==================== branch_resolve_bht_flat
Fig. 1: branch_resolve_bht_flat, routed metal, one colour a layer
Bar = 50 um. Two of the layers only.
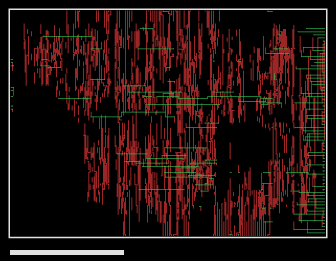

File: config.mk
export PLATFORM = sky130hd
export DESIGN_NAME = branch_resolve_bht_flat
export DESIGN_NICKNAME = d
export VERILOG_FILES = /design/src/rtl/branch_resolve_bht_pkg.sv /design/src/rtl/branch_resolve_bht_if.sv /design/src/rtl/branch_resolve_bht_cond.sv /design/src/rtl/branch_resolve_bht.sv /design/src/flat_wrapper.sv
export SDC_FILE = /design/constraint.sdc
export NUM_CORES = 1
export LEC_CHECK = 0
export CAP_MARGIN = 20
export CORE_ASPECT_RATIO = 0.7
export CORE_MARGIN = 4
export CORE_UTILIZATION = 45
export DETAILED_ROUTE_END_ITERATION = 6
export GPL_ROUTABILITY_DRIVEN = 0
export MAX_ROUTING_LAYER = met4
export PLACE_DENSITY = 0.85
export SYNTH_ARGS = -nofsm -noshare
export SYNTH_HDL_FRONTEND = slang
export SYNTH_SLANG_ARGS = --single-unit
File: constraint.sdc
create_clock -name clk -period 6.8 [get_ports clk]
set_clock_uncertainty 0.15 [all_clocks]
set_input_delay 1.02 -clock clk [delete_from_list [all_inputs] [get_ports clk]]
set_output_delay 1.02 -clock clk [all_outputs]
set_load 0.05 [all_outputs]
File: src/rtl/branch_resolve_bht_pkg.sv
// Shared MIPS branch definitions: opcode and REGIMM rt encodings plus the
// 2-bit saturating counter states and their update rule.
package mips_defs;

  localparam logic [5:0] OP_REGIMM = 6'b000001;
  localparam logic [5:0] OP_BEQ    = 6'b000100;
  localparam logic [5:0] OP_BNE    = 6'b000101;
  localparam logic [5:0] OP_BLEZ   = 6'b000110;
  localparam logic [5:0] OP_BGTZ   = 6'b000111;

  localparam logic [4:0] RT_BLTZ   = 5'b00000;
  localparam logic [4:0] RT_BGEZ   = 5'b00001;
  localparam logic [4:0] RT_BLTZAL = 5'b10000;
  localparam logic [4:0] RT_BGEZAL = 5'b10001;

  localparam logic [1:0] SNT = 2'b00;
  localparam logic [1:0] WNT = 2'b01;
  localparam logic [1:0] WT  = 2'b10;
  localparam logic [1:0] ST  = 2'b11;

  // Saturating step: taken moves toward ST, not-taken toward SNT.
  function automatic logic [1:0] sat_update(input logic [1:0] cnt, input logic taken);
    logic [1:0] nxt;
    nxt = cnt;
    if (taken && cnt != ST) nxt = cnt + 2'd1;
    else if (!taken && cnt != SNT) nxt = cnt - 2'd1;
    return nxt;
  endfunction

endpackage

File: src/rtl/branch_resolve_bht_if.sv
// IF/ID branch-resolution bundle. No handshake: every signal is valid each
// cycle, and stall_d alone gates state updates.
interface bht_if #(
  parameter int WIDTH = 32,
  parameter int CNT_W = 32
);
  logic [31:0]      pc_f;
  logic             pred_taken_f;
  logic [31:0]      instr_d;
  logic [31:0]      pc_d;
  logic [WIDTH-1:0] mfrsd;
  logic [WIDTH-1:0] mfrtd;
  logic             stall_d;
  logic             flush_d;
  logic             cmp_true;
  logic             is_branch_d;
  logic             link_d;
  logic             pred_d;
  logic             mispredict_d;
  logic [CNT_W-1:0] br_cnt;
  logic [CNT_W-1:0] miss_cnt;

  modport slave (
    input  pc_f, instr_d, pc_d, mfrsd, mfrtd, stall_d, flush_d,
    output pred_taken_f, cmp_true, is_branch_d, link_d, pred_d,
           mispredict_d, br_cnt, miss_cnt
  );

  modport master (
    output pc_f, instr_d, pc_d, mfrsd, mfrtd, stall_d, flush_d,
    input  pred_taken_f, cmp_true, is_branch_d, link_d, pred_d,
           mispredict_d, br_cnt, miss_cnt
  );
endinterface

File: src/rtl/branch_resolve_bht_cond.sv
// Combinational decode and signed condition evaluation for MIPS conditional
// branches; unknown encodings report not-a-branch and not-taken.
module branch_cond
  import mips_defs::*;
#(
  parameter int WIDTH = 32
) (
  input  logic [5:0]       op_i,
  input  logic [4:0]       rt_sel_i,
  input  logic [WIDTH-1:0] rs_val_i,
  input  logic [WIDTH-1:0] rt_val_i,
  output logic             cmp_true_o,
  output logic             is_branch_o,
  output logic             link_o
);

  logic rs_neg;
  logic rs_zero;

  assign rs_neg  = rs_val_i[WIDTH-1];
  assign rs_zero = (rs_val_i == '0);

  always_comb begin
    cmp_true_o  = 1'b0;
    is_branch_o = 1'b0;
    link_o      = 1'b0;
    case (op_i)
      OP_BEQ:  begin is_branch_o = 1'b1; cmp_true_o = (rs_val_i == rt_val_i); end
      OP_BNE:  begin is_branch_o = 1'b1; cmp_true_o = (rs_val_i != rt_val_i); end
      OP_BLEZ: begin is_branch_o = 1'b1; cmp_true_o = rs_neg | rs_zero; end
      OP_BGTZ: begin is_branch_o = 1'b1; cmp_true_o = ~rs_neg & ~rs_zero; end
      OP_REGIMM: begin
        // The rt field selects the condition; bit 4 marks the linking forms.
        case (rt_sel_i)
          RT_BLTZ:   begin is_branch_o = 1'b1; cmp_true_o = rs_neg; end
          RT_BGEZ:   begin is_branch_o = 1'b1; cmp_true_o = ~rs_neg; end
          RT_BLTZAL: begin is_branch_o = 1'b1; cmp_true_o = rs_neg; link_o = 1'b1; end
          RT_BGEZAL: begin is_branch_o = 1'b1; cmp_true_o = ~rs_neg; link_o = 1'b1; end
          default: ;
        endcase
      end
      default: ;
    endcase
  end

endmodule

File: src/rtl/branch_resolve_bht.sv
// ID-stage branch resolver with a 2-bit-counter branch history table,
// a prediction register carried from IF, and resolve/miss counters.
module branch_resolve_bht
  import mips_defs::*;
#(
  parameter int WIDTH   = 32,
  parameter int BHT_IDX = 4,
  parameter int CNT_W   = 32
) (
  input logic  clk,
  input logic  reset,
  bht_if.slave bus
);

  localparam int DEPTH = 2 ** BHT_IDX;

  logic [1:0]         bht_q [DEPTH];
  logic               pred_q;
  logic               pred_d;
  logic [CNT_W-1:0]   br_cnt_q;
  logic [CNT_W-1:0]   miss_cnt_q;
  logic [BHT_IDX-1:0] rd_idx;
  logic [BHT_IDX-1:0] wr_idx;
  logic [1:0]         upd_d;
  logic               cmp_true;
  logic               is_branch;
  logic               link;
  logic               mispredict;
  logic               resolve;

  branch_cond #(.WIDTH(WIDTH)) u_cond (
    .op_i        (bus.instr_d[31:26]),
    .rt_sel_i    (bus.instr_d[20:16]),
    .rs_val_i    (bus.mfrsd),
    .rt_val_i    (bus.mfrtd),
    .cmp_true_o  (cmp_true),
    .is_branch_o (is_branch),
    .link_o      (link)
  );

  assign rd_idx     = bus.pc_f[BHT_IDX+1:2];
  assign wr_idx     = bus.pc_d[BHT_IDX+1:2];
  assign resolve    = is_branch & ~bus.stall_d;
  assign mispredict = resolve & (pred_q != cmp_true);
  assign upd_d      = sat_update(bht_q[wr_idx], cmp_true);
  assign pred_d     = bus.flush_d ? 1'b0 : bus.pred_taken_f;

  // Table read sees the pre-update value; a same-cycle write lands at the edge.
  assign bus.pred_taken_f = bht_q[rd_idx][1];
  assign bus.cmp_true     = cmp_true;
  assign bus.is_branch_d  = is_branch;
  assign bus.link_d       = link;
  assign bus.pred_d       = pred_q;
  assign bus.mispredict_d = mispredict;
  assign bus.br_cnt       = br_cnt_q;
  assign bus.miss_cnt     = miss_cnt_q;

  always_ff @(posedge clk) begin
    if (reset) begin
      for (int i = 0; i < DEPTH; i++) bht_q[i] <= WNT;
      pred_q     <= 1'b0;
      br_cnt_q   <= '0;
      miss_cnt_q <= '0;
    end else if (!bus.stall_d) begin
      pred_q <= pred_d;
      if (resolve) begin
        bht_q[wr_idx] <= upd_d;
        br_cnt_q      <= br_cnt_q + 1'b1;
        if (mispredict) miss_cnt_q <= miss_cnt_q + 1'b1;
      end
    end
  end

endmodule

File: src/flat_wrapper.sv
// flat-port wrapper written by rule: the top's interface ports become plain ports
module branch_resolve_bht_flat import mips_defs::*;
#(
  parameter int WIDTH   = 32,
  parameter int BHT_IDX = 4,
  parameter int CNT_W   = 32
)
  (clk, reset, bus_pc_f, bus_instr_d, bus_pc_d, bus_mfrsd, bus_mfrtd, bus_stall_d, bus_flush_d, bus_pred_taken_f, bus_cmp_true, bus_is_branch_d, bus_link_d, bus_pred_d, bus_mispredict_d, bus_br_cnt, bus_miss_cnt);
  bht_if #(.WIDTH(WIDTH), .CNT_W(CNT_W)) bus_i ();
  input logic clk;
  input logic reset;
  input wire logic [$bits(bus_i.pc_f)-1:0] bus_pc_f;
  input wire logic [$bits(bus_i.instr_d)-1:0] bus_instr_d;
  input wire logic [$bits(bus_i.pc_d)-1:0] bus_pc_d;
  input wire logic [$bits(bus_i.mfrsd)-1:0] bus_mfrsd;
  input wire logic [$bits(bus_i.mfrtd)-1:0] bus_mfrtd;
  input wire logic [$bits(bus_i.stall_d)-1:0] bus_stall_d;
  input wire logic [$bits(bus_i.flush_d)-1:0] bus_flush_d;
  output wire logic [$bits(bus_i.pred_taken_f)-1:0] bus_pred_taken_f;
  output wire logic [$bits(bus_i.cmp_true)-1:0] bus_cmp_true;
  output wire logic [$bits(bus_i.is_branch_d)-1:0] bus_is_branch_d;
  output wire logic [$bits(bus_i.link_d)-1:0] bus_link_d;
  output wire logic [$bits(bus_i.pred_d)-1:0] bus_pred_d;
  output wire logic [$bits(bus_i.mispredict_d)-1:0] bus_mispredict_d;
  output wire logic [$bits(bus_i.br_cnt)-1:0] bus_br_cnt;
  output wire logic [$bits(bus_i.miss_cnt)-1:0] bus_miss_cnt;
  assign bus_i.pc_f = bus_pc_f;
  assign bus_i.instr_d = bus_instr_d;
  assign bus_i.pc_d = bus_pc_d;
  assign bus_i.mfrsd = bus_mfrsd;
  assign bus_i.mfrtd = bus_mfrtd;
  assign bus_i.stall_d = bus_stall_d;
  assign bus_i.flush_d = bus_flush_d;
  assign bus_pred_taken_f = bus_i.pred_taken_f;
  assign bus_cmp_true = bus_i.cmp_true;
  assign bus_is_branch_d = bus_i.is_branch_d;
  assign bus_link_d = bus_i.link_d;
  assign bus_pred_d = bus_i.pred_d;
  assign bus_mispredict_d = bus_i.mispredict_d;
  assign bus_br_cnt = bus_i.br_cnt;
  assign bus_miss_cnt = bus_i.miss_cnt;
  branch_resolve_bht #(.WIDTH(WIDTH), .BHT_IDX(BHT_IDX), .CNT_W(CNT_W)) u_core (.clk(clk), .reset(reset), .bus(bus_i));
endmodule
==================== ahb_slave_interface
==> src/rtl/ahb_slave_interface.sv <==
// AHB slave front end: address/data/write pipeline, range check, peripheral decode.
// Optional error-response FSM is compiled in with `define AHB_ERR_RESP_EN.
module ahb_slave_interface (
  input  logic        hclk,
  input  logic        hresetn,
  input  logic        hwrite,
  input  logic        hready_in,
  input  logic [1:0]  htrans,
  input  logic [31:0] haddr,
  input  logic [31:0] hwdata,
  output logic [31:0] haddr_1,
  output logic [31:0] haddr_2,
  output logic [31:0] hwdata_1,
  output logic [31:0] hwdata_2,
  output logic        hwrite_reg,
  output logic        hwrite_reg_1,
  output logic        valid,
  output logic [2:0]  temp_selx,
  output logic [1:0]  hresp,
  output logic        hready_err
);

  localparam int unsigned AW = 32;
  localparam int unsigned DW = 32;
  localparam logic [AW-1:0] RANGE_LO = 32'h8000_0000;
  localparam logic [AW-1:0] RANGE_HI = 32'h8C00_0000;

  logic in_range;
  logic active_xfer;

  assign in_range    = (haddr >= RANGE_LO) && (haddr < RANGE_HI);
  // NONSEQ and SEQ both have htrans[1] set.
  assign active_xfer = hready_in & htrans[1];

  // Two-stage address/data/write pipeline, advancing only on hready_in.
  always_ff @(posedge hclk) begin
    if (hresetn) begin
      haddr_1      <= '0;
      haddr_2      <= '0;
      hwdata_1     <= '0;
      hwdata_2     <= '0;
      hwrite_reg   <= 1'b0;
      hwrite_reg_1 <= 1'b0;
    end else if (hready_in) begin
      haddr_1      <= haddr;
      haddr_2      <= haddr_1;
      hwdata_1     <= hwdata;
      hwdata_2     <= hwdata_1;
      hwrite_reg   <= hwrite;
      hwrite_reg_1 <= hwrite_reg;
    end
  end

  // Peripheral select from the registered address (64 MB windows).
  always_comb begin
    temp_selx = 3'b000;
    unique case (haddr_1[AW-1:AW-6])
      6'b100000: temp_selx = 3'b001;
      6'b100001: temp_selx = 3'b010;
      6'b100010: temp_selx = 3'b100;
      default:   temp_selx = 3'b000;
    endcase
  end

`ifdef AHB_ERR_RESP_EN
  typedef enum logic [1:0] {
    ST_OK   = 2'd0,
    ST_ERR1 = 2'd1,
    ST_ERR2 = 2'd2
  } err_state_t;

  err_state_t state, state_nxt;
  logic       err_det;

  assign err_det = active_xfer & ~in_range;

  always_ff @(posedge hclk) begin
    if (hresetn) state <= ST_OK;
    else         state <= state_nxt;
  end

  // Two-cycle ERROR response; ERR1 ignores the bus, ERR2 may start a new one.
  always_comb begin
    state_nxt  = state;
    hresp      = 2'b00;
    hready_err = 1'b1;
    unique case (state)
      ST_OK: begin
        if (err_det) state_nxt = ST_ERR1;
      end
      ST_ERR1: begin
        hresp      = 2'b01;
        hready_err = 1'b0;
        state_nxt  = ST_ERR2;
      end
      ST_ERR2: begin
        hresp     = 2'b01;
        state_nxt = err_det ? ST_ERR1 : ST_OK;
      end
      default: state_nxt = ST_OK;
    endcase
  end

  assign valid = ~hresetn & active_xfer & in_range & (state != ST_ERR1);
`else
  assign hresp      = 2'b00;
  assign hready_err = 1'b1;
  assign valid      = ~hresetn & active_xfer & in_range;
`endif

endmodule

==> config.mk <==
export PLATFORM = sky130hd
export DESIGN_NAME = ahb_slave_interface
export DESIGN_NICKNAME = d
export VERILOG_FILES = /design/src/rtl/ahb_slave_interface.sv
export SDC_FILE = /design/constraint.sdc
export NUM_CORES = 1
export LEC_CHECK = 0
export CORE_MARGIN = 3
export CORE_UTILIZATION = 45
export CTS_CLUSTER_DIAMETER = 80
export DETAILED_ROUTE_END_ITERATION = 16
export GPL_TIMING_DRIVEN = 0
export HOLD_SLACK_MARGIN = 0.06
export PLACE_DENSITY = 0.94
export SLEW_MARGIN = 40
export SYNTH_ARGS = -nofsm -noshare
export SYNTH_HDL_FRONTEND = slang
export SYNTH_SLANG_ARGS = --single-unit
==> constraint.sdc <==
create_clock -name hclk -period 3.9 [get_ports hclk]
set_clock_uncertainty 0.2 [all_clocks]
set_input_delay 0.78 -clock hclk [delete_from_list [all_inputs] [get_ports hclk]]
set_output_delay 0.78 -clock hclk [all_outputs]
set_load 0.01 [all_outputs]
==================== instruction_issue_unit
`config.mk`:
```
export PLATFORM = sky130hd
export DESIGN_NAME = instruction_issue_unit
export DESIGN_NICKNAME = d
export VERILOG_FILES = /design/src/rtl/simple_isa_pkg.sv /design/src/rtl/issue_fifo.sv /design/src/rtl/instruction_issue_unit.sv
export SDC_FILE = /design/constraint.sdc
export NUM_CORES = 1
export LEC_CHECK = 0
export ABC_AREA = 1
export CORE_MARGIN = 2
export CORE_UTILIZATION = 45
export CTS_CLUSTER_DIAMETER = 40
export CTS_CLUSTER_SIZE = 10
export DETAILED_ROUTE_END_ITERATION = 8
export PLACE_DENSITY_LB_ADDON = 0.25
export SLEW_MARGIN = 40
export SYNTH_ARGS = -nofsm -noshare
export SYNTH_HDL_FRONTEND = slang
export SYNTH_SLANG_ARGS = --single-unit
export TNS_END_PERCENT = 50
```
`constraint.sdc`:
```
create_clock -name clk -period 4.6 [get_ports clk]
set_clock_uncertainty 0.2 [all_clocks]
set_input_delay 1.15 -clock clk [delete_from_list [all_inputs] [get_ports clk]]
set_output_delay 1.15 -clock clk [all_outputs]
set_load 0.005 [all_outputs]
```
`src/rtl/simple_isa_pkg.sv`:
```
// Shared ISA constants for the issue stage: instruction width, bubble encoding, field ranges.
package simple_isa_pkg;

   localparam int unsigned INSTR_W  = 16;
   localparam int unsigned CLASS_HI = 15;
   localparam int unsigned CLASS_LO = 14;
   localparam int unsigned RA_HI    = 13;
   localparam int unsigned RA_LO    = 11;
   localparam int unsigned RB_HI    = 10;
   localparam int unsigned RB_LO    = 8;
   localparam int unsigned FUNC_HI  = 7;
   localparam int unsigned FUNC_LO  = 4;

   localparam logic [1:0]         CLASS_ARITH = 2'b11;
   localparam logic [3:0]         FUNC_HLT    = 4'b1111;
   // Arith class with func 4'b1110: no write, no output, never matches a forwarding compare
   localparam logic [INSTR_W-1:0] BUBBLE      = 16'hC0E0;

   function automatic logic is_hlt(input logic [INSTR_W-1:0] instr);
      return (instr[CLASS_HI:CLASS_LO] == CLASS_ARITH) && (instr[FUNC_HI:FUNC_LO] == FUNC_HLT);
   endfunction

endpackage

```
`src/rtl/issue_fifo.sv`:
```
// Small power-of-two FIFO with clear; head is visible on rdata_o whenever not empty.
module issue_fifo #(
   parameter  int unsigned DEPTH  = 4,
   parameter  int unsigned DATA_W = 32,
   localparam int unsigned PTR_W  = $clog2(DEPTH),
   localparam int unsigned LVL_W  = PTR_W + 1
) (
   input  logic              clk,
   input  logic              rst_n,
   input  logic              push_i,
   input  logic              pop_i,
   input  logic              clear_i,
   input  logic [DATA_W-1:0] wdata_i,
   output logic [DATA_W-1:0] rdata_o,
   output logic              full_o,
   output logic              empty_o,
   output logic [LVL_W-1:0]  level_o
);

   logic [DATA_W-1:0] mem_q [DEPTH];
   logic [PTR_W-1:0]  wr_ptr_q, wr_ptr_d;
   logic [PTR_W-1:0]  rd_ptr_q, rd_ptr_d;
   logic [LVL_W-1:0]  level_q, level_d;
   logic              do_push, do_pop;

   assign full_o  = (level_q == LVL_W'(DEPTH));
   assign empty_o = (level_q == '0);
   assign level_o = level_q;
   assign rdata_o = mem_q[rd_ptr_q];

   // Clear wins; a full FIFO never overwrites, an empty one never underflows
   assign do_push = push_i && !full_o && !clear_i;
   assign do_pop  = pop_i && !empty_o && !clear_i;

   always_comb begin
      wr_ptr_d = wr_ptr_q;
      rd_ptr_d = rd_ptr_q;
      level_d  = level_q;
      if (clear_i) begin
         wr_ptr_d = '0;
         rd_ptr_d = '0;
         level_d  = '0;
      end else begin
         wr_ptr_d = wr_ptr_q + PTR_W'(do_push);
         rd_ptr_d = rd_ptr_q + PTR_W'(do_pop);
         level_d  = level_q + LVL_W'(do_push) - LVL_W'(do_pop);
      end
   end

   always_ff @(posedge clk or negedge rst_n) begin
      if (!rst_n) begin
         wr_ptr_q <= '0;
         rd_ptr_q <= '0;
         level_q  <= '0;
      end else begin
         wr_ptr_q <= wr_ptr_d;
         rd_ptr_q <= rd_ptr_d;
         level_q  <= level_d;
      end
   end

   always_ff @(posedge clk) begin
      if (do_push) mem_q[wr_ptr_q] <= wdata_i;
   end

endmodule

```
`src/rtl/instruction_issue_unit.sv`:
```
// Issue stage: buffers fetched instructions and presents a three-slot issue window to decode.
// Optional build macro HALT_DETECT_EN enables sticky halt on an issued HLT.
module instruction_issue_unit
   import simple_isa_pkg::*;
#(
   parameter  int unsigned DEPTH = 4,
   parameter  int unsigned PC_W  = 16,
   localparam int unsigned LVL_W = $clog2(DEPTH) + 1
) (
   input  logic               clk,
   input  logic               rst_n,
   input  logic               in_valid,
   input  logic [INSTR_W-1:0] in_instr,
   input  logic [PC_W-1:0]    in_pc,
   output logic               in_ready,
   input  logic               stall,
   input  logic               flush,
   output logic               out_valid,
   output logic [INSTR_W-1:0] command,
   output logic [INSTR_W-1:0] before_command,
   output logic [INSTR_W-1:0] two_before_command,
   output logic [PC_W-1:0]    out_pc,
   output logic [LVL_W-1:0]   fifo_level,
   output logic               halted
);

   localparam int unsigned DATA_W = PC_W + INSTR_W;

   logic [DATA_W-1:0]  head;
   logic [INSTR_W-1:0] head_instr;
   logic [PC_W-1:0]    head_pc;
   logic               fifo_full, fifo_empty;
   logic               push, pop;

   logic [INSTR_W-1:0] cmd_q, cmd_d;
   logic [INSTR_W-1:0] bef_q, bef_d;
   logic [INSTR_W-1:0] two_q, two_d;
   logic [PC_W-1:0]    pc_q, pc_d;
   logic               valid_q, valid_d;
   logic               halted_q, halted_d;

   assign head_instr = head[INSTR_W-1:0];
   assign head_pc    = head[DATA_W-1:INSTR_W];

   // Ready depends only on registered state and the flush input, never on this cycle's pop
   assign in_ready = !fifo_full && !flush && !halted_q;
   assign push     = in_valid && in_ready;
   assign pop      = !flush && !stall && !fifo_empty && !halted_q;

   issue_fifo #(
      .DEPTH  (DEPTH),
      .DATA_W (DATA_W)
   ) u_fifo (
      .clk     (clk),
      .rst_n   (rst_n),
      .push_i  (push),
      .pop_i   (pop),
      .clear_i (flush),
      .wdata_i ({in_pc, in_instr}),
      .rdata_o (head),
      .full_o  (fifo_full),
      .empty_o (fifo_empty),
      .level_o (fifo_level)
   );

   // Window priority: flush > stall > advance; bubbles shift through history like instructions
   always_comb begin
      cmd_d    = cmd_q;
      bef_d    = bef_q;
      two_d    = two_q;
      pc_d     = pc_q;
      valid_d  = valid_q;
      halted_d = halted_q;
      if (flush || !stall) begin
         two_d   = bef_q;
         bef_d   = cmd_q;
         cmd_d   = BUBBLE;
         pc_d    = '0;
         valid_d = 1'b0;
         if (pop) begin
            cmd_d   = head_instr;
            pc_d    = head_pc;
            valid_d = 1'b1;
`ifdef HALT_DETECT_EN
            if (is_hlt(head_instr)) halted_d = 1'b1;
`endif
         end
      end
   end

   always_ff @(posedge clk or negedge rst_n) begin
      if (!rst_n) begin
         cmd_q    <= BUBBLE;
         bef_q    <= BUBBLE;
         two_q    <= BUBBLE;
         pc_q     <= '0;
         valid_q  <= 1'b0;
         halted_q <= 1'b0;
      end else begin
         cmd_q    <= cmd_d;
         bef_q    <= bef_d;
         two_q    <= two_d;
         pc_q     <= pc_d;
         valid_q  <= valid_d;
         halted_q <= halted_d;
      end
   end

   assign command            = cmd_q;
   assign before_command     = bef_q;
   assign two_before_command = two_q;
   assign out_pc             = pc_q;
   assign out_valid          = valid_q;
   assign halted             = halted_q;

endmodule

```
==================== cdb_broadcaster_flat
<file path="config.mk">
export PLATFORM = sky130hd
export DESIGN_NAME = cdb_broadcaster_flat
export DESIGN_NICKNAME = d
export VERILOG_FILES = /design/src/rtl/cdb_broadcaster_if.sv /design/src/rtl/cdb_broadcaster.sv /design/src/flat_wrapper.sv
export SDC_FILE = /design/constraint.sdc
export NUM_CORES = 1
export LEC_CHECK = 0
export CAP_MARGIN = 20
export CORE_MARGIN = 1.5
export CORE_UTILIZATION = 55
export DETAILED_ROUTE_END_ITERATION = 6
export GPL_TIMING_DRIVEN = 0
export PLACE_DENSITY = 0.89
export SYNTH_ARGS = -nofsm -noshare
export SYNTH_HDL_FRONTEND = slang
export SYNTH_SLANG_ARGS = --single-unit
</file>
<file path="constraint.sdc">
create_clock -name clk_i -period 3.45 [get_ports clk_i]
set_input_delay 0.8625 -clock clk_i [delete_from_list [all_inputs] [get_ports clk_i]]
set_output_delay 0.8625 -clock clk_i [all_outputs]
set_load 0.03 [all_outputs]
</file>
<file path="src/rtl/cdb_broadcaster_if.sv">
// Bus bundle between the adder result producers, the register status table and
// the CDB transmit block.
interface cdb_broadcaster_if #(
  parameter int unsigned DATA_W = 16
) ();
  logic              valid_add1;
  logic [DATA_W-1:0] result_add1;
  logic [2:0]        dest_add1;
  logic              ready_add1;
  logic              valid_add2;
  logic [DATA_W-1:0] result_add2;
  logic [2:0]        dest_add2;
  logic              ready_add2;
  logic              finished_add1;
  logic              finished_add2;
  logic [3:0]        qi_cdb;
  logic [DATA_W-1:0] qi_cdb_data;
  logic              r_enable_add1;
  logic              r_enable_add2;
  logic [2:0]        r_target_add1;
  logic [2:0]        r_target_add2;
  logic              timeout_err;

  modport slave (
    input  valid_add1, result_add1, dest_add1,
    input  valid_add2, result_add2, dest_add2,
    input  finished_add1, finished_add2,
    output ready_add1, ready_add2,
    output qi_cdb, qi_cdb_data,
    output r_enable_add1, r_enable_add2, r_target_add1, r_target_add2,
    output timeout_err
  );

  modport master (
    output valid_add1, result_add1, dest_add1,
    output valid_add2, result_add2, dest_add2,
    output finished_add1, finished_add2,
    input  ready_add1, ready_add2,
    input  qi_cdb, qi_cdb_data,
    input  r_enable_add1, r_enable_add2, r_target_add1, r_target_add2,
    input  timeout_err
  );
endinterface

</file>
<file path="src/rtl/cdb_broadcaster.sv">
// CDB transmit side: one holding slot per adder, round-robin grant, one-cycle
// broadcast, then wait for the register table acknowledge (or give up on timeout).
module cdb_broadcaster #(
  parameter int unsigned       DATA_W      = 16,
  parameter logic [3:0]        TAG_NONE    = 4'd0,
  parameter logic [3:0]        TAG_ADD1    = 4'd1,
  parameter logic [3:0]        TAG_ADD2    = 4'd2,
  parameter logic [DATA_W-1:0] IDLE_DATA   = 16'hFFF0,
  parameter int unsigned       ACK_TIMEOUT = 8,
  parameter int unsigned       CNT_W       = 4
) (
  input  logic                 clk_i,
  input  logic                 rst_ni,
  cdb_broadcaster_if.slave     cdb
);

  typedef enum logic [1:0] {
    ST_IDLE  = 2'd0,
    ST_BCAST = 2'd1,
    ST_WAIT  = 2'd2
  } state_e;

  localparam logic [CNT_W-1:0] CNT_LAST = CNT_W'(ACK_TIMEOUT - 1);

  state_e            state_q, state_d;
  logic              sel_q, sel_d;
  logic              last_q, last_d;
  logic [CNT_W-1:0]  cnt_q, cnt_d;
  logic [3:0]        qi_q, qi_d;
  logic [DATA_W-1:0] data_q, data_d;
  logic              ren1_q, ren1_d, ren2_q, ren2_d;
  logic [2:0]        rt1_q, rt1_d, rt2_q, rt2_d;
  logic              terr_q, terr_d;
  logic              slot_v1_q, slot_v2_q;
  logic [DATA_W-1:0] slot_data1_q, slot_data2_q;
  logic [2:0]        slot_dest1_q, slot_dest2_q;
  logic              grant_s, fin_sel_s, free1_s, free2_s;

  // Source select: 0 = ADD1, 1 = ADD2; with both pending, the one not served last wins.
  assign grant_s   = (slot_v1_q && slot_v2_q) ? ~last_q : slot_v2_q;
  assign fin_sel_s = sel_q ? cdb.finished_add2 : cdb.finished_add1;

  // Next-state and next-output logic; outputs are computed for the state being entered.
  always_comb begin
    state_d = state_q;
    sel_d   = sel_q;
    last_d  = last_q;
    cnt_d   = cnt_q;
    qi_d    = TAG_NONE;
    data_d  = IDLE_DATA;
    ren1_d  = 1'b0;
    ren2_d  = 1'b0;
    rt1_d   = rt1_q;
    rt2_d   = rt2_q;
    terr_d  = terr_q;
    free1_s = 1'b0;
    free2_s = 1'b0;
    case (state_q)
      ST_IDLE: begin
        if (slot_v1_q || slot_v2_q) begin
          sel_d   = grant_s;
          state_d = ST_BCAST;
          if (grant_s) begin
            qi_d   = TAG_ADD2;
            data_d = slot_data2_q;
            ren2_d = 1'b1;
            rt2_d  = slot_dest2_q;
          end else begin
            qi_d   = TAG_ADD1;
            data_d = slot_data1_q;
            ren1_d = 1'b1;
            rt1_d  = slot_dest1_q;
          end
        end else begin
          state_d = ST_IDLE;
        end
      end
      ST_BCAST: begin
        state_d = ST_WAIT;
        cnt_d   = {CNT_W{1'b0}};
      end
      ST_WAIT: begin
        if (fin_sel_s || (cnt_q == CNT_LAST)) begin
          if (!fin_sel_s) begin
            terr_d = 1'b1;
          end else begin
            terr_d = terr_q;
          end
          free1_s = ~sel_q;
          free2_s = sel_q;
          last_d  = sel_q;
          state_d = ST_IDLE;
        end else begin
          cnt_d = cnt_q + CNT_W'(1);
        end
      end
      default: begin
        state_d = ST_IDLE;
      end
    endcase
  end

  // FSM state and registered bus outputs.
  always_ff @(posedge clk_i or negedge rst_ni) begin
    if (!rst_ni) begin
      state_q <= ST_IDLE;
      sel_q   <= 1'b0;
      last_q  <= 1'b1;
      cnt_q   <= {CNT_W{1'b0}};
      qi_q    <= TAG_NONE;
      data_q  <= IDLE_DATA;
      ren1_q  <= 1'b0;
      ren2_q  <= 1'b0;
      rt1_q   <= 3'd0;
      rt2_q   <= 3'd0;
      terr_q  <= 1'b0;
    end else begin
      state_q <= state_d;
      sel_q   <= sel_d;
      last_q  <= last_d;
      cnt_q   <= cnt_d;
      qi_q    <= qi_d;
      data_q  <= data_d;
      ren1_q  <= ren1_d;
      ren2_q  <= ren2_d;
      rt1_q   <= rt1_d;
      rt2_q   <= rt2_d;
      terr_q  <= terr_d;
    end
  end

  // Holding slots: capture on Valid&Ready, release only when the broadcast leaves WAIT.
  always_ff @(posedge clk_i or negedge rst_ni) begin
    if (!rst_ni) begin
      slot_v1_q    <= 1'b0;
      slot_v2_q    <= 1'b0;
      slot_data1_q <= {DATA_W{1'b0}};
      slot_data2_q <= {DATA_W{1'b0}};
      slot_dest1_q <= 3'd0;
      slot_dest2_q <= 3'd0;
    end else begin
      if (free1_s) begin
        slot_v1_q <= 1'b0;
      end else if (cdb.valid_add1 && !slot_v1_q) begin
        slot_v1_q    <= 1'b1;
        slot_data1_q <= cdb.result_add1;
        slot_dest1_q <= cdb.dest_add1;
      end
      if (free2_s) begin
        slot_v2_q <= 1'b0;
      end else if (cdb.valid_add2 && !slot_v2_q) begin
        slot_v2_q    <= 1'b1;
        slot_data2_q <= cdb.result_add2;
        slot_dest2_q <= cdb.dest_add2;
      end
    end
  end

  assign cdb.ready_add1    = ~slot_v1_q;
  assign cdb.ready_add2    = ~slot_v2_q;
  assign cdb.qi_cdb        = qi_q;
  assign cdb.qi_cdb_data   = data_q;
  assign cdb.r_enable_add1 = ren1_q;
  assign cdb.r_enable_add2 = ren2_q;
  assign cdb.r_target_add1 = rt1_q;
  assign cdb.r_target_add2 = rt2_q;
  assign cdb.timeout_err   = terr_q;

endmodule
</file>
<file path="src/flat_wrapper.sv">
// flat-port wrapper written by rule: the top's interface ports become plain ports
module cdb_broadcaster_flat 
#(
  parameter int unsigned       DATA_W      = 16,
  parameter logic [3:0]        TAG_NONE    = 4'd0,
  parameter logic [3:0]        TAG_ADD1    = 4'd1,
  parameter logic [3:0]        TAG_ADD2    = 4'd2,
  parameter logic [DATA_W-1:0] IDLE_DATA   = 16'hFFF0,
  parameter int unsigned       ACK_TIMEOUT = 8,
  parameter int unsigned       CNT_W       = 4
)
  (clk_i, rst_ni, cdb_valid_add1, cdb_result_add1, cdb_dest_add1, cdb_valid_add2, cdb_result_add2, cdb_dest_add2, cdb_finished_add1, cdb_finished_add2, cdb_ready_add1, cdb_ready_add2, cdb_qi_cdb, cdb_qi_cdb_data, cdb_r_enable_add1, cdb_r_enable_add2, cdb_r_target_add1, cdb_r_target_add2, cdb_timeout_err);
  cdb_broadcaster_if #(.DATA_W(DATA_W)) cdb_i ();
  input  logic clk_i;
  input  logic rst_ni;
  input wire logic [$bits(cdb_i.valid_add1)-1:0] cdb_valid_add1;
  input wire logic [$bits(cdb_i.result_add1)-1:0] cdb_result_add1;
  input wire logic [$bits(cdb_i.dest_add1)-1:0] cdb_dest_add1;
  input wire logic [$bits(cdb_i.valid_add2)-1:0] cdb_valid_add2;
  input wire logic [$bits(cdb_i.result_add2)-1:0] cdb_result_add2;
  input wire logic [$bits(cdb_i.dest_add2)-1:0] cdb_dest_add2;
  input wire logic [$bits(cdb_i.finished_add1)-1:0] cdb_finished_add1;
  input wire logic [$bits(cdb_i.finished_add2)-1:0] cdb_finished_add2;
  output wire logic [$bits(cdb_i.ready_add1)-1:0] cdb_ready_add1;
  output wire logic [$bits(cdb_i.ready_add2)-1:0] cdb_ready_add2;
  output wire logic [$bits(cdb_i.qi_cdb)-1:0] cdb_qi_cdb;
  output wire logic [$bits(cdb_i.qi_cdb_data)-1:0] cdb_qi_cdb_data;
  output wire logic [$bits(cdb_i.r_enable_add1)-1:0] cdb_r_enable_add1;
  output wire logic [$bits(cdb_i.r_enable_add2)-1:0] cdb_r_enable_add2;
  output wire logic [$bits(cdb_i.r_target_add1)-1:0] cdb_r_target_add1;
  output wire logic [$bits(cdb_i.r_target_add2)-1:0] cdb_r_target_add2;
  output wire logic [$bits(cdb_i.timeout_err)-1:0] cdb_timeout_err;
  assign cdb_i.valid_add1 = cdb_valid_add1;
  assign cdb_i.result_add1 = cdb_result_add1;
  assign cdb_i.dest_add1 = cdb_dest_add1;
  assign cdb_i.valid_add2 = cdb_valid_add2;
  assign cdb_i.result_add2 = cdb_result_add2;
  assign cdb_i.dest_add2 = cdb_dest_add2;
  assign cdb_i.finished_add1 = cdb_finished_add1;
  assign cdb_i.finished_add2 = cdb_finished_add2;
  assign cdb_ready_add1 = cdb_i.ready_add1;
  assign cdb_ready_add2 = cdb_i.ready_add2;
  assign cdb_qi_cdb = cdb_i.qi_cdb;
  assign cdb_qi_cdb_data = cdb_i.qi_cdb_data;
  assign cdb_r_enable_add1 = cdb_i.r_enable_add1;
  assign cdb_r_enable_add2 = cdb_i.r_enable_add2;
  assign cdb_r_target_add1 = cdb_i.r_target_add1;
  assign cdb_r_target_add2 = cdb_i.r_target_add2;
  assign cdb_timeout_err = cdb_i.timeout_err;
  cdb_broadcaster #(.DATA_W(DATA_W), .TAG_NONE(TAG_NONE), .TAG_ADD1(TAG_ADD1), .TAG_ADD2(TAG_ADD2), .IDLE_DATA(IDLE_DATA), .ACK_TIMEOUT(ACK_TIMEOUT), .CNT_W(CNT_W)) u_core (.clk_i(clk_i), .rst_ni(rst_ni), .cdb(cdb_i));
endmodule
</file>
Fig. 2: cdb_broadcaster_flat, where the registers sit
Bar = 20 um.
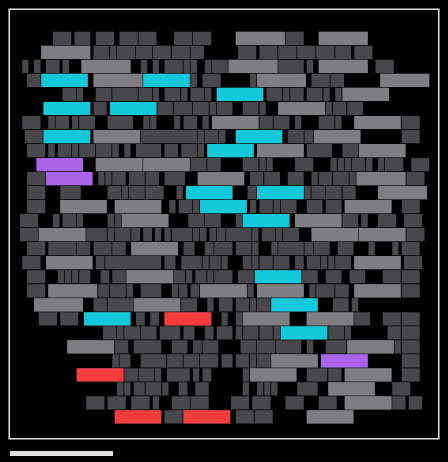
Purple marks u_core.cdb.r_target_add1, sequential cells 3. Red marks u_core.cnt_q, sequential cells 4. Cyan marks u_core.slot_data2_q, sequential cells 16.
Another 50 sequential cells are not coloured.

==> reports/metrics.json, cdb_broadcaster_flat <==
{
  "result_of_the_run": "finished with violations",
  "violated_checks": "DRC",
  "syn-instance-count": 339,
  "first_global_vias": 3217,
  "nets_finish": 468,
  "power_top_consumer": "combinational logic",
  "crit_top_cell": "clkbuf_1",
  "num-clock-buffers": 11,
  "met3_wirelength_um": 844,
  "r2r_end": "u_core.cdb.r_target_add1[2]",
  "p_comb_uw": 1920,
  "share_seq_of_total_power_pct": 37.4,
  "internal_power_uw": 2530,
  "p_sw_uw": 1730,
  "layout-area-overhead-vs-synth_pct": 29.4,
  "ys_sh_adder_pct": 0.355,
  "biggestCellCategory": "registers",
  "vias": 3232,
  "timing.critical_path.to_type": "register",
  "achievable-frequency_mhz": 404,
  "comb_power_share_pct": 45.1,
  "multi_input_logic_cell_count": 224,
  "count_of_hold_buffers_inserted_by_post_cts_repair": 0,
  "synth-warning-count": 0,
  "synth_top_cell_by_area": "dfrtp_1",
  "flop_cell": "dfrtp_1",
  "remaining_drc_errors": 1,
  "dr_wl_met2_mm": 4.71
}
[cdb_broadcaster_flat: worst min-delay path by stage]
stage	startpoint	end	slack (ns)	cells past startpoint
3_5_place_dp	u_core.cdb.timeout_err	u_core.cdb.timeout_err	0.48	1
2_1_floorplan	u_core.slot_data2_q[10]	u_core.cdb.qi_cdb_data[10]	0.48	1
5_1_grt	u_core.cdb.timeout_err	u_core.cdb.timeout_err	0.51	1
3_3_place_gp	u_core.cdb.timeout_err	u_core.cdb.timeout_err	0.48	1
6_report	u_core.cdb.timeout_err	u_core.cdb.timeout_err	0.49	1
4_1_cts	u_core.cdb.timeout_err	u_core.cdb.timeout_err	0.50	1
[cdb_broadcaster_flat: cell families (layout without fill, tap and decap cells)]
| group | count (synthesis) | in the layout |
|---|---|---|
| AND-OR/OR-AND | 108 | 108 |
| AND/OR/NAND/NOR | 105 | 105 |
| flip-flops | 73 | 73 |
| buffers and inverters | 43 | 131 |
| multiplexers | 8 | 8 |
| adder cells (fa/ha/maj) | 1 | 1 |
| other | 1 | 2 |
[cdb_broadcaster_flat: metal layers]
metal,vias to the layer above,GRT usage (%)
met5,-,0
met4,0,10.8
met3,25,6.56
met2,198,47.0
met1,1574,40.1
li1,1435,-
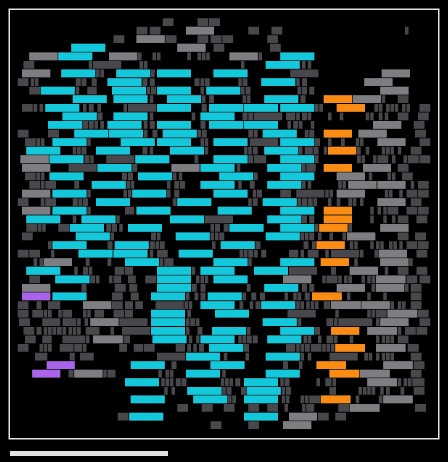
Fig. 3. Where the registers sit (instruction_issue_unit).
Bar = 50 um.
Purple marks u_fifo.level_o, sequential cells 3. Orange marks command, sequential cells 16. Cyan marks u_fifo.mem_q, sequential cells 128.

==> reports/metrics.json, instruction_issue_unit <==
{
  "nonClkBufAreaFrac_pct": 11.9,
  "vias": 5053,
  "asyncSetResetFlopFracSynth_pct": 36.0,
  "maxSlewViolCount": 0,
  "netlist_top_cells_area": "edfxtp_1 (49%), dfrtp_1 (18%), nand2_1 (14%), nand3_1 (6.2%), dfstp_2 (5.0%)",
  "flop_cell": "edfxtp_1",
  "start_point_of_the_critical_path": "flush",
  "syn-instance-count": 689,
  "critical_path_arrival_ns": 2.49,
  "grt_start_max_net_pins": 73,
  "result_of_the_run": "finished clean",
  "post_cts.resized_instances": 0,
  "drt-total-wl_mm": 15.8,
  "clock_tree.htree_level_count": 4,
  "synthesis.area_per_instance_sq_um": 11.3,
  "slew-limit-headroom_pct": 53.4,
  "biggestCellCategory": "registers",
  "worst-path-max-fanout": 8,
  "die_w_um": 136,
  "whs_path_depth": 2,
  "layout.sequential_cells": 200,
  "synth_seq_share_pct": 72.5,
  "register_area_sq_um": 5670,
  "rows": 48,
  "post-synth-top-count-cell": "nand2_1"
}
[instruction_issue_unit: through the flow]
step	instance area (sq um)	worst slack, ns	std cells
after floorplan	7810	0.251	689
after global placement	9060	0.758	997
after detailed placement	9070	0.775	997
after CTS	9630	0.761	1029
after global routing	9630	0.671	1029
final	9630	0.762	1029
[instruction_issue_unit: critical path, cell delays in order]
cell and delay [ns]:
clkdlybuf4s50_1 0.60, a21oi_1 0.21, clkdlybuf4s50_1 0.52
[instruction_issue_unit: power by group]
group,total (uW),internal (uW),switching (uW),leakage [uW]
logic,769,356,413,0.00167
clock network,1430,764,665,0.000279
registers,2200,2100,97.9,0.00210
total,4400,3220,1180,0.00404
[instruction_issue_unit: cells by family (layout without fill, tap and decap cells)]
kind of cell	count (synthesis)	in the layout	synth area share, %
DFF	200	200	72.5
other	1	1	0.0480
AOI/OAI and AO/OA	5	5	0.497
adders and majority gates	5	5	0.897
and+or+nand+nor	402	402	21.4
xor gates and xnor gates	2	2	0.224
buffers and inverters	74	189	4.44
[instruction_issue_unit: routing by layer]
layer / track usage, % / routed length, um
met1: 23.2 / 6940
met2: 30.4 / 7630
met3: 3.93 / 982
met4: 6.25 / 255
met5: 0 / 0
Fig. 4: branch_resolve_bht_flat, congestion heat map
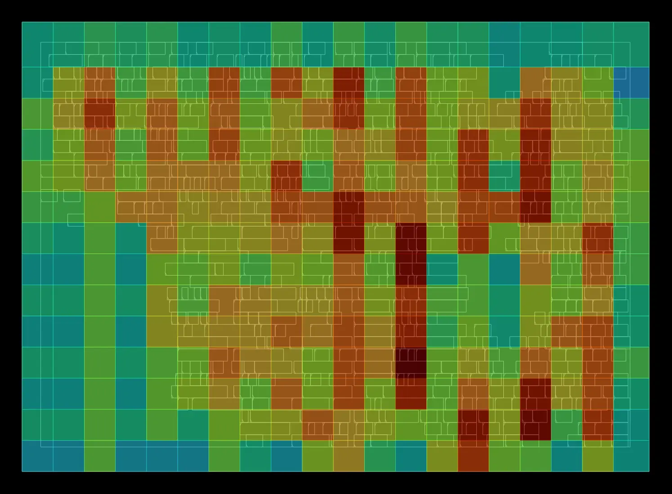
GR met2 Demand/Resource: 36.7%
global-route track usage on met1: 26.3%
fraction of met3 tracks used by global routing: 4.71%
highest-utilization routing layer at the global route stage: met2
Total Routing Usage GR: 21.6%

Fig. 5: branch_resolve_bht_flat, pin placement
Bar = 50 um. Pins as bars across the die edge, other pins in grey.
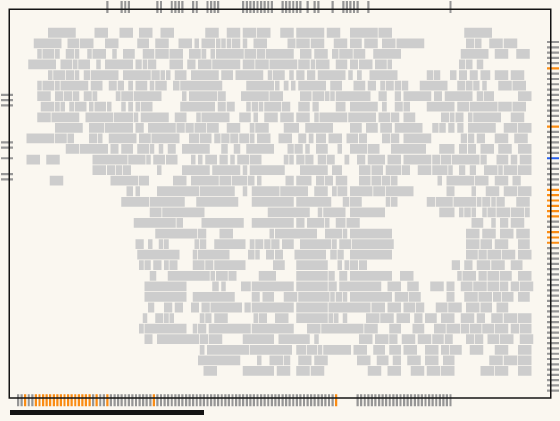
Blue marks bus_is_branch_d, pins 1, direction output, edge right. Orange marks bus_instr_d, pins 32, direction input, edge 21 bottom, 11 right.

About Fig. 1:
Green marks met3, wire length 940 um. Red marks met2, wire length 7280 um.

==> reports/metrics.json, branch_resolve_bht_flat <==
{
  "result_of_the_run": "finished clean",
  "worst_setup_path_start_kind": "input port",
  "vias": 4823,
  "start_point_of_the_critical_path": "bus_mfrsd[2]",
  "synthDominantCellAreaShare_pct": 24.1,
  "flop_cell": "dfxtp_1",
  "vdd_drop_max_v": 0.000130,
  "clock_sinks": 97,
  "cts_made_buffers": 9,
  "flip_flops_with_a_built_in_enable": 32,
  "ports_placed_on_the_boundary": 234,
  "yosys-top-cells-count": "nor2_1 (68), dfxtp_1 (65), xor2_1 (64)",
  "power.switching_fraction_pct": 23.1,
  "rows": 33,
  "internal_power_uw": 976,
  "layout_top_cell": "clkdlybuf4s50_1",
  "fin_area_sq_um": 7390,
  "maxSlewViolCount": 0,
  "asyncSetResetFlopFracSynth_pct": 0,
  "yosys-stat-area_sq_um": 5410,
  "final-comb-area_sq_um": 2980,
  "power_frac_clock_pct": 41.1
}
[branch_resolve_bht_flat: critical path, cell delays in order]
cell and delay [ns]:
clkdlybuf4s50_1 0.44, nor4_1 0.49, nand4_1 0.16, o21ai_2 0.19, nor3_1 0.06, a311o_2 0.37
o21a_1 0.20, buf_4 0.18, nor2_1 0.49, nor2_1 0.19, clkdlybuf4s50_1 0.75
[branch_resolve_bht_flat: kinds of logic after synthesis]
group / count (synthesis)
buffers and inverters: 40
DFF: 97
muxes: 22
adders and majority gates: 4
AOI/OAI and AO/OA: 52
xor gates and xnor gates: 76
and+or+nand+nor: 275
[branch_resolve_bht_flat: layer usage]
layer	global-route usage, %	part of all wire (%)	up-vias
met5	-	0	-
met3	4.71	6.4	26
met4	5.71	1.9	0
met1	26.3	42	2287
li1	-	-	2316
met2	36.7	50	194
[branch_resolve_bht_flat: registers in the layout, summed over array words and instances, names as in the netlist]
register / cells
u_core.bus.br_cnt: 32
u_core.bus.pred_d: 1
u_core.bht_q: 32
u_core.bus.miss_cnt: 32
Fig. 6: ahb_slave_interface, cells coloured by class
Bar = 20 um. Fill, decap, tap and diode cells in grey.
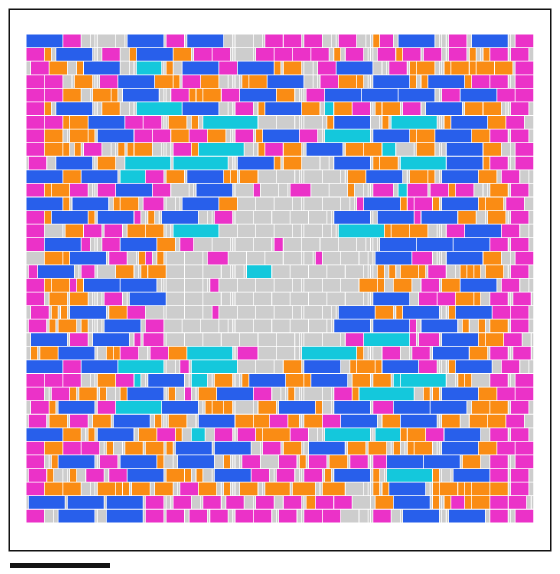
Orange marks all other logic, cells 271, share of their area 26%. Cyan marks clock drivers and dummy loads, cells 31, share of their area 8.4%. Magenta marks other buffers and delay cells, cells 233, share of their area 30%. Blue marks flip-flops, cells 130, share of their area 36%.

Fig. 7: ahb_slave_interface, cell area per tile
The die is cut into 11 by 11 equal tiles; black is low, pale yellow is high, 0 to 100% covered.
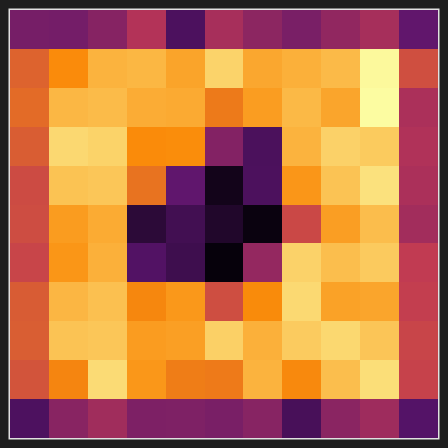
46% of the tiles are over 75% full. 0.80% of the tiles are nearly empty. The fullest tile reaches 99%.

==> reports/metrics.json, ahb_slave_interface <==
{
  "ys_top_logic_family": "multiplexers",
  "core_sq_um": 9950,
  "first_global_vias": 4105,
  "cts_root_buf": "clkbuf_8",
  "p_leak_uw": 0.00321,
  "result_of_the_run": "finished clean",
  "maxSlewViolCount": 0,
  "chipArea_sq_um": 11700,
  "timing.critical_path.to_type": "output pin",
  "drv.max_cap_violation_count": 0,
  "synth-seq-cells": 130,
  "setup_viol": 0,
  "final_cells": 798,
  "simple_gate_area_share_pct": 11.8,
  "final_core_util_pct": 75.2,
  "synthXorXnorAreaFrac_pct": 0
}
## ahb_slave_interface: area by class of cell
class,count,area [sq um],area share [%]
timing repair buffer,200,2000,26.7
clock buffer,22,463,6.18
clock inverter,9,154,2.06
sequential,130,2600,34.8
buffer,33,224,2.99
tap,133,166,2.22
multi-input combinational,271,1880,25.1
## ahb_slave_interface: synth_stat cells
cell	number
nand2_1	1
nor3b_2	2
nor2_1	129
or4b_4	1
a21oi_1	1
buf_4	5
buf_2	5
conb_1	2
buf_1	3
mux2i_1	129
dfxtp_1	130
a2111oi_2	1
or3b_1	1
nand2b_1	1
clkbuf_1	10
buf_6	10
nor3_1	1
or2_2	1
## ahb_slave_interface: placed cells by master, fill, tap and decap left out, types with 2 or more instances in the layout
cell type	n
nor3b_2	2
buf_2	5
clkdlybuf4s50_1	200
clkinvlp_4	2
nor2_1	129
buf_4	5
clkbuf_8	4
conb_1	3
buf_6	10
mux2i_1	129
clkbuf_1	12
clkbuf_16	16
buf_1	3
bufinv_16	4
dfxtp_1	130
clkinv_2	2
## ahb_slave_interface: power by group
group          internal, uW  switching (uW)  leakage [uW]
logic                   246             178       0.00185
registers              1390            50.7       0.00107
clock network          1080             553      0.000297
total                  2720             782       0.00321

==> notes/layouts.md <==
Pictures saved along the way, in no particular order.

Routed metal, one colour a layer.
Plate I
Bar = 20 um. Two of the layers only.
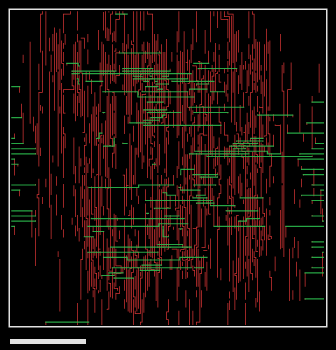
Plate II
Bar = 20 um. Two of the layers only.
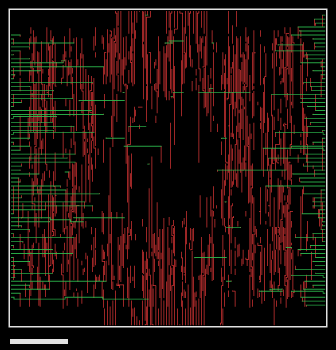
Plate III
Bar = 50 um. Two of the layers only.
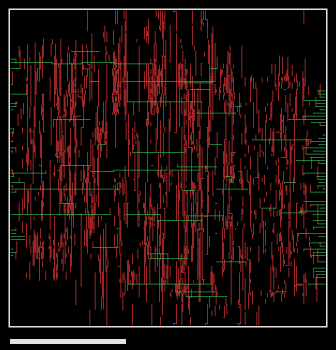
Of these, smallest die: Plate I
Of these, largest die: Plate III
For cdb_broadcaster_flat, see Plate I.
For instruction_issue_unit, see Plate III.
For ahb_slave_interface, see Plate II.


==================== muxn_rr
Fig. 8: muxn_rr, where the registers sit
Bar = 10 um.
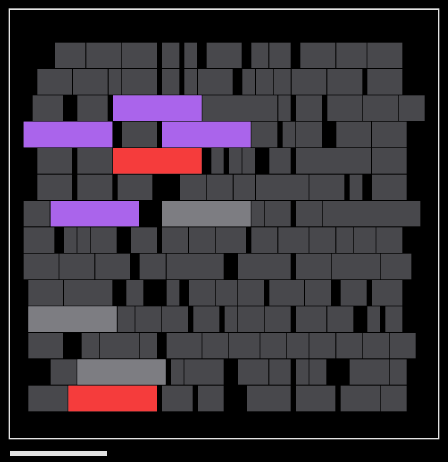

## src/rtl/mux_pkg.sv

```systemverilog
// Shared definitions for the N-channel round-robin mux.
// Mode encodings, size limits and a flattened-bus channel extractor.
package mux_pkg;

  localparam logic MODE_SEL = 1'b0;
  localparam logic MODE_RR  = 1'b1;

  localparam int MAX_N = 16;
  localparam int MAX_W = 32;
  localparam int BUSW  = MAX_N * MAX_W;

  // Channel i of a flattened bus with w bits per channel.
  // The caller truncates the result to its own width.
  function automatic logic [MAX_W-1:0] get_ch(
    input logic [BUSW-1:0] bus,
    input int              i,
    input int              w
  );
    logic [BUSW-1:0] sh;
    sh = bus >> (i * w);
    return sh[MAX_W-1:0];
  endfunction

endpackage

```

## src/rtl/rr_arbiter.sv

```systemverilog
// Rotating-priority arbiter: search starts at ptr and wraps modulo N.
// ptr moves past the winner only when the caller commits the grant.
module rr_arbiter
  import mux_pkg::*;
#(
  parameter int N    = 4,
  parameter int SELW = $clog2(N)
) (
  input  logic            clk,
  input  logic            reset,
  input  logic [N-1:0]    req,
  input  logic            advance,
  output logic [SELW-1:0] grant_idx,
  output logic            grant_vld
);

  logic [SELW-1:0] ptr_q, ptr_d;

  // First requester at or after ptr, wrapping around.
  always_comb begin
    int idx;
    idx       = 0;
    grant_vld = 1'b0;
    grant_idx = '0;
    for (int k = 0; k < N; k++) begin
      idx = int'(ptr_q) + k;
      if (idx >= N) idx = idx - N;
      if (!grant_vld && req[SELW'(idx)]) begin
        grant_vld = 1'b1;
        grant_idx = SELW'(idx);
      end
    end
  end

  // Next pointer: one past a committed winner, else hold.
  always_comb begin
    ptr_d = ptr_q;
    if (advance && grant_vld) begin
      if (grant_idx == SELW'(N - 1)) ptr_d = '0;
      else                          ptr_d = grant_idx + SELW'(1);
    end
  end

  // Pointer register.
  always_ff @(posedge clk or negedge reset) begin
    if (!reset) ptr_q <= '0;
    else        ptr_q <= ptr_d;
  end

endmodule

```

## src/rtl/muxn_rr.sv

```systemverilog
// N-channel mux with one-deep registered output and valid/ready.
// Direct select or round-robin; in_ready is combinational on out_ready.
module muxn_rr
  import mux_pkg::*;
#(
  parameter int WIDTH = 4,
  parameter int N     = 4,
  parameter int SELW  = $clog2(N)
) (
  input  logic               clk,
  input  logic               reset,
  input  logic               mode,
  input  logic [SELW-1:0]    s,
  input  logic [N*WIDTH-1:0] in_data,
  input  logic [N-1:0]       in_valid,
  output logic [N-1:0]       in_ready,
  output logic [WIDTH-1:0]   out_data,
  output logic               out_valid,
  output logic [SELW-1:0]    out_sel,
  input  logic               out_ready
);

  logic [WIDTH-1:0] data_q, data_d;
  logic [SELW-1:0]  sel_q, sel_d;
  logic             vld_q, vld_d;

  logic             can_load;
  logic             sel_vld;
  logic [SELW-1:0]  arb_idx;
  logic             arb_vld;
  logic [SELW-1:0]  gnt_idx;
  logic             gnt_vld;
  logic             load;
  logic [BUSW-1:0]  bus_ext;

  assign can_load = !vld_q || out_ready;
  assign bus_ext  = BUSW'(in_data);

  // Direct select: out-of-range s simply grants nothing.
  always_comb begin
    sel_vld = 1'b0;
    for (int i = 0; i < N; i++) begin
      if (s == SELW'(i) && in_valid[i]) sel_vld = 1'b1;
    end
  end

  rr_arbiter #(
    .N    (N),
    .SELW (SELW)
  ) u_arb (
    .clk       (clk),
    .reset     (reset),
    .req       (in_valid),
    .advance   (reset && can_load && mode == MODE_RR),
    .grant_idx (arb_idx),
    .grant_vld (arb_vld)
  );

  assign gnt_idx = (mode == MODE_RR) ? arb_idx : s;
  assign gnt_vld = (mode == MODE_RR) ? arb_vld : sel_vld;
  assign load    = reset && can_load && gnt_vld;

  // One-hot accept for the granted channel; quiet during reset.
  always_comb begin
    in_ready = '0;
    for (int i = 0; i < N; i++) begin
      if (load && gnt_idx == SELW'(i)) in_ready[i] = 1'b1;
    end
  end

  // Load replaces (even on a same-cycle drain); drain alone clears valid.
  always_comb begin
    data_d = data_q;
    sel_d  = sel_q;
    vld_d  = vld_q;
    if (load) begin
      data_d = WIDTH'(get_ch(bus_ext, int'(gnt_idx), WIDTH));
      sel_d  = gnt_idx;
      vld_d  = 1'b1;
    end else if (vld_q && out_ready) begin
      vld_d  = 1'b0;
    end
  end

  // Output register.
  always_ff @(posedge clk or negedge reset) begin
    if (!reset) begin
      data_q <= '0;
      sel_q  <= '0;
      vld_q  <= 1'b0;
    end else begin
      data_q <= data_d;
      sel_q  <= sel_d;
      vld_q  <= vld_d;
    end
  end

  assign out_data  = data_q;
  assign out_sel   = sel_q;
  assign out_valid = vld_q;

endmodule
```

## config.mk

```make
export PLATFORM = sky130hd
export DESIGN_NAME = muxn_rr
export DESIGN_NICKNAME = d
export VERILOG_FILES = /design/src/rtl/mux_pkg.sv /design/src/rtl/rr_arbiter.sv /design/src/rtl/muxn_rr.sv
export SDC_FILE = /design/constraint.sdc
export NUM_CORES = 1
export LEC_CHECK = 0
export CAP_MARGIN = 20
export CORE_UTILIZATION = 40
export CTS_BUF_LIST = sky130_fd_sc_hd__clkbuf_2
export DETAILED_ROUTE_END_ITERATION = 7
export MAX_ROUTING_LAYER = met4
export PLACE_DENSITY_LB_ADDON = 0.25
export SYNTH_ARGS = -nofsm -noshare
export SYNTH_HDL_FRONTEND = slang
export SYNTH_SLANG_ARGS = --single-unit
```

## constraint.sdc

```tcl
create_clock -name clk -period 2.3 [get_ports clk]
set_input_delay 0.575 -clock clk [delete_from_list [all_inputs] [get_ports clk]]
set_output_delay 0.575 -clock clk [all_outputs]
set_load 0.01 [all_outputs]
```

==================== sync_fifo_gen
<file path="config.mk">
export PLATFORM = sky130hd
export DESIGN_NAME = sync_fifo_gen
export DESIGN_NICKNAME = d
export VERILOG_FILES = /design/src/rtl/fifo_pkg.sv /design/src/rtl/fifo_mem.sv /design/src/rtl/sync_fifo_gen.sv
export SDC_FILE = /design/constraint.sdc
export NUM_CORES = 1
export LEC_CHECK = 0
export CAP_MARGIN = 20
export CORE_MARGIN = 1
export CORE_UTILIZATION = 65
export CTS_BUF_LIST = sky130_fd_sc_hd__clkbuf_4
export CTS_CLUSTER_SIZE = 40
export DETAILED_ROUTE_END_ITERATION = 10
export DONT_BUFFER_PORTS = 1
export PLACE_DENSITY = 0.81
export SYNTH_ARGS = -nofsm -noshare
export SYNTH_HDL_FRONTEND = slang
export SYNTH_HIERARCHICAL = 1
export SYNTH_SLANG_ARGS = --single-unit
export TNS_END_PERCENT = 1
</file>
<file path="constraint.sdc">
create_clock -name clock -period 5.1 [get_ports clock]
set_input_delay 1.02 -clock clock [delete_from_list [all_inputs] [get_ports clock]]
set_output_delay 1.02 -clock clock [all_outputs]
set_load 0.02 [all_outputs]
</file>
<file path="src/rtl/fifo_pkg.sv">
// Shared definitions for the parametrised synchronous FIFO family.
// Holds defaults, the read-mode encoding and the address-width helper.
package fifo_pkg;

    localparam int unsigned DEF_DATA_WIDTH = 8;
    localparam int unsigned DEF_DEPTH      = 16;

    typedef enum logic {
        FIFO_REG  = 1'b0,
        FIFO_FWFT = 1'b1
    } fifo_mode_e;

    // Ceiling log2 of depth; never returns less than 1 so a port width is always legal.
    function automatic int unsigned fifo_addr_w(input int unsigned depth);
        int unsigned w;
        w = 0;
        while (w < 31 && (32'd1 << w) < depth) begin
            w++;
        end
        return (w == 0) ? 1 : w;
    endfunction

endpackage

</file>
<file path="src/rtl/fifo_mem.sv">
// Simple dual-port storage for the FIFO: synchronous write, asynchronous read.
// Written without reset so it maps onto distributed RAM.
module fifo_mem
    import fifo_pkg::*;
#(
    parameter int unsigned DATA_WIDTH = DEF_DATA_WIDTH,
    parameter int unsigned DEPTH      = DEF_DEPTH,
    localparam int unsigned ADDR_WIDTH = fifo_addr_w(DEPTH)
) (
    input  logic                  clock,
    input  logic                  wr_en,
    input  logic [ADDR_WIDTH-1:0] wr_addr,
    input  logic [DATA_WIDTH-1:0] wr_data,
    input  logic [ADDR_WIDTH-1:0] rd_addr,
    output logic [DATA_WIDTH-1:0] rd_data
);

    logic [DATA_WIDTH-1:0] mem [DEPTH];

    always_ff @(posedge clock) begin
        if (wr_en) begin
            mem[wr_addr] <= wr_data;
        end
    end

    assign rd_data = mem[rd_addr];

endmodule

</file>
<file path="src/rtl/sync_fifo_gen.sv">
// Parametrised single-clock FIFO with fill count, programmable thresholds,
// overflow/underflow pulses, synchronous flush and registered or fall-through output.
module sync_fifo_gen
    import fifo_pkg::*;
#(
    parameter int unsigned DATA_WIDTH = DEF_DATA_WIDTH,
    parameter int unsigned DEPTH      = DEF_DEPTH,
    parameter int unsigned AFULL_TH   = 12,
    parameter int unsigned AEMPTY_TH  = 4,
    parameter int unsigned FWFT       = 0,
    localparam int unsigned ADDR_WIDTH = fifo_addr_w(DEPTH)
) (
    input  logic                  clock,
    input  logic                  reset,
    input  logic                  clear,
    input  logic [DATA_WIDTH-1:0] data_in,
    input  logic                  write_enb,
    input  logic                  read,
    output logic [DATA_WIDTH-1:0] data_out,
    output logic                  full,
    output logic                  empty,
    output logic                  almost_full,
    output logic                  almost_empty,
    output logic [ADDR_WIDTH:0]   count,
    output logic                  overflow,
    output logic                  underflow
);

    localparam logic [ADDR_WIDTH:0] DepthCnt  = (ADDR_WIDTH + 1)'(DEPTH);
    localparam logic [ADDR_WIDTH:0] AfullCnt  = (ADDR_WIDTH + 1)'(AFULL_TH);
    localparam logic [ADDR_WIDTH:0] AemptyCnt = (ADDR_WIDTH + 1)'(AEMPTY_TH);
    localparam bit UseFwft = (FWFT == int'(FIFO_FWFT));

    if (DEPTH < 2 || (DEPTH & (DEPTH - 1)) != 0) begin : g_bad_depth
        $error("sync_fifo_gen: DEPTH must be a power of two >= 2");
    end
    if (AFULL_TH < 1 || AFULL_TH > DEPTH) begin : g_bad_afull
        $error("sync_fifo_gen: AFULL_TH must be in 1..DEPTH");
    end
    if (AEMPTY_TH > DEPTH - 1) begin : g_bad_aempty
        $error("sync_fifo_gen: AEMPTY_TH must be in 0..DEPTH-1");
    end
    if (FWFT > 1) begin : g_bad_mode
        $error("sync_fifo_gen: FWFT must be 0 or 1");
    end

    logic [ADDR_WIDTH:0]   wr_ptr_q, wr_ptr_d;
    logic [ADDR_WIDTH:0]   rd_ptr_q, rd_ptr_d;
    logic [ADDR_WIDTH:0]   count_q, count_d;
    logic                  overflow_q, underflow_q;
    logic                  wr_acc, rd_acc;
    logic [DATA_WIDTH-1:0] rd_data;

    assign full         = (count_q == DepthCnt);
    assign empty        = (count_q == '0);
    assign almost_full  = (count_q >= AfullCnt);
    assign almost_empty = (count_q <= AemptyCnt);
    assign count        = count_q;
    assign overflow     = overflow_q;
    assign underflow    = underflow_q;

    assign wr_acc = write_enb & ~full & ~clear;
    assign rd_acc = read & ~empty & ~clear;

    always_comb begin
        wr_ptr_d = wr_ptr_q;
        rd_ptr_d = rd_ptr_q;
        count_d  = count_q;
        if (clear) begin
            wr_ptr_d = '0;
            rd_ptr_d = '0;
            count_d  = '0;
        end else begin
            if (wr_acc) wr_ptr_d = wr_ptr_q + 1'b1;
            if (rd_acc) rd_ptr_d = rd_ptr_q + 1'b1;
            case ({wr_acc, rd_acc})
                2'b10:   count_d = count_q + 1'b1;
                2'b01:   count_d = count_q - 1'b1;
                default: count_d = count_q;
            endcase
        end
    end

    always_ff @(posedge clock or posedge reset) begin
        if (reset) begin
            wr_ptr_q    <= '0;
            rd_ptr_q    <= '0;
            count_q     <= '0;
            overflow_q  <= 1'b0;
            underflow_q <= 1'b0;
        end else begin
            wr_ptr_q    <= wr_ptr_d;
            rd_ptr_q    <= rd_ptr_d;
            count_q     <= count_d;
            overflow_q  <= write_enb & full & ~clear;
            underflow_q <= read & empty & ~clear;
        end
    end

    fifo_mem #(
        .DATA_WIDTH (DATA_WIDTH),
        .DEPTH      (DEPTH)
    ) u_mem (
        .clock   (clock),
        .wr_en   (wr_acc),
        .wr_addr (wr_ptr_q[ADDR_WIDTH-1:0]),
        .wr_data (data_in),
        .rd_addr (rd_ptr_q[ADDR_WIDTH-1:0]),
        .rd_data (rd_data)
    );

    if (UseFwft) begin : g_fwft
        // Head word is visible without a read; forced to zero so an empty FIFO shows no stale data.
        assign data_out = empty ? '0 : rd_data;
    end else begin : g_reg
        logic [DATA_WIDTH-1:0] dout_q;

        always_ff @(posedge clock or posedge reset) begin
            if (reset) begin
                dout_q <= '0;
            end else if (clear) begin
                dout_q <= '0;
            end else if (rd_acc) begin
                dout_q <= rd_data;
            end
        end

        assign data_out = dout_q;
    end

endmodule

</file>
==================== button_event
$ cat config.mk
export PLATFORM = sky130hd
export DESIGN_NAME = button_event
export DESIGN_NICKNAME = d
export VERILOG_FILES = /design/src/rtl/button_pkg.sv /design/src/rtl/sync_edge.sv /design/src/rtl/button_event.sv
export SDC_FILE = /design/constraint.sdc
export NUM_CORES = 1
export LEC_CHECK = 0
export ABC_AREA = 1
export CORE_UTILIZATION = 65
export DETAILED_ROUTE_END_ITERATION = 8
export PLACE_DENSITY = 0.84
export SYNTH_ARGS = -nofsm -noshare
export SYNTH_HDL_FRONTEND = slang
export SYNTH_HIERARCHICAL = 1
export SYNTH_SLANG_ARGS = --single-unit
$ cat constraint.sdc
create_clock -name clk -period 4.55 [get_ports clk]
set_input_delay 0.91 -clock clk [delete_from_list [all_inputs] [get_ports clk]]
set_output_delay 0.91 -clock clk [all_outputs]
set_load 0.02 [all_outputs]
$ cat src/rtl/button_pkg.sv
// Shared types and helpers for the button event decoder.
package button_pkg;

    // Decoder states: idle, button down (short so far), long hold, double-click window.
    typedef enum logic [1:0] {
        IDLE = 2'd0,
        DOWN = 2'd1,
        LONG = 2'd2,
        GAP  = 2'd3
    } btn_state_e;

    // Largest of three timer lengths; sizes the single shared counter.
    function automatic int max3(input int a, input int b, input int c);
        int m;
        m = a;
        if (b > m) m = b;
        if (c > m) m = c;
        return m;
    endfunction

endpackage

$ cat src/rtl/sync_edge.sv
// Two-flop synchronizer with a third history flop for edge detection.
// Usable for any slow asynchronous board input.
module sync_edge (
    input  logic clk,
    input  logic rst_n,
    input  logic d,
    output logic level,
    output logic rise,
    output logic fall
);

    logic s1_q, s1_d;
    logic s2_q, s2_d;
    logic s3_q, s3_d;

    // Shift the input through the synchronizer and history stages.
    always_comb begin
        s1_d = d;
        s2_d = s1_q;
        s3_d = s2_q;
    end

    // Synchronizer flops; history resets low so a held input still yields a rise.
    always_ff @(posedge clk or negedge rst_n) begin
        if (!rst_n) begin
            s1_q <= 1'b0;
            s2_q <= 1'b0;
            s3_q <= 1'b0;
        end else begin
            s1_q <= s1_d;
            s2_q <= s2_d;
            s3_q <= s3_d;
        end
    end

    assign level = s2_q;
    assign rise  = s2_q & ~s3_q;
    assign fall  = ~s2_q & s3_q;

endmodule

$ cat src/rtl/button_event.sv
// Button gesture decoder: press/release, long press with auto-repeat,
// and double-click detection from a debounced asynchronous button level.
//
// state | meaning
// IDLE  | button up, no double-click window open
// DOWN  | button down, not yet long; cnt measures hold time
// LONG  | long press reached; cnt paces repeat pulses
// GAP   | button up after a short press; cnt measures double-click window
module button_event
    import button_pkg::*;
#(
    parameter int LONG_CYCLES   = 50_000_000,
    parameter int REPEAT_CYCLES = 10_000_000,
    parameter int DBL_CYCLES    = 12_500_000
) (
    input  logic clk,
    input  logic rst_n,
    input  logic btn,
    output logic held_o,
    output logic press_o,
    output logic release_o,
    output logic long_o,
    output logic repeat_o,
    output logic dbl_o
);

    localparam int CNT_MAX = max3(LONG_CYCLES, REPEAT_CYCLES, DBL_CYCLES);
    localparam int CNT_W   = (CNT_MAX < 2) ? 1 : $clog2(CNT_MAX);

    localparam logic [CNT_W-1:0] LONG_TC = CNT_W'(LONG_CYCLES - 1);
    localparam logic [CNT_W-1:0] REP_TC  = CNT_W'(REPEAT_CYCLES - 1);
    localparam logic [CNT_W-1:0] DBL_TC  = CNT_W'(DBL_CYCLES - 1);
    localparam logic [CNT_W-1:0] CNT_ONE = CNT_W'(1);

    // Timer lengths below two leave no room for the terminal-count compare.
    generate
        if (LONG_CYCLES < 2 || REPEAT_CYCLES < 2 || DBL_CYCLES < 2) begin : g_bad_param
            $error("button_event: LONG_CYCLES, REPEAT_CYCLES and DBL_CYCLES must all be >= 2");
        end
    endgenerate

    logic level;
    logic rise;
    logic fall;

    sync_edge u_sync (
        .clk   (clk),
        .rst_n (rst_n),
        .d     (btn),
        .level (level),
        .rise  (rise),
        .fall  (fall)
    );

    assign held_o = level;

    btn_state_e       state_q,   state_d;
    logic [CNT_W-1:0] cnt_q,     cnt_d;
    logic             second_q,  second_d;
    logic             press_q,   press_d;
    logic             release_q, release_d;
    logic             long_q,    long_d;
    logic             repeat_q,  repeat_d;
    logic             dbl_q,     dbl_d;

    // Next-state and event decode. Edges take priority over terminal counts:
    // a fall beats long/repeat, a rise on the last window cycle is a double-click.
    always_comb begin
        state_d   = state_q;
        cnt_d     = cnt_q;
        second_d  = second_q;
        press_d   = 1'b0;
        release_d = 1'b0;
        long_d    = 1'b0;
        repeat_d  = 1'b0;
        dbl_d     = 1'b0;

        case (state_q)
            IDLE: begin
                cnt_d = '0;
                if (rise) begin
                    press_d  = 1'b1;
                    second_d = 1'b0;
                    state_d  = DOWN;
                end
            end

            DOWN: begin
                if (fall) begin
                    release_d = 1'b1;
                    cnt_d     = '0;
                    // The second click of a double-click does not open a new window.
                    state_d   = second_q ? IDLE : GAP;
                end else if (cnt_q == LONG_TC) begin
                    long_d  = 1'b1;
                    cnt_d   = '0;
                    state_d = LONG;
                end else begin
                    cnt_d = cnt_q + CNT_ONE;
                end
            end

            LONG: begin
                if (fall) begin
                    release_d = 1'b1;
                    cnt_d     = '0;
                    state_d   = IDLE;
                end else if (cnt_q == REP_TC) begin
                    repeat_d = 1'b1;
                    cnt_d    = '0;
                end else begin
                    cnt_d = cnt_q + CNT_ONE;
                end
            end

            GAP: begin
                if (rise) begin
                    press_d  = 1'b1;
                    dbl_d    = 1'b1;
                    second_d = 1'b1;
                    cnt_d    = '0;
                    state_d  = DOWN;
                end else if (cnt_q == DBL_TC) begin
                    cnt_d   = '0;
                    state_d = IDLE;
                end else begin
                    cnt_d = cnt_q + CNT_ONE;
                end
            end

            default: begin
                cnt_d   = '0;
                state_d = IDLE;
            end
        endcase
    end

    // State, counter and registered event pulses.
    always_ff @(posedge clk or negedge rst_n) begin
        if (!rst_n) begin
            state_q   <= IDLE;
            cnt_q     <= '0;
            second_q  <= 1'b0;
            press_q   <= 1'b0;
            release_q <= 1'b0;
            long_q    <= 1'b0;
            repeat_q  <= 1'b0;
            dbl_q     <= 1'b0;
        end else begin
            state_q   <= state_d;
            cnt_q     <= cnt_d;
            second_q  <= second_d;
            press_q   <= press_d;
            release_q <= release_d;
            long_q    <= long_d;
            repeat_q  <= repeat_d;
            dbl_q     <= dbl_d;
        end
    end

    assign press_o   = press_q;
    assign release_o = release_q;
    assign long_o    = long_q;
    assign repeat_o  = repeat_q;
    assign dbl_o     = dbl_q;

endmodule

==> gallery <==
Cells coloured by class.
image #1
Bar = 10 um. Fill, decap, tap and diode cells in grey.
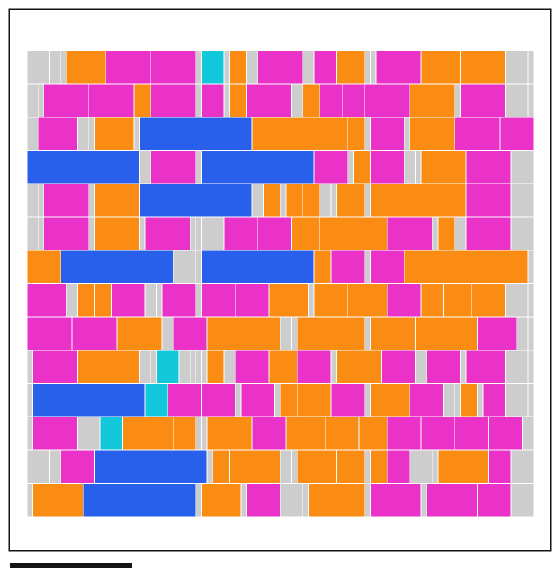
image #2
Bar = 20 um. Fill, decap, tap and diode cells in grey.
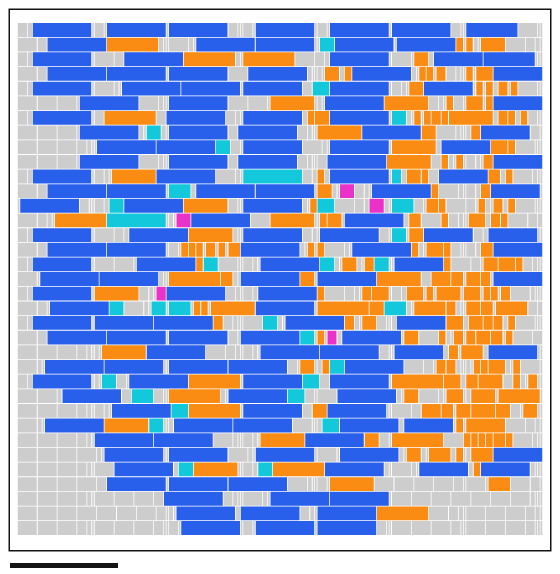
image #3
Bar = 20 um. Fill, decap, tap and diode cells in grey.
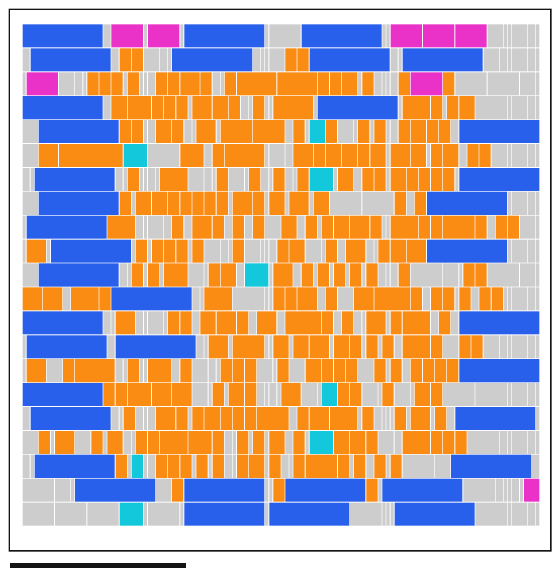
For button_event, see image #3.
For muxn_rr, see image #1.
For sync_fifo_gen, see image #2.

Key to image #2:
Magenta marks other buffers and delay cells, cells 5, share of their area 0.50%. Blue marks flip-flops, cells 151, share of their area 68%. Cyan marks clock drivers and dummy loads, cells 32, share of their area 4.8%. Orange marks all other logic, cells 189, share of their area 27%.

Fig. 9: muxn_rr, congestion heat map
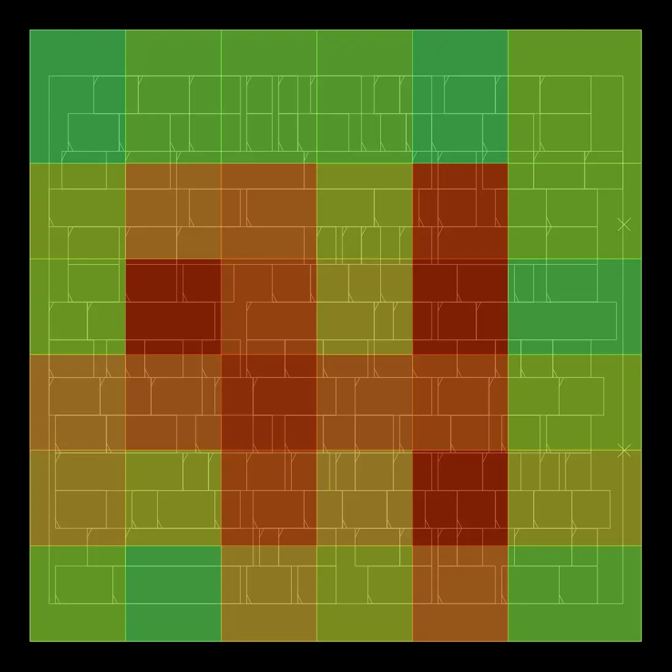
fraction of met3 tracks used by global routing: 2.86%
Total Routing Usage GR: 31.3%
core utilization of the finished layout: 86.3%
per-cell routed wire length: 18.5 um

About Fig. 8:
Red marks u_arb.ptr_q, sequential cells 2. Purple marks out_data, sequential cells 4.
Another 3 sequential cells are not coloured.

==> reports/metrics.json, muxn_rr <==
{
  "cts_made_buffers": 3,
  "placement.setup.worst_slack_ns": -0.772,
  "violated_checks": "DRC, setup timing",
  "multi_input_logic_cell_count": 61,
  "crit_end": "in_ready[3]",
  "remaining_drc_errors": 2,
  "pwr_density_cell_nw_per_um2": 736,
  "flop_cell": "dfrtp_1",
  "yosysUniqueCellTypes": 29,
  "detailedPlacementHpwl_mm": 1.83,
  "setup_viol": 2,
  "yosys-top-cells-count": "nand2_1 (12), mux2i_1 (10), dfrtp_1 (9)",
  "final_cells": 160,
  "synth-seq-cells": 9,
  "rr_startpoint": "u_arb.ptr_q[1]",
  "comb_area_share_pct": 38.8,
  "core_sq_um": 1580,
  "result_of_the_run": "finished with violations",
  "total_power_uw": 1000,
  "layout_setup_ws_ns": -0.0159
}
-- muxn_rr: power by group through the flow --
stage | clock network, uW | registers, uW | logic, uW
after floorplan | 0 | 281 | 244
after global placement | 0 | 256 | 544
after detailed placement | 0 | 262 | 560
after CTS | 101 | 262 | 587
after global routing | 112 | 272 | 661
final | 106 | 264 | 631
-- muxn_rr: logic make-up (layout without fill, tap and decap cells) --
group / Yosys count / in the layout / synth area share, %
AND/OR/NAND/NOR: 31 / 31 / 21.7
AND-OR/OR-AND: 17 / 17 / 25.4
multiplexers: 12 / 12 / 17.3
flip-flops: 9 / 9 / 31.7
buffers and inverters: 4 / 74 / 2.65
XOR/XNOR: 1 / 1 / 1.23
-- muxn_rr: timing repair --
item                       CTS  global route
setup buffers                9             1
setup endpoints to repair    4             4
pin swaps                    6             7
hold buffers                 0             0
gates resized               44            11
-- muxn_rr: worst max-delay path, delay by kind of cell --
kind	cells	cell delay (ns)
buffers and inverters	4	0.52
and+or+nand+nor	2	0.15
AOI/OAI and AO/OA	3	0.50
-- muxn_rr: routing by layer --
metal	GRT usage, %	wire, um
met4	13.9	65
met1	34.2	1090
met5	-	0
met3	2.86	178
met2	56.8	1630
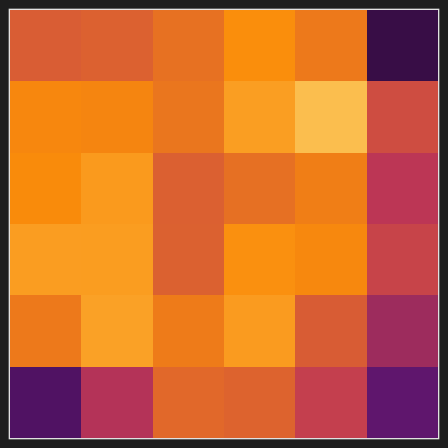
Fig. 10. Cell area per tile (button_event).
The die is cut into 6 by 6 equal tiles; black is low, pale yellow is high, 0 to 100% covered.
25% of the tiles are over 75% full. The mean over all tiles is 64%. The fullest tile reaches 86%. The emptiest ninth of the die: bottom right.

Fig. 11: button_event, congestion heat map
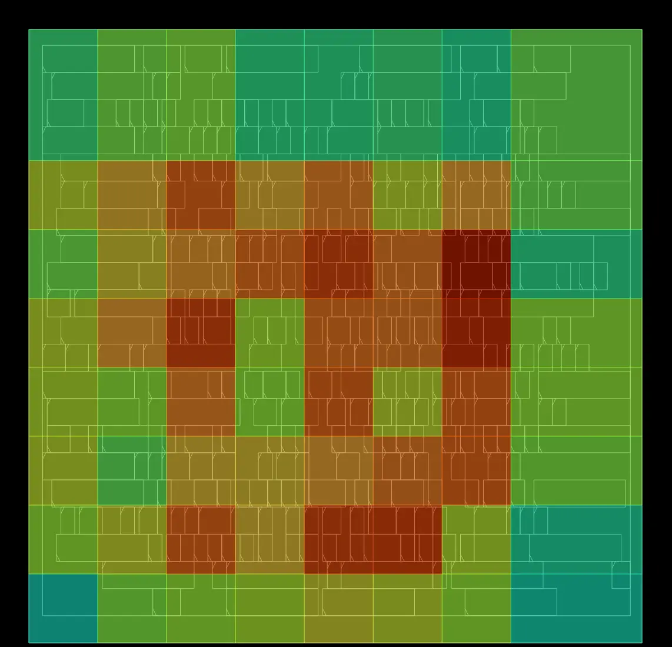
GR met2 Demand/Resource: 43.0%
global-route track usage on met1: 39.7%
per-cell routed wire length: 12.3 um
fraction of met3 tracks used by global routing: 8.40%

==> reports/metrics.json, button_event <==
{
  "rr_startpoint": "cnt_q[0]",
  "whs_path_depth": 0,
  "cts.path.max_buffers": 2,
  "largest_register_ff_count": 26,
  "first_global_vias": 1691,
  "nets_finish": 335,
  "setup_viol": 0,
  "result_of_the_run": "finished clean",
  "crit_buf_inv": 1,
  "vdd_drop_max_v": 0.000256,
  "power.sequential.total_uw": 366,
  "grt_pass1_wl_mm": 7.67,
  "grt_overflow_total": 0,
  "min_period_ns": 2.29,
  "final_cells": 374,
  "flop_cell": "dfrtp_1",
  "placed_cells_incl_taps": 366,
  "vias": 1945,
  "core_sq_um": 3360,
  "placement.io_buffers": 8,
  "yosys-top-cells-count": "nand2_1 (67), inv_1 (55), nor2_1 (52)",
  "clockNetworkPower_uw": 162,
  "ys_top_logic_family": "simple AND/OR/NAND/NOR gates",
  "rsz0062_at_grt": "no",
  "clkTransAtPathRegs_ns": 0.10,
  "achievable-frequency_mhz": 437,
  "syn-instance-count": 316
}
button_event: layer usage:
metal | share of wire, % | up-vias | global-route usage [%]
met2 | 44 | 50 | 43.0
met4 | 1.7 | 0 | 9.84
met1 | 48 | 895 | 39.7
met3 | 6.5 | 8 | 8.40
met5 | 0 | - | 0
li1 | - | 992 | -
button_event: stage by stage:
step	total power, uW	hold slack [ns]
2_1_floorplan	556	0.331
3_3_place_gp	593	0.342
3_5_place_dp	598	0.360
4_1_cts	760	0.387
5_1_grt	807	0.403
6_report	753	0.376
button_event: layout by cell type (no fill, tap or decap), drive strengths merged, types with 2 or more instances in the layout:
cell	Yosys	layout
nand4	11	11
ha	5	5
dfrtp	37	37
nor3	14	14
nor3b	2	2
clkdlybuf4s50	0	7
clkinv	0	2
o21ai	5	5
inv	58	58
clkbuf	2	6
nor2	65	65
nand2	76	76
a21oi	3	3
xor2	10	10
nand3	19	19
button_event: final cells by class:
type	instances	area [sq um]
multi-input cells	217	1130
flip-flops and latches	37	926
fillers	308	907
inverters	58	218
repair buffers	8	75.1
well taps	46	57.6
clock buffers	6	41.3
clock inverters	2	10.0
Fig. 12: sync_fifo_gen, cell area per tile
The die is cut into 10 by 10 equal tiles; black is low, pale yellow is high, 0 to 100% covered.
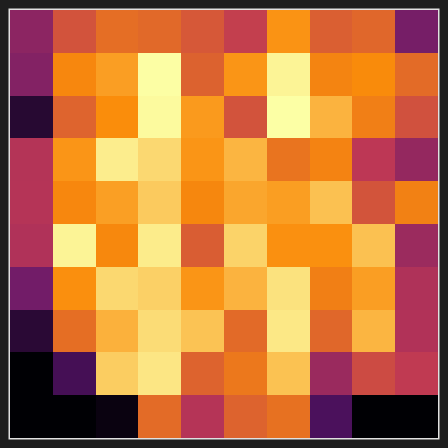
The mean over all tiles is 65%. The emptiest ninth of the die: bottom left. 41% of the tiles are over 75% full. The fullest tile reaches 100%.

==> reports/metrics.json, sync_fifo_gen <==
{
  "result_of_the_run": "finished clean",
  "final-comb-area_sq_um": 1710,
  "rows": 35,
  "drt_first_iter_violations": 294,
  "pwr_density_cell_nw_per_um2": 432,
  "finalHoldViolations": 0,
  "min_period_ns": 3.20,
  "register_area_sq_um": 4420,
  "finClkSkew_ns": 0.0258,
  "post-synth-top-count-cell": "edfxtp_1",
  "layout.sequential_cells": 151,
  "detailedPlacementHpwl_mm": 7.41,
  "core_sq_um": 9280,
  "path_class": "reg -> out",
  "cts_made_buffers": 17,
  "drv.max_cap_violation_count": 0,
  "fill_cell_count": 598,
  "flop_cell": "edfxtp_1",
  "fp-utilization_pct": 67.6,
  "drt_first_pass_iters": 5,
  "first_global_vias": 3265,
  "mux_share_pct": 13.2,
  "clock.latency.late_pin_ns": 0.54
}
[sync_fifo_gen: routing by layer]
| layer | wire length [um] | part of all wire, % | vias up | global-route usage, % |
|---|---|---|---|---|
| li1 | - | - | 1432 | - |
| met2 | 5870 | 50 | 157 | 40.9 |
| met5 | 0 | 0 | - | 0 |
| met4 | 197 | 1.7 | 0 | 9.92 |
| met1 | 4890 | 42 | 1674 | 36.6 |
| met3 | 745 | 6.4 | 16 | 5.36 |
[sync_fifo_gen: path summary, 6_finish.rpt]
path / start / endpoint / depth (start not counted)
setup / recovery: count[2] / empty / 2
hold / removal: clear / rd_ptr_q[1] / 1
setup reg to reg: count[2] / count[4] / 9
hold reg to reg: data_out[5] / data_out[5] / 2
max in group asynchronous: reset / rd_ptr_q[0] / 1
min in group asynchronous: reset / data_out[4] / 1
[sync_fifo_gen: power by group]
group / total (uW) / leakage, uW / internal (uW) / switching [uW]
Clock: 775 / 0.000167 / 314 / 461
Sequential: 1550 / 0.00146 / 1390 / 164
Combinational: 546 / 0.000603 / 271 / 275
[sync_fifo_gen: critical path: stages, from the launching register on]
cell     delay, ns
dfrtp_1       0.55
or4_1         0.73
nor2_1        0.37

==================== plot_capture
Fig. 13: plot_capture, cells coloured by class
Bar = 20 um. Fill, decap, tap and diode cells in grey.
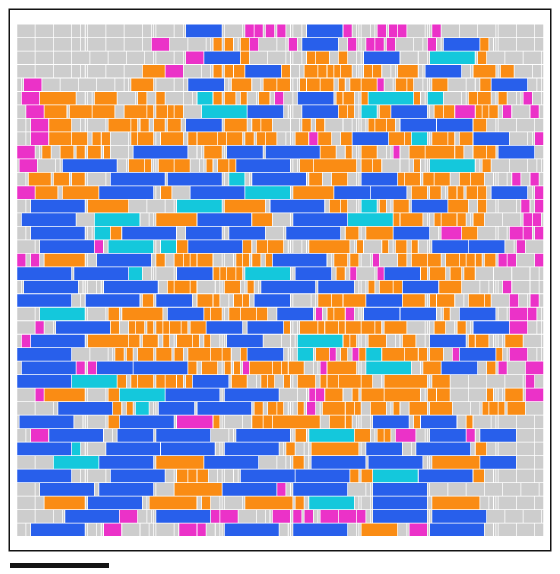

**src/rtl/plot_pkg.sv**
```systemverilog
// Shared types and constants for the pixel-plot capture path into the 160x120 framebuffer.
package plot_pkg;

  localparam int FB_WIDTH  = 160;
  localparam int FB_HEIGHT = 120;
  localparam int FB_PIXELS = FB_WIDTH * FB_HEIGHT;
  localparam int ADDR_W    = 15;

  typedef enum logic [1:0] {
    IDLE,
    RUN,
    CLEAR
  } state_t;

  localparam logic [2:0] BLACK = 3'b000;
  localparam logic [2:0] RED   = 3'b100;
  localparam logic [2:0] GREEN = 3'b010;
  localparam logic [2:0] BLUE  = 3'b001;
  localparam logic [2:0] WHITE = 3'b111;

  typedef struct packed {
    logic [ADDR_W-1:0] addr;
    logic [2:0]        colour;
  } entry_t;

  // y*160 + x built from shifts so no multiplier is needed.
  function automatic logic [ADDR_W-1:0] pixelAddr(input logic [7:0] x, input logic [6:0] y);
    logic [ADDR_W-1:0] yw;
    yw = {{(ADDR_W-7){1'b0}}, y};
    return (yw << 7) + (yw << 5) + {{(ADDR_W-8){1'b0}}, x};
  endfunction

endpackage

```
**src/rtl/plot_fifo.sv**
```systemverilog
// Small synchronous FIFO of plot entries; push while full is legal only together with a pop.
module plot_fifo
  import plot_pkg::*;
#(
  parameter int DEPTH = 4
) (
  input  logic                     clk,
  input  logic                     rst,
  input  logic                     push,
  input  logic                     pop,
  input  entry_t                   wrData,
  output entry_t                   rdData,
  output logic                     full,
  output logic                     empty,
  output logic [$clog2(DEPTH):0]   count
);

  localparam int PW = $clog2(DEPTH);

  entry_t           r_mem [DEPTH];
  logic [PW:0]      r_wrPtr;
  logic [PW:0]      r_rdPtr;

  always_ff @(posedge clk) begin
    if (rst) begin
      r_wrPtr <= '0;
      r_rdPtr <= '0;
    end else begin
      if (push) r_wrPtr <= r_wrPtr + 1'b1;
      if (pop)  r_rdPtr <= r_rdPtr + 1'b1;
    end
  end

  // When full, the write slot equals the read slot; the head is read combinationally before it is overwritten.
  always_ff @(posedge clk) begin
    if (push) r_mem[r_wrPtr[PW-1:0]] <= wrData;
  end

  assign rdData = r_mem[r_rdPtr[PW-1:0]];
  assign count  = r_wrPtr - r_rdPtr;
  assign empty  = (count == '0);
  assign full   = (count == (PW+1)'(DEPTH));

endmodule

```
**src/rtl/plot_capture.sv**
```systemverilog
// Clips engine plots to the screen, buffers them and writes them to the framebuffer; also sweeps a full-screen clear.
module plot_capture
  import plot_pkg::*;
#(
  parameter int FB_WIDTH   = plot_pkg::FB_WIDTH,
  parameter int FB_HEIGHT  = plot_pkg::FB_HEIGHT,
  parameter int FIFO_DEPTH = 4,
  parameter int CNT_W      = 16
) (
  input  logic              clk,
  input  logic              rst,
  input  logic [7:0]        vga_x,
  input  logic [6:0]        vga_y,
  input  logic [2:0]        vga_colour,
  input  logic              vga_plot,
  input  logic              clear,
  input  logic [2:0]        clear_colour,
  output logic              clear_done,
  output logic              busy,
  output logic [14:0]       mem_addr,
  output logic [2:0]        mem_data,
  output logic              mem_we,
  input  logic              mem_ready,
  output logic [CNT_W-1:0]  drop_count,
  output logic [CNT_W-1:0]  clip_count
);

  localparam int                CW        = $clog2(FIFO_DEPTH) + 1;
  localparam logic [7:0]        X_LIM     = 8'(FB_WIDTH);
  localparam logic [6:0]        Y_LIM     = 7'(FB_HEIGHT);
  localparam logic [ADDR_W-1:0] LAST_ADDR = ADDR_W'(FB_WIDTH * FB_HEIGHT - 1);

  state_t              r_state;
  state_t              w_nextState;
  logic                r_clearPend;
  logic [2:0]          r_clearColour;
  logic [ADDR_W-1:0]   r_clearAddr;
  logic                r_clearDone;
  logic [CNT_W-1:0]    r_dropCount;
  logic [CNT_W-1:0]    r_clipCount;

  entry_t              w_entry;
  entry_t              w_head;
  logic                w_full;
  logic                w_empty;
  logic [CW-1:0]       w_count;
  logic [CW-1:0]       w_countNext;
  logic                w_inRange;
  logic                w_accept;
  logic                w_pop;
  logic                w_push;
  logic                w_drop;
  logic                w_clip;
  logic                w_clearReq;
  logic                w_clearGo;
  logic                w_lastClear;

  assign w_inRange   = (vga_x < X_LIM) && (vga_y < Y_LIM);
  assign w_entry     = '{addr: pixelAddr(vga_x, vga_y), colour: vga_colour};
  assign w_accept    = mem_we && mem_ready;
  assign w_pop       = w_accept && (r_state != CLEAR);
  assign w_push      = vga_plot && w_inRange && (!w_full || w_pop);
  assign w_drop      = vga_plot && w_inRange && w_full && !w_pop;
  assign w_clip      = vga_plot && !w_inRange;
  assign w_countNext = w_count + CW'(w_push) - CW'(w_pop);

  // A clear seen while a write is stalled is remembered until that handshake completes.
  assign w_clearReq  = (r_state != CLEAR) && (clear || r_clearPend);
  assign w_clearGo   = w_clearReq && !(mem_we && !mem_ready);
  assign w_lastClear = (r_state == CLEAR) && w_accept && (r_clearAddr == LAST_ADDR);

  plot_fifo #(
    .DEPTH (FIFO_DEPTH)
  ) u_fifo (
    .clk    (clk),
    .rst    (rst),
    .push   (w_push),
    .pop    (w_pop),
    .wrData (w_entry),
    .rdData (w_head),
    .full   (w_full),
    .empty  (w_empty),
    .count  (w_count)
  );

  always_comb begin
    mem_we   = 1'b0;
    mem_addr = '0;
    mem_data = '0;
    if (r_state == CLEAR) begin
      mem_we   = 1'b1;
      mem_addr = r_clearAddr;
      mem_data = r_clearColour;
    end else if (!w_empty) begin
      mem_we   = 1'b1;
      mem_addr = w_head.addr;
      mem_data = w_head.colour;
    end
  end

  always_comb begin
    w_nextState = r_state;
    unique case (r_state)
      IDLE, RUN: begin
        if (w_clearGo)              w_nextState = CLEAR;
        else if (w_countNext != '0) w_nextState = RUN;
        else                        w_nextState = IDLE;
      end
      CLEAR: begin
        if (w_lastClear) w_nextState = (w_countNext != '0) ? RUN : IDLE;
      end
      default: w_nextState = IDLE;
    endcase
  end

  always_ff @(posedge clk) begin
    if (rst) begin
      r_state       <= IDLE;
      r_clearPend   <= 1'b0;
      r_clearColour <= '0;
      r_clearAddr   <= '0;
      r_clearDone   <= 1'b0;
      r_dropCount   <= '0;
      r_clipCount   <= '0;
    end else begin
      r_state     <= w_nextState;
      r_clearDone <= w_lastClear;
      r_clearPend <= w_clearReq && !w_clearGo;
      if (clear && (r_state != CLEAR) && !r_clearPend) r_clearColour <= clear_colour;
      if (w_clearGo)                           r_clearAddr <= '0;
      else if ((r_state == CLEAR) && w_accept) r_clearAddr <= r_clearAddr + 1'b1;
      if (w_drop && (r_dropCount != '1)) r_dropCount <= r_dropCount + 1'b1;
      if (w_clip && (r_clipCount != '1)) r_clipCount <= r_clipCount + 1'b1;
    end
  end

  assign clear_done = r_clearDone;
  assign busy       = (r_state == CLEAR) || !w_empty;
  assign drop_count = r_dropCount;
  assign clip_count = r_clipCount;

endmodule

```
**config.mk**
```make
export PLATFORM = sky130hd
export DESIGN_NAME = plot_capture
export DESIGN_NICKNAME = d
export VERILOG_FILES = /design/src/rtl/plot_pkg.sv /design/src/rtl/plot_fifo.sv /design/src/rtl/plot_capture.sv
export SDC_FILE = /design/constraint.sdc
export NUM_CORES = 1
export LEC_CHECK = 0
export CORE_MARGIN = 1
export CORE_UTILIZATION = 56
export CTS_CLUSTER_DIAMETER = 50
export CTS_CLUSTER_SIZE = 8
export DETAILED_ROUTE_END_ITERATION = 16
export GPL_TIMING_DRIVEN = 0
export HOLD_SLACK_MARGIN = 0.02
export PLACE_DENSITY_LB_ADDON = 0.25
export SLEW_MARGIN = 40
export SYNTH_ARGS = -nofsm -noshare
export SYNTH_HDL_FRONTEND = slang
export SYNTH_HIERARCHICAL = 1
export SYNTH_SLANG_ARGS = --single-unit
```
**constraint.sdc**
```tcl
create_clock -name clk -period 3.9 [get_ports clk]
set_input_delay 0.78 -clock clk [delete_from_list [all_inputs] [get_ports clk]]
set_output_delay 0.78 -clock clk [all_outputs]
set_load 0.1 [all_outputs]
```
==================== matmul_4x4_stream_ctrl
## src/rtl/matmul_4x4_stream_ctrl.sv

```systemverilog
// Streaming wrapper around an external NxN matrix multiplier: collects A then B,
// pulses the multiplier, captures its result and streams C out row-major.
module matmul_4x4_stream_ctrl #(
    parameter int BIT_PREC = 8,
    parameter int N        = 4
) (
    input  logic                              clk,
    input  logic                              rstn,
    input  logic                              in_valid,
    output logic                              in_ready,
    input  logic signed [BIT_PREC-1:0]        in_data,
    output logic                              out_valid,
    input  logic                              out_ready,
    output logic signed [2*BIT_PREC:0]        out_data,
    output logic                              out_last,
    output logic                              busy,
    output logic [N*N*BIT_PREC-1:0]           mm_A,
    output logic [N*N*BIT_PREC-1:0]           mm_B,
    output logic                              mm_start,
    input  logic [N*N*(2*BIT_PREC+1)-1:0]     mm_C,
    input  logic                              mm_valid
);
    // state | meaning
    // LOAD  | accept operands  ; START | pulse mm_start ; WAIT | await mm_valid ; SEND | stream C

    localparam int NN = N * N;
    localparam int RW = 2 * BIT_PREC + 1;
    localparam int CW = $clog2(2 * NN);
    localparam int IW = $clog2(NN);
    localparam logic [CW-1:0] CNT_LAST = CW'(2 * NN - 1);
    localparam logic [CW-1:0] CNT_B    = CW'(NN);
    localparam logic [IW-1:0] IDX_LAST = IW'(NN - 1);

    typedef enum logic [1:0] {S_LOAD, S_START, S_WAIT, S_SEND} state_t;

    state_t state, state_nxt;

    logic signed [BIT_PREC-1:0] a_mem   [NN];
    logic signed [BIT_PREC-1:0] b_mem   [NN];
    logic signed [RW-1:0]       res_mem [NN];
    logic [CW-1:0] cnt;
    logic [IW-1:0] idx;
    logic [IW-1:0] slot;
    logic          wait_armed;
    logic          accept;
    logic          capture;
    logic          xfer;

    assign accept  = (state == S_LOAD) && in_valid;
    assign capture = (state == S_WAIT) && wait_armed && mm_valid;
    assign xfer    = (state == S_SEND) && out_ready;
    assign slot    = (cnt < CNT_B) ? cnt[IW-1:0] : IW'(cnt - CNT_B);

    // wait_armed is low only during the first WAIT cycle, masking a stale mm_valid
    always_ff @(posedge clk or negedge rstn) begin
        if (!rstn) begin
            state      <= S_LOAD;
            cnt        <= '0;
            idx        <= '0;
            wait_armed <= 1'b0;
            for (int k = 0; k < NN; k++) begin
                a_mem[k]   <= '0;
                b_mem[k]   <= '0;
                res_mem[k] <= '0;
            end
        end else begin
            state      <= state_nxt;
            wait_armed <= (state == S_WAIT);
            if (accept) begin
                if (cnt < CNT_B)
                    a_mem[slot] <= in_data;
                else
                    b_mem[slot] <= in_data;
                cnt <= (cnt == CNT_LAST) ? '0 : cnt + CW'(1);
            end
            if (capture) begin
                for (int k = 0; k < NN; k++)
                    res_mem[k] <= mm_C[k*RW +: RW];
            end
            if (xfer)
                idx <= (idx == IDX_LAST) ? '0 : idx + IW'(1);
        end
    end

    always_comb begin
        state_nxt = state;
        in_ready  = 1'b0;
        mm_start  = 1'b0;
        out_valid = 1'b0;
        out_last  = 1'b0;
        busy      = 1'b1;
        case (state)
            S_LOAD: begin
                in_ready = 1'b1;
                busy     = 1'b0;
                if (in_valid && (cnt == CNT_LAST))
                    state_nxt = S_START;
            end
            S_START: begin
                mm_start  = 1'b1;
                state_nxt = S_WAIT;
            end
            S_WAIT: begin
                if (wait_armed && mm_valid)
                    state_nxt = S_SEND;
            end
            S_SEND: begin
                out_valid = 1'b1;
                out_last  = (idx == IDX_LAST);
                if (out_ready && (idx == IDX_LAST))
                    state_nxt = S_LOAD;
            end
            default: state_nxt = S_LOAD;
        endcase
    end

    assign out_data = res_mem[idx];

    for (genvar g = 0; g < NN; g++) begin : g_flat
        assign mm_A[g*BIT_PREC +: BIT_PREC] = a_mem[g];
        assign mm_B[g*BIT_PREC +: BIT_PREC] = b_mem[g];
    end

endmodule

```

## config.mk

```make
export PLATFORM = sky130hd
export DESIGN_NAME = matmul_4x4_stream_ctrl
export DESIGN_NICKNAME = d
export VERILOG_FILES = /design/src/rtl/matmul_4x4_stream_ctrl.sv
export SDC_FILE = /design/constraint.sdc
export NUM_CORES = 1
export LEC_CHECK = 0
export CAP_MARGIN = 20
export CORE_MARGIN = 2
export CORE_UTILIZATION = 40
export DETAILED_ROUTE_END_ITERATION = 8
export PLACE_DENSITY = 0.78
export SETUP_SLACK_MARGIN = 0.4
export SKIP_LAST_GASP = 1
export SLEW_MARGIN = 20
export SYNTH_ARGS = -nofsm -noshare
export SYNTH_HDL_FRONTEND = slang
export SYNTH_SLANG_ARGS = --single-unit
```

## constraint.sdc

```tcl
create_clock -name clk -period 2.5 [get_ports clk]
set_clock_uncertainty 0.05 [all_clocks]
set_input_delay 0.75 -clock clk [delete_from_list [all_inputs] [get_ports clk]]
set_output_delay 0.75 -clock clk [all_outputs]
set_load 0.02 [all_outputs]
```


## Gallery

Routed metal, one colour a layer.
(a)
Bar = 50 um. Two of the layers only.
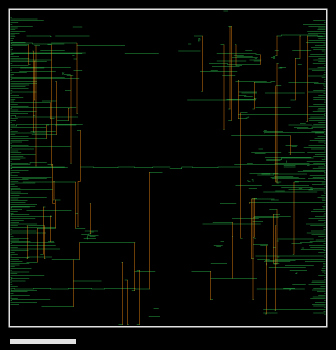
(b)
Bar = 20 um. Two of the layers only.
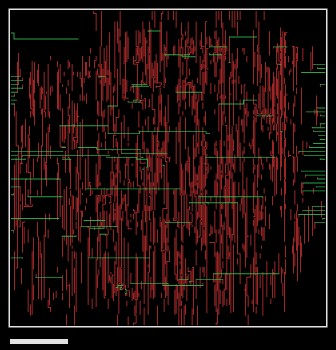
Of these, most wire: (a)
Of these, largest die: (a)
- matmul_4x4_stream_ctrl = (a)
- plot_capture = (b)

Key to (b):
Green marks met3, wire length 716 um. Red marks met2, wire length 6970 um.

Fig. 14: plot_capture, where the registers sit
Bar = 20 um.
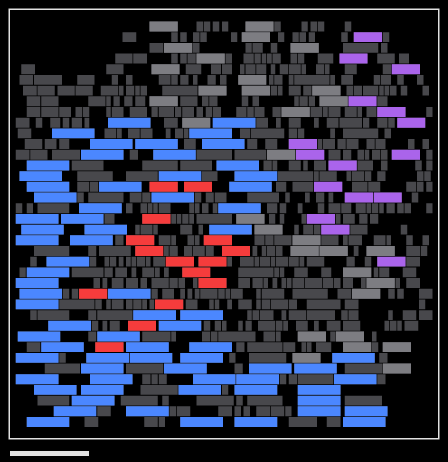
Purple marks clip_count, sequential cells 16. Blue marks u_fifo/r_mem, sequential cells 72. Red marks r_clearAddr, sequential cells 15.
Another 31 sequential cells are not coloured.

Fig. 15: plot_capture, congestion heat map
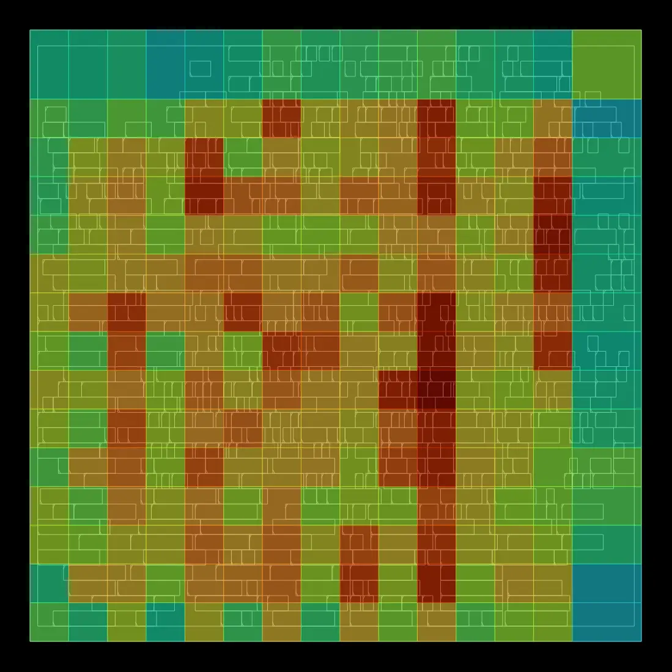
per-cell routed wire length: 17.7 um
fraction of met3 tracks used by global routing: 5.44%
highest-utilization routing layer at the global route stage: met2
global-route track usage on met1: 32.3%

## Picture notes: Fig. 13
Magenta marks other buffers and delay cells, cells 101, share of their area 8.7%. Blue marks flip-flops, cells 134, share of their area 45%. Orange marks all other logic, cells 384, share of their area 38%. Cyan marks clock drivers and dummy loads, cells 32, share of their area 7.8%.

==> reports/metrics.json, plot_capture <==
{
  "synth_top_cell_by_area": "edfxtp_1",
  "finClkSkew_ns": 0.00864,
  "rows": 38,
  "holdWs_ns": 0.499,
  "result_of_the_run": "finished clean",
  "cts_made_buffers": 17,
  "internal_power_uw": 3120,
  "min_path_type": "reg -> reg",
  "chipArea_sq_um": 11900,
  "finalCritPeriodShare_pct": 96.3,
  "path_delay_family": "adder cells",
  "placed_cells_incl_taps": 759,
  "log_warnings": 29,
  "layout_cells_sized_above_1_pct": 19.8,
  "timing.hold.worst.start": "r_clearColour[0]",
  "drv.max_cap_violation_count": 0,
  "drt_first_pass_iters": 5,
  "fp_nets": 595,
  "syn-instance-count": 541
}
==> plot_capture: sequential cells by signal (all words and copies together) (netlist names), named ones only <==
name and cells:
r_clearColour 3, r_state 2, u_fifo/r_mem 72, r_clearAddr 15, clear_done 1, u_fifo/r_rdPtr 3, drop_count 16, r_clearPend 1
u_fifo/r_wrPtr 3, clip_count 16
==> plot_capture: worst max-delay path by stage <==
stage	start	endpoint	slack [ns]	cells past startpoint
final	u_fifo/r_wrPtr[0]	r_state[0]	0.14	16
after global routing	u_fifo/r_wrPtr[0]	r_state[0]	-0.03	16
after CTS	u_fifo/r_wrPtr[0]	mem_data[0]	0.07	9
after detailed placement	u_fifo/r_wrPtr[0]	r_state[0]	0.20	16
after global placement	u_fifo/r_wrPtr[0]	mem_addr[13]	-0.18	9
after floorplan	u_fifo/r_wrPtr[0]	mem_addr[11]	0.13	8
==> plot_capture: cell type report <==
type,instances,share of cell area (%)
Timing Repair Buffer,78,6.70
Multi-Input combinational cell,365,36.5
Tap cell,140,2.28
Sequential cell,134,44.2
Clock inverter,13,1.40
Buffer,23,1.77
Clock buffer,19,6.18
Inverter,19,0.927
Fig. 16: matmul_4x4_stream_ctrl, congestion heat map
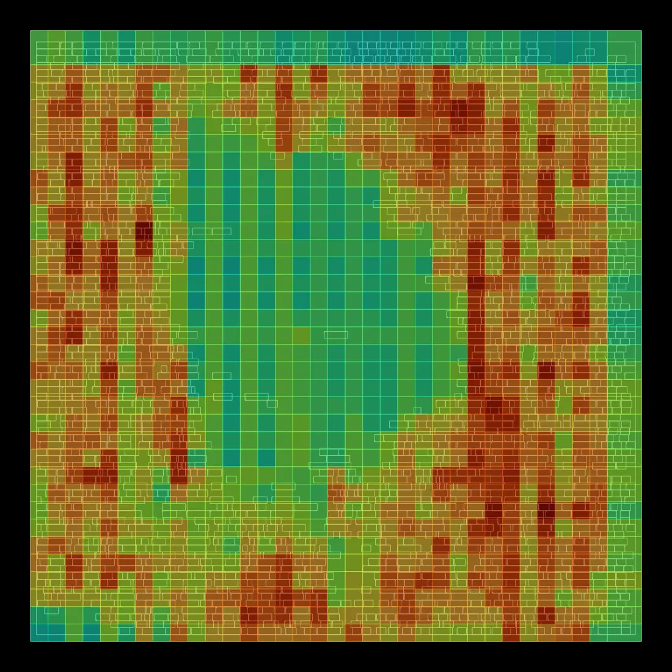
GR met2 Demand/Resource: 41.7%
fraction of met3 tracks used by global routing: 6.86%
core utilization of the finished layout: 61.6%
global-route track usage on met1: 29.8%
Total Routing Usage GR: 24.3%

==> reports/metrics.json, matmul_4x4_stream_ctrl <==
{
  "tritoncts": "yes",
  "layout_setup_ws_ns": -0.813,
  "asyncSetResetFlopFracSynth_pct": 100,
  "seq-cell-share_pct": 39.7,
  "pwr_density_cell_nw_per_um2": 1070,
  "setup_viol": 18,
  "vias": 15400,
  "flip_flops_with_a_built_in_enable": 0,
  "finalCritPeriodShare_pct": 133,
  "synth-seq-cells": 540,
  "drv.max_cap_violation_count": 0,
  "drt_first_iter_violations": 806,
  "synth_seq_share_pct": 60.1,
  "result_of_the_run": "finished with violations",
  "slew-limit-headroom_pct": 51.3,
  "min_path_type": "reg -> reg",
  "violated_checks": "setup timing",
  "clkTransAtPathRegs_ns": 0.06,
  "crit_required_ns": 1.70,
  "synth-warning-count": 0
}
matmul_4x4_stream_ctrl: power by group:
part	total, uW	internal [uW]	switching, uW	leakage (uW)
clock network	8420	4900	3520	0.000930
logic	14500	8160	6300	0.00792
registers	13600	11600	1980	0.00697
matmul_4x4_stream_ctrl: how the worst max path moves through the flow:
| stage | end | startpoint | depth (start not counted) | slack (ns) |
|---|---|---|---|---|
| after global placement | out_data[7] | idx[0] | 6 | -0.55 |
| after global routing | out_data[11] | idx[0] | 8 | -0.87 |
| after detailed placement | out_data[8] | idx[0] | 6 | -0.57 |
| after CTS | out_data[9] | idx[0] | 8 | -0.86 |
| after floorplan | out_data[0] | idx[0] | 5 | 0.20 |
| final | out_data[9] | idx[0] | 8 | -0.81 |
matmul_4x4_stream_ctrl: per-stage QoR:
stage	instance area [sq um]	worst slack, ns	util [%]	total power, uW
after detailed placement	30500	-0.567	55.2	26600
after floorplan	22700	0.203	-	20700
after CTS	33000	-0.855	59.6	35800
after global routing	34100	-0.872	61.6	38000
final	34100	-0.813	61.6	36500
after global placement	30500	-0.551	55.2	26200

==================== mem_arbiter
Fig. 17: mem_arbiter, cells coloured by class
Bar = 50 um. Fill, decap, tap and diode cells in grey.
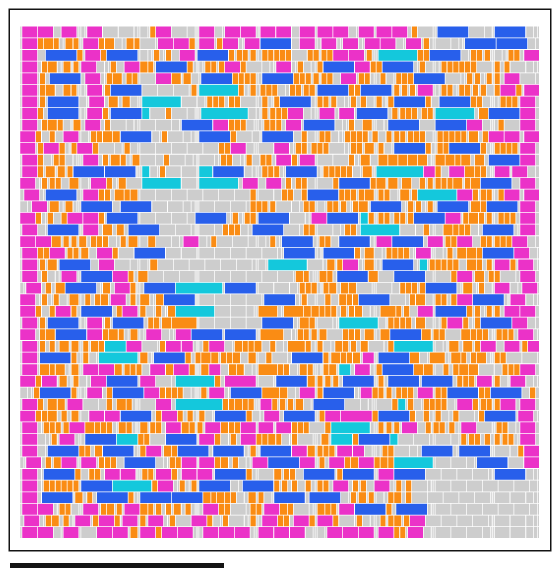

### src/rtl/mem_arbiter.sv
// mem_arbiter: shares one single-ported RAM between the instruction-fetch port
// and the data port. The data port wins simultaneous requests. Each transfer is
// held until the RAM acknowledges or a timeout expires, and it completes with a
// one-cycle hit pulse on the granted port.
//
// Ports:
//   CLK, RST              clock, synchronous active-high reset
//   iREN, iaddr           instruction read request / word address
//   iload, ihit           instruction read data / completion pulse
//   dREN, dWEN            data read / write request (both set means a write)
//   daddr, dstore         data word address / write value
//   dload, dhit           data read data / completion pulse
//   ramREN, ramWEN        RAM read / write strobes
//   ramaddr, ramstore     RAM address / write data
//   ramload               RAM read data
//   ram_ready, ram_error  RAM completion / error indication
//   busy                  an access is in flight (IACC, DACC or RESP)
//   err                   sticky: timeout or RAM error seen since reset
module mem_arbiter #(
    parameter int unsigned TIMEOUT  = 64,
    parameter logic [31:0] ERR_WORD = 32'hBAD1BAD1
) (
    input  logic        CLK,
    input  logic        RST,
    input  logic        iREN,
    input  logic [31:0] iaddr,
    output logic [31:0] iload,
    output logic        ihit,
    input  logic        dREN,
    input  logic        dWEN,
    input  logic [31:0] daddr,
    input  logic [31:0] dstore,
    output logic [31:0] dload,
    output logic        dhit,
    output logic        ramREN,
    output logic        ramWEN,
    output logic [31:0] ramaddr,
    output logic [31:0] ramstore,
    input  logic [31:0] ramload,
    input  logic        ram_ready,
    input  logic        ram_error,
    output logic        busy,
    output logic        err
);

    typedef enum logic [1:0] {StIdle, StIacc, StDacc, StResp} state_e;

    state_e      state_q, state_d;
    logic [31:0] addr_q, addr_d;
    logic [31:0] wdata_q, wdata_d;
    logic [31:0] iload_q, iload_d;
    logic [31:0] dload_q, dload_d;
    logic        is_data_q, is_data_d;   // granted port: 1 = data, 0 = instruction
    logic        is_write_q, is_write_d;
    logic        err_q, err_d;
    logic [7:0]  cnt_q, cnt_d;
    logic [31:0] rd_value;

    assign iload = iload_q;
    assign dload = dload_q;
    assign err   = err_q;
    assign busy  = (state_q != StIdle);

    // Value captured on a read exit by ram_ready; an errored read yields ERR_WORD.
    assign rd_value = ram_error ? ERR_WORD : ramload;

    always_comb begin
        state_d    = state_q;
        addr_d     = addr_q;
        wdata_d    = wdata_q;
        iload_d    = iload_q;
        dload_d    = dload_q;
        is_data_d  = is_data_q;
        is_write_d = is_write_q;
        err_d      = err_q;
        cnt_d      = cnt_q;
        ramREN     = 1'b0;
        ramWEN     = 1'b0;
        ramaddr    = 32'h0;
        ramstore   = 32'h0;
        ihit       = 1'b0;
        dhit       = 1'b0;

        unique case (state_q)
            StIdle: begin
                if (dREN || dWEN) begin
                    state_d    = StDacc;
                    is_data_d  = 1'b1;
                    is_write_d = dWEN;
                    addr_d     = daddr;
                    wdata_d    = dstore;
                end else if (iREN) begin
                    state_d    = StIacc;
                    is_data_d  = 1'b0;
                    is_write_d = 1'b0;
                    addr_d     = iaddr;
                    wdata_d    = 32'h0;
                end
            end
            StIacc, StDacc: begin
                ramREN   = ~is_write_q;
                ramWEN   = is_write_q;
                ramaddr  = addr_q;
                ramstore = wdata_q;
                cnt_d    = cnt_q + 8'd1;
                if (ram_ready) begin
                    state_d = StResp;
                    if (ram_error) begin
                        err_d = 1'b1;
                    end
                    if (!is_write_q) begin
                        if (is_data_q) begin
                            dload_d = rd_value;
                        end else begin
                            iload_d = rd_value;
                        end
                    end
                end else if (cnt_q == 8'(TIMEOUT - 1)) begin
                    // Hung RAM: reads return ERR_WORD, writes are dropped.
                    state_d = StResp;
                    err_d   = 1'b1;
                    if (!is_write_q) begin
                        if (is_data_q) begin
                            dload_d = ERR_WORD;
                        end else begin
                            iload_d = ERR_WORD;
                        end
                    end
                end
            end
            StResp: begin
                ihit    = ~is_data_q;
                dhit    = is_data_q;
                cnt_d   = 8'd0;
                state_d = StIdle;
            end
            default: state_d = StIdle;
        endcase
    end

    always_ff @(posedge CLK) begin
        if (RST) begin
            state_q    <= StIdle;
            addr_q     <= 32'h0;
            wdata_q    <= 32'h0;
            iload_q    <= 32'h0;
            dload_q    <= 32'h0;
            is_data_q  <= 1'b0;
            is_write_q <= 1'b0;
            err_q      <= 1'b0;
            cnt_q      <= 8'd0;
        end else begin
            state_q    <= state_d;
            addr_q     <= addr_d;
            wdata_q    <= wdata_d;
            iload_q    <= iload_d;
            dload_q    <= dload_d;
            is_data_q  <= is_data_d;
            is_write_q <= is_write_d;
            err_q      <= err_d;
            cnt_q      <= cnt_d;
        end
    end

endmodule

### config.mk
export PLATFORM = sky130hd
export DESIGN_NAME = mem_arbiter
export DESIGN_NICKNAME = d
export VERILOG_FILES = /design/src/rtl/mem_arbiter.sv
export SDC_FILE = /design/constraint.sdc
export NUM_CORES = 1
export LEC_CHECK = 0
export ABC_AREA = 1
export CAP_MARGIN = 20
export CORE_MARGIN = 2
export CORE_UTILIZATION = 45
export CTS_BUF_LIST = sky130_fd_sc_hd__clkbuf_4 sky130_fd_sc_hd__clkbuf_8 sky130_fd_sc_hd__clkbuf_16
export CTS_CLUSTER_SIZE = 20
export DETAILED_ROUTE_END_ITERATION = 6
export PLACE_DENSITY = 0.82
export SLEW_MARGIN = 10
export SYNTH_ARGS = -nofsm -noshare
export SYNTH_HDL_FRONTEND = slang
export SYNTH_SLANG_ARGS = --single-unit
### constraint.sdc
create_clock -name CLK -period 4.3 [get_ports CLK]
set_input_delay 0.645 -clock CLK [delete_from_list [all_inputs] [get_ports CLK]]
set_output_delay 0.645 -clock CLK [all_outputs]
set_load 0.05 [all_outputs]
==================== delay_gen
[src/rtl/delay_gen.sv]
`timescale 1ns / 1ps
// delay_gen: reset-release delay generator.
//
// Counts rising clk_i edges after arst_ni deasserts and raises delayed_o after
// exactly COUNT_RANGE edges. delayed_o then stays high until the next reset.
// Used to hold off downstream enables/sequencing for a fixed time after reset.
//
// Parameters:
//   COUNT_RANGE  edges after reset release before delayed_o rises (1 .. 2^31-1)
//   CNT_W        counter width, derived from COUNT_RANGE; do not override
//
// Ports:
//   clk_i      input   clock, rising-edge active
//   arst_ni    input   asynchronous active-low reset
//   delayed_o  output  registered delay-elapsed flag, sticky until reset
//
// Optional build macro:
//   DELAY_GEN_ASSERT_EN  adds simulation-only concurrent assertions on the
//                        counter and flag; no functional change.

module delay_gen #(
  parameter int unsigned COUNT_RANGE = 128,
  parameter int unsigned CNT_W       = $clog2(COUNT_RANGE + 1)
) (
  input  logic clk_i,
  input  logic arst_ni,
  output logic delayed_o
);

  // Elaboration-time parameter checks.
  if (COUNT_RANGE < 1) begin : g_range_check
    $error("delay_gen: COUNT_RANGE must be at least 1");
  end
  if (CNT_W < $clog2(COUNT_RANGE + 1)) begin : g_width_check
    $error("delay_gen: CNT_W too narrow to hold COUNT_RANGE");
  end

  localparam logic [CNT_W-1:0] MaxCnt = CNT_W'(COUNT_RANGE);
  localparam logic [CNT_W-1:0] OneCnt = CNT_W'(1);

  logic [CNT_W-1:0] cnt_q, cnt_d;
  logic             delayed_q, delayed_d;

  // Counter saturates at MaxCnt; the flag is set on the edge that lands on
  // MaxCnt and is held afterwards, so it never depends on a live decode.
  always_comb begin
    cnt_d     = cnt_q;
    delayed_d = delayed_q;
    if (cnt_q < MaxCnt) begin
      cnt_d = cnt_q + OneCnt;
      if (cnt_d == MaxCnt) begin
        delayed_d = 1'b1;
      end
    end
  end

  always_ff @(posedge clk_i or negedge arst_ni) begin
    if (!arst_ni) begin
      cnt_q     <= '0;
      delayed_q <= 1'b0;
    end else begin
      cnt_q     <= cnt_d;
      delayed_q <= delayed_d;
    end
  end

  // Output straight from the flop keeps it glitch-free.
  assign delayed_o = delayed_q;

`ifdef DELAY_GEN_ASSERT_EN
  // Flag is sticky while out of reset.
  a_sticky : assert property (@(posedge clk_i) disable iff (!arst_ni)
    delayed_q |=> delayed_q);

  // Counter saturates, never overshoots.
  a_cnt_max : assert property (@(posedge clk_i) disable iff (!arst_ni)
    cnt_q <= MaxCnt);

  // Flag rises only together with the counter reaching its limit.
  a_rise_at_max : assert property (@(posedge clk_i) disable iff (!arst_ni)
    $rose(delayed_q) |-> (cnt_q == MaxCnt));

  // Flag low while the count is still running.
  a_low_below_max : assert property (@(posedge clk_i) disable iff (!arst_ni)
    (cnt_q < MaxCnt) |-> !delayed_q);
`endif

endmodule

[config.mk]
export PLATFORM = sky130hd
export DESIGN_NAME = delay_gen
export DESIGN_NICKNAME = d
export VERILOG_FILES = /design/src/rtl/delay_gen.sv
export SDC_FILE = /design/constraint.sdc
export NUM_CORES = 1
export LEC_CHECK = 0
export CORE_AREA = 8 8 45 47
export DETAILED_ROUTE_END_ITERATION = 7
export DIE_AREA = 0 0 53 55
export PLACE_DENSITY = 0.44
export SETUP_SLACK_MARGIN = 0.5
export SLEW_MARGIN = 20
export SYNTH_ARGS = -nofsm -noshare
export SYNTH_HDL_FRONTEND = slang
export SYNTH_SLANG_ARGS = --single-unit
[constraint.sdc]
create_clock -name clk_i -period 2.4 [get_ports clk_i]
set_clock_uncertainty 0.15 [all_clocks]
set_input_delay 0.24 -clock clk_i [delete_from_list [all_inputs] [get_ports clk_i]]
set_output_delay 0.24 -clock clk_i [all_outputs]
set_load 0.01 [all_outputs]

==> layout pictures side by side <==
Routed metal, one colour a layer.
panel A
Bar = 20 um. Two of the layers only.
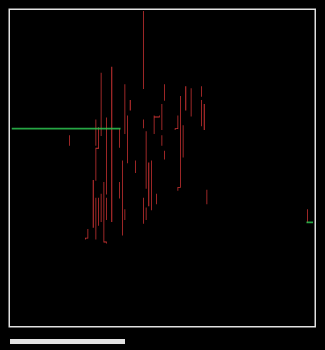
panel B
Bar = 50 um. Two of the layers only.
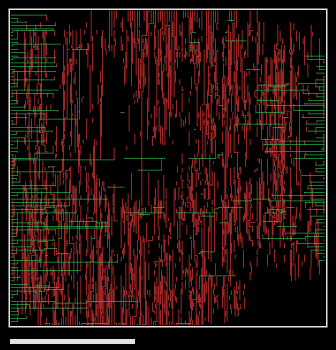
- most wire: panel B
- largest die: panel B
panel A: delay_gen
panel B: mem_arbiter

Key to panel B:
Green marks met3, wire length 1800 um. Red marks met2, wire length 9590 um.

Fig. 18: delay_gen, cell area per tile
The die is cut into 11 by 11 equal tiles; black is low, pale yellow is high, 0 to 100% covered.
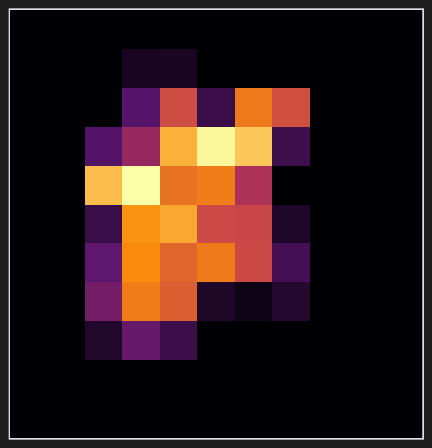
The fullest tile reaches 100%. 5.8% of the tiles are over 75% full. The emptiest ninth of the die: bottom right. 68% of the tiles are nearly empty.

==> reports/metrics.json, delay_gen <==
{
  "register_area_sq_um": 225,
  "ports_placed_on_the_boundary": 3,
  "worst_margin_pin_slew_ns": 0.400,
  "tritoncts": "yes",
  "clock_sinks": 9,
  "synth-seq-cells": 9,
  "result_of_the_run": "finished clean",
  "synth-warning-count": 0,
  "topRoutingLayerUsed": "met3",
  "remaining_drc_errors": 0,
  "multi_input_logic_cell_count": 19,
  "ys_cells": 28,
  "vdd_drop_max_v": 0.000223,
  "synth_top_cell_by_area": "dfrtp_1",
  "power_frac_clock_pct": 42.6,
  "layout-area-overhead-vs-synth_pct": 17.2,
  "rr_startpoint": "cnt_q[0]",
  "syn-instance-count": 28,
  "layout_top_cell": "dfrtp_1",
  "rsz0062_at_grt": "no",
  "finalCritPeriodShare_pct": 63.7,
  "inv_count": 0,
  "final-comb-area_sq_um": 161,
  "p_sw_uw": 54.4,
  "layout_cells_sized_above_1_pct": 20.6,
  "chipArea_sq_um": 2920,
  "nets_finish": 38,
  "crit_buf_inv": 1,
  "fp_nets": 31,
  "total_power_uw": 272
}
[delay_gen: state kept, by name, summed over array words and instances, names as in the netlist]
register / cells
delayed_o: 1
cnt_q: 8
[delay_gen: through the flow]
stage,worst slack (ns),instances
3_3_place_gp,1.08,46
2_1_floorplan,1.14,28
5_1_grt,0.803,50
3_5_place_dp,1.06,46
6_report,0.871,50
4_1_cts,0.852,50
[delay_gen: kinds of logic after synthesis]
logic type               after synthesis  share of synthesized area, %
AND/OR/NAND/NOR                       10                          19.7
flip-flops                             9                          58.3
XOR/XNOR                               6                          13.6
AND-OR/OR-AND                          1                          2.27
multiplexers                           1                          2.91
adder cells (fa/ha/maj)                1                          3.24
[delay_gen: final timing paths]
path	to	depth (start not counted)
worst min-delay path	cnt_q[2]	1
min in group clk_i	delayed_o	1
worst min register to register	delayed_o	1
worst max-delay path	delayed_o	1
worst max register to register	cnt_q[6]	4
max in group asynchronous	cnt_q[0]	1
[delay_gen: cells in the mapped netlist, drive strengths merged]
cell and number:
a21o 1, and3b 1, dfrtp 9, ha 1
mux2 1, nand2 3, nand2b 1, nand4 1
nand4b 1, nor2 1, nor3 1, or2 1
xnor2 5, xor2 1
Fig. 19: mem_arbiter, congestion heat map
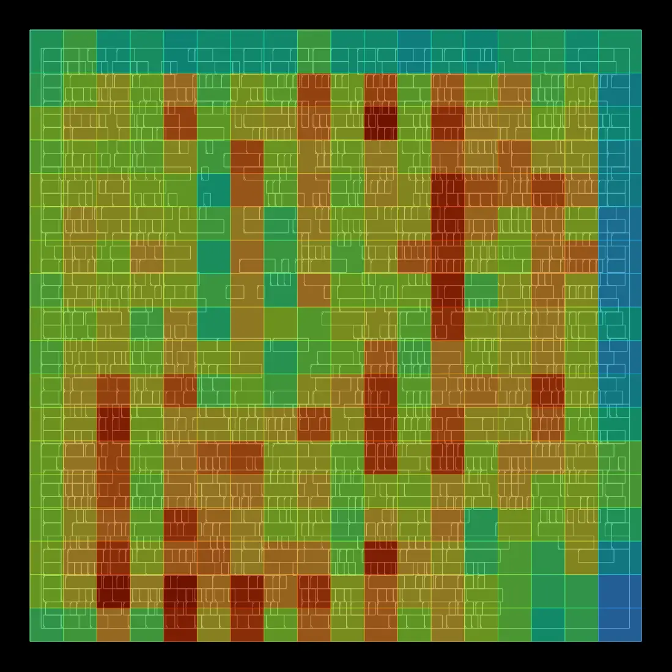
per-cell routed wire length: 13.5 um
global-route track usage on met1: 28.0%
Total Routing Usage GR: 24.8%

Fig. 20: mem_arbiter, cell area per tile
The die is cut into 13 by 13 equal tiles; black is low, pale yellow is high, 0 to 100% covered.
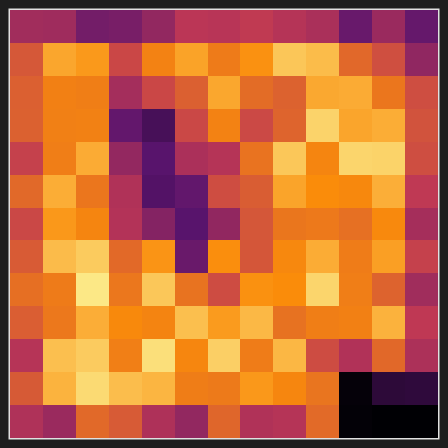
The emptiest ninth of the die: bottom right. The fullest tile reaches 95%. 2.4% of the tiles are nearly empty. The mean over all tiles is 62%. 28% of the tiles are over 75% full.

About Fig. 17:
Orange marks all other logic, cells 858, share of their area 37%. Cyan marks clock drivers and dummy loads, cells 32, share of their area 6.4%. Magenta marks other buffers and delay cells, cells 278, share of their area 28%. Blue marks flip-flops, cells 141, share of their area 29%.

==> reports/metrics.json, mem_arbiter <==
{
  "result_of_the_run": "finished clean",
  "critical_path_arrival_ns": 2.78,
  "core_sq_um": 14500,
  "lay_top_cells": "nand2_1 (356), clkdlybuf4s50_1 (268), inv_1 (202)",
  "p_leak_uw": 0.00488,
  "syn-instance-count": 1065,
  "layout-area-overhead-vs-synth_pct": 50.2,
  "aoi_share_pct": 9.16,
  "min_period_ns": 3.43,
  "cts_made_buffers": 17,
  "min_path_type": "reg -> reg",
  "internal_power_uw": 3720,
  "grt_start_max_net_pins": 65,
  "fin_area_sq_um": 10100,
  "worst-path-max-fanout": 46,
  "layout_top_cell": "nand2_1",
  "worst-r2r-setup-slack_ns": 1.21,
  "hold_end": "wdata_q[12]",
  "path_class": "reg -> out",
  "placement.io_buffers": 268,
  "timing.hold.worst.start": "wdata_q[12]",
  "dr_wl_met2_mm": 9.59
}
==> mem_arbiter: through the flow <==
step           std cells  hold slack [ns]  total power [uW]  setup slack [ns]  utilization, %
4_1_cts             1493            0.461              6860             0.840            69.4
6_report            1493            0.459              6830             0.873            69.4
2_1_floorplan       1065            0.439              4180              1.99               -
5_1_grt             1493            0.479              7200             0.758            69.4
3_5_place_dp        1461            0.452              5270              1.22            65.1
3_3_place_gp        1461            0.448              5220              1.28            65.1
==> mem_arbiter: routing by layer <==
| metal | track usage (%) | vias up |
|---|---|---|
| li1 | - | 3670 |
| met1 | 28.0 | 3153 |
| met2 | 42.1 | 271 |
| met3 | 8.62 | 39 |
| met4 | 11.1 | 0 |
| met5 | 0 | - |
==> mem_arbiter: cell type report <==
class / instances / area (sq um)
repair buffers: 278 / 2780
clock inverters: 12 / 166
fillers: 1248 / 4440
clock buffers: 20 / 467
multi-input cells: 653 / 2850
flip-flops and latches: 141 / 2820
well taps: 184 / 230
inverters: 205 / 769
==> mem_arbiter: power groups by stage <==
stage               registers [uW]  logic (uW)  clock network, uW
floorplan                     2300        1880                  0
global placement              1830        3390                  0
detailed placement            1840        3430                  0
CTS                           1820        3450               1590
global route                  1860        3690               1640
finish                        1820        3440               1560


## Gallery

Where the registers sit.
picture 1
Bar = 20 um.
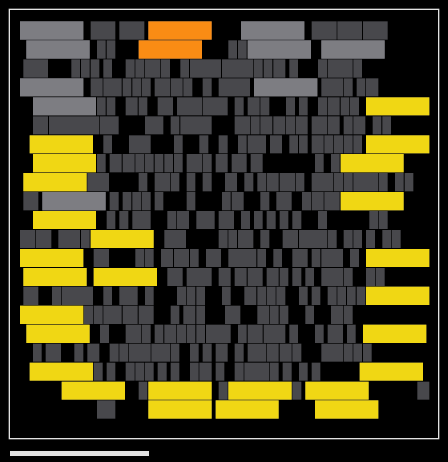
picture 2
Bar = 50 um.
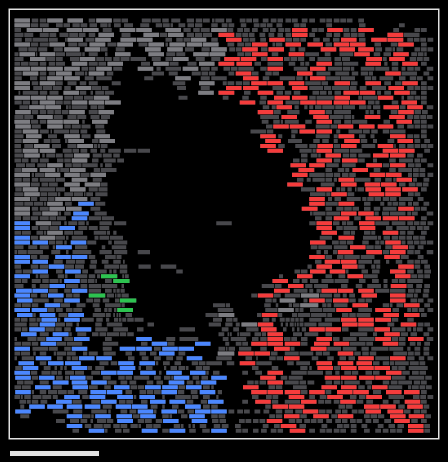
picture 3
Bar = 20 um.
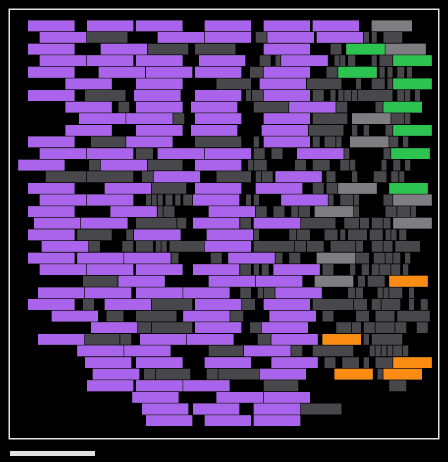
picture 4
Bar = 50 um.
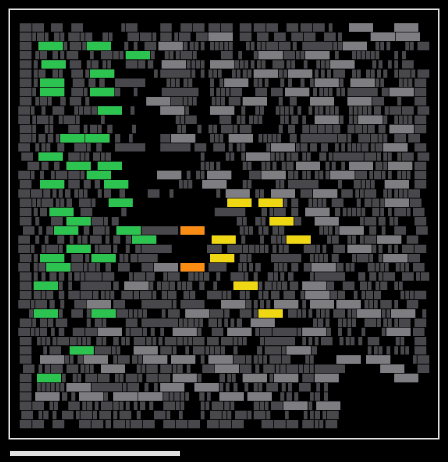
- picture 4 = mem_arbiter
- picture 3 = sync_fifo_gen
- picture 2 = matmul_4x4_stream_ctrl
- picture 1 = button_event

Key to picture 3:
Orange marks count, sequential cells 5, where bottom right. Green marks data_out, sequential cells 8, where top right. Purple marks u_mem/mem, sequential cells 128.


==> notes/layouts.md <==
Pictures saved along the way, in no particular order.

Cells coloured by class.
shot_01.png
Bar = 20 um. Fill, decap, tap and diode cells in grey.
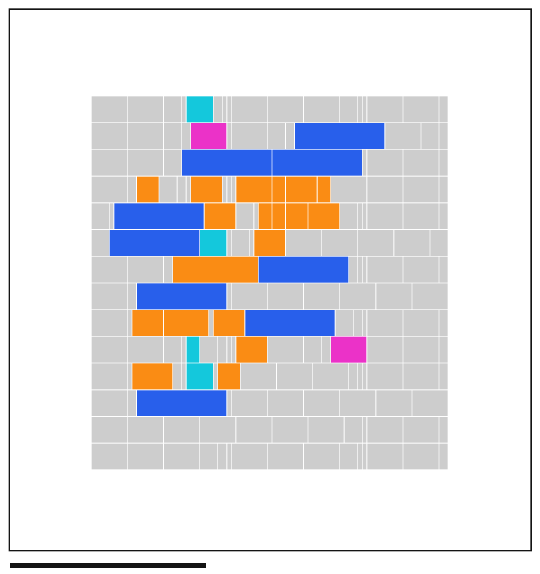
shot_02.png
Bar = 20 um. Fill, decap, tap and diode cells in grey.
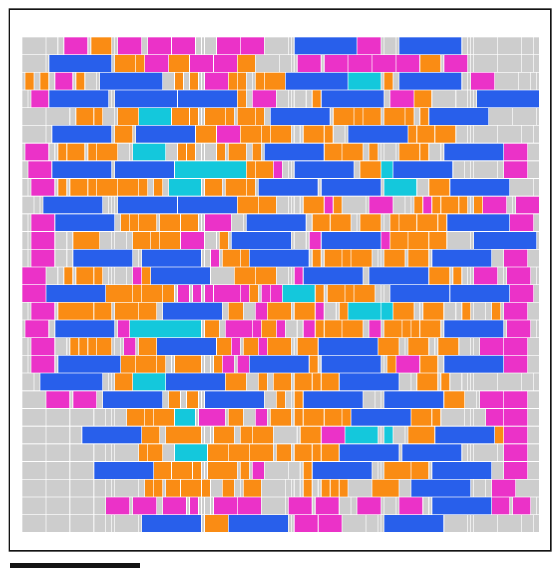
shot_03.png
Bar = 50 um. Fill, decap, tap and diode cells in grey.
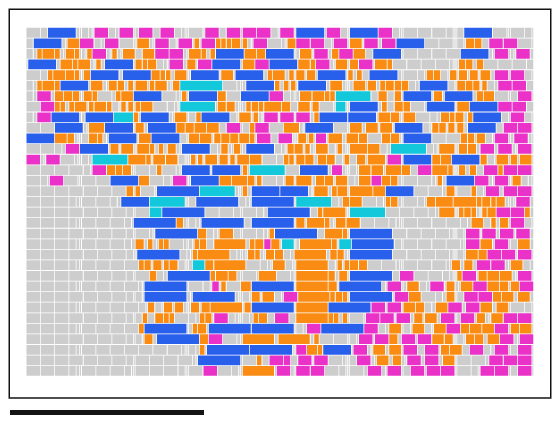
shot_04.png
Bar = 50 um. Fill, decap, tap and diode cells in grey.
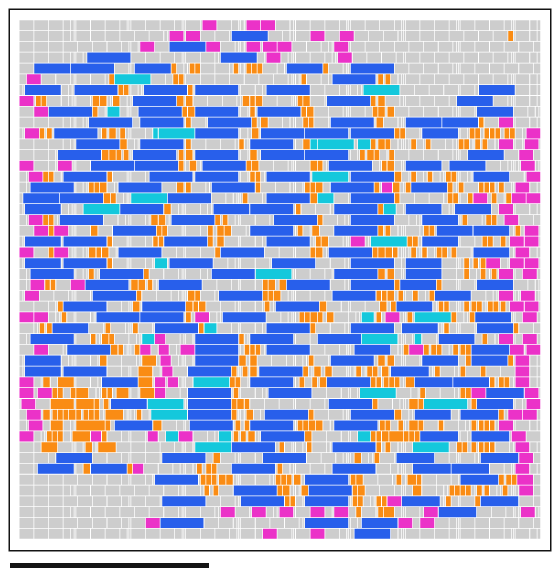
shot_05.png
Bar = 50 um. Fill, decap, tap and diode cells in grey.
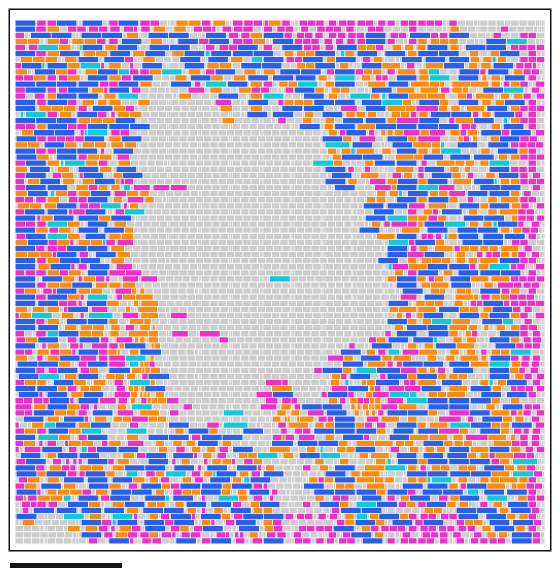
- highest utilization: shot_02.png
- most cells: shot_05.png
| picture | from |
|---|---|
| shot_05.png | matmul_4x4_stream_ctrl |
| shot_03.png | branch_resolve_bht_flat |
| shot_01.png | delay_gen |
| shot_04.png | instruction_issue_unit |
| shot_02.png | cdb_broadcaster_flat |

Power is estimated from default activity; no workload was simulated.
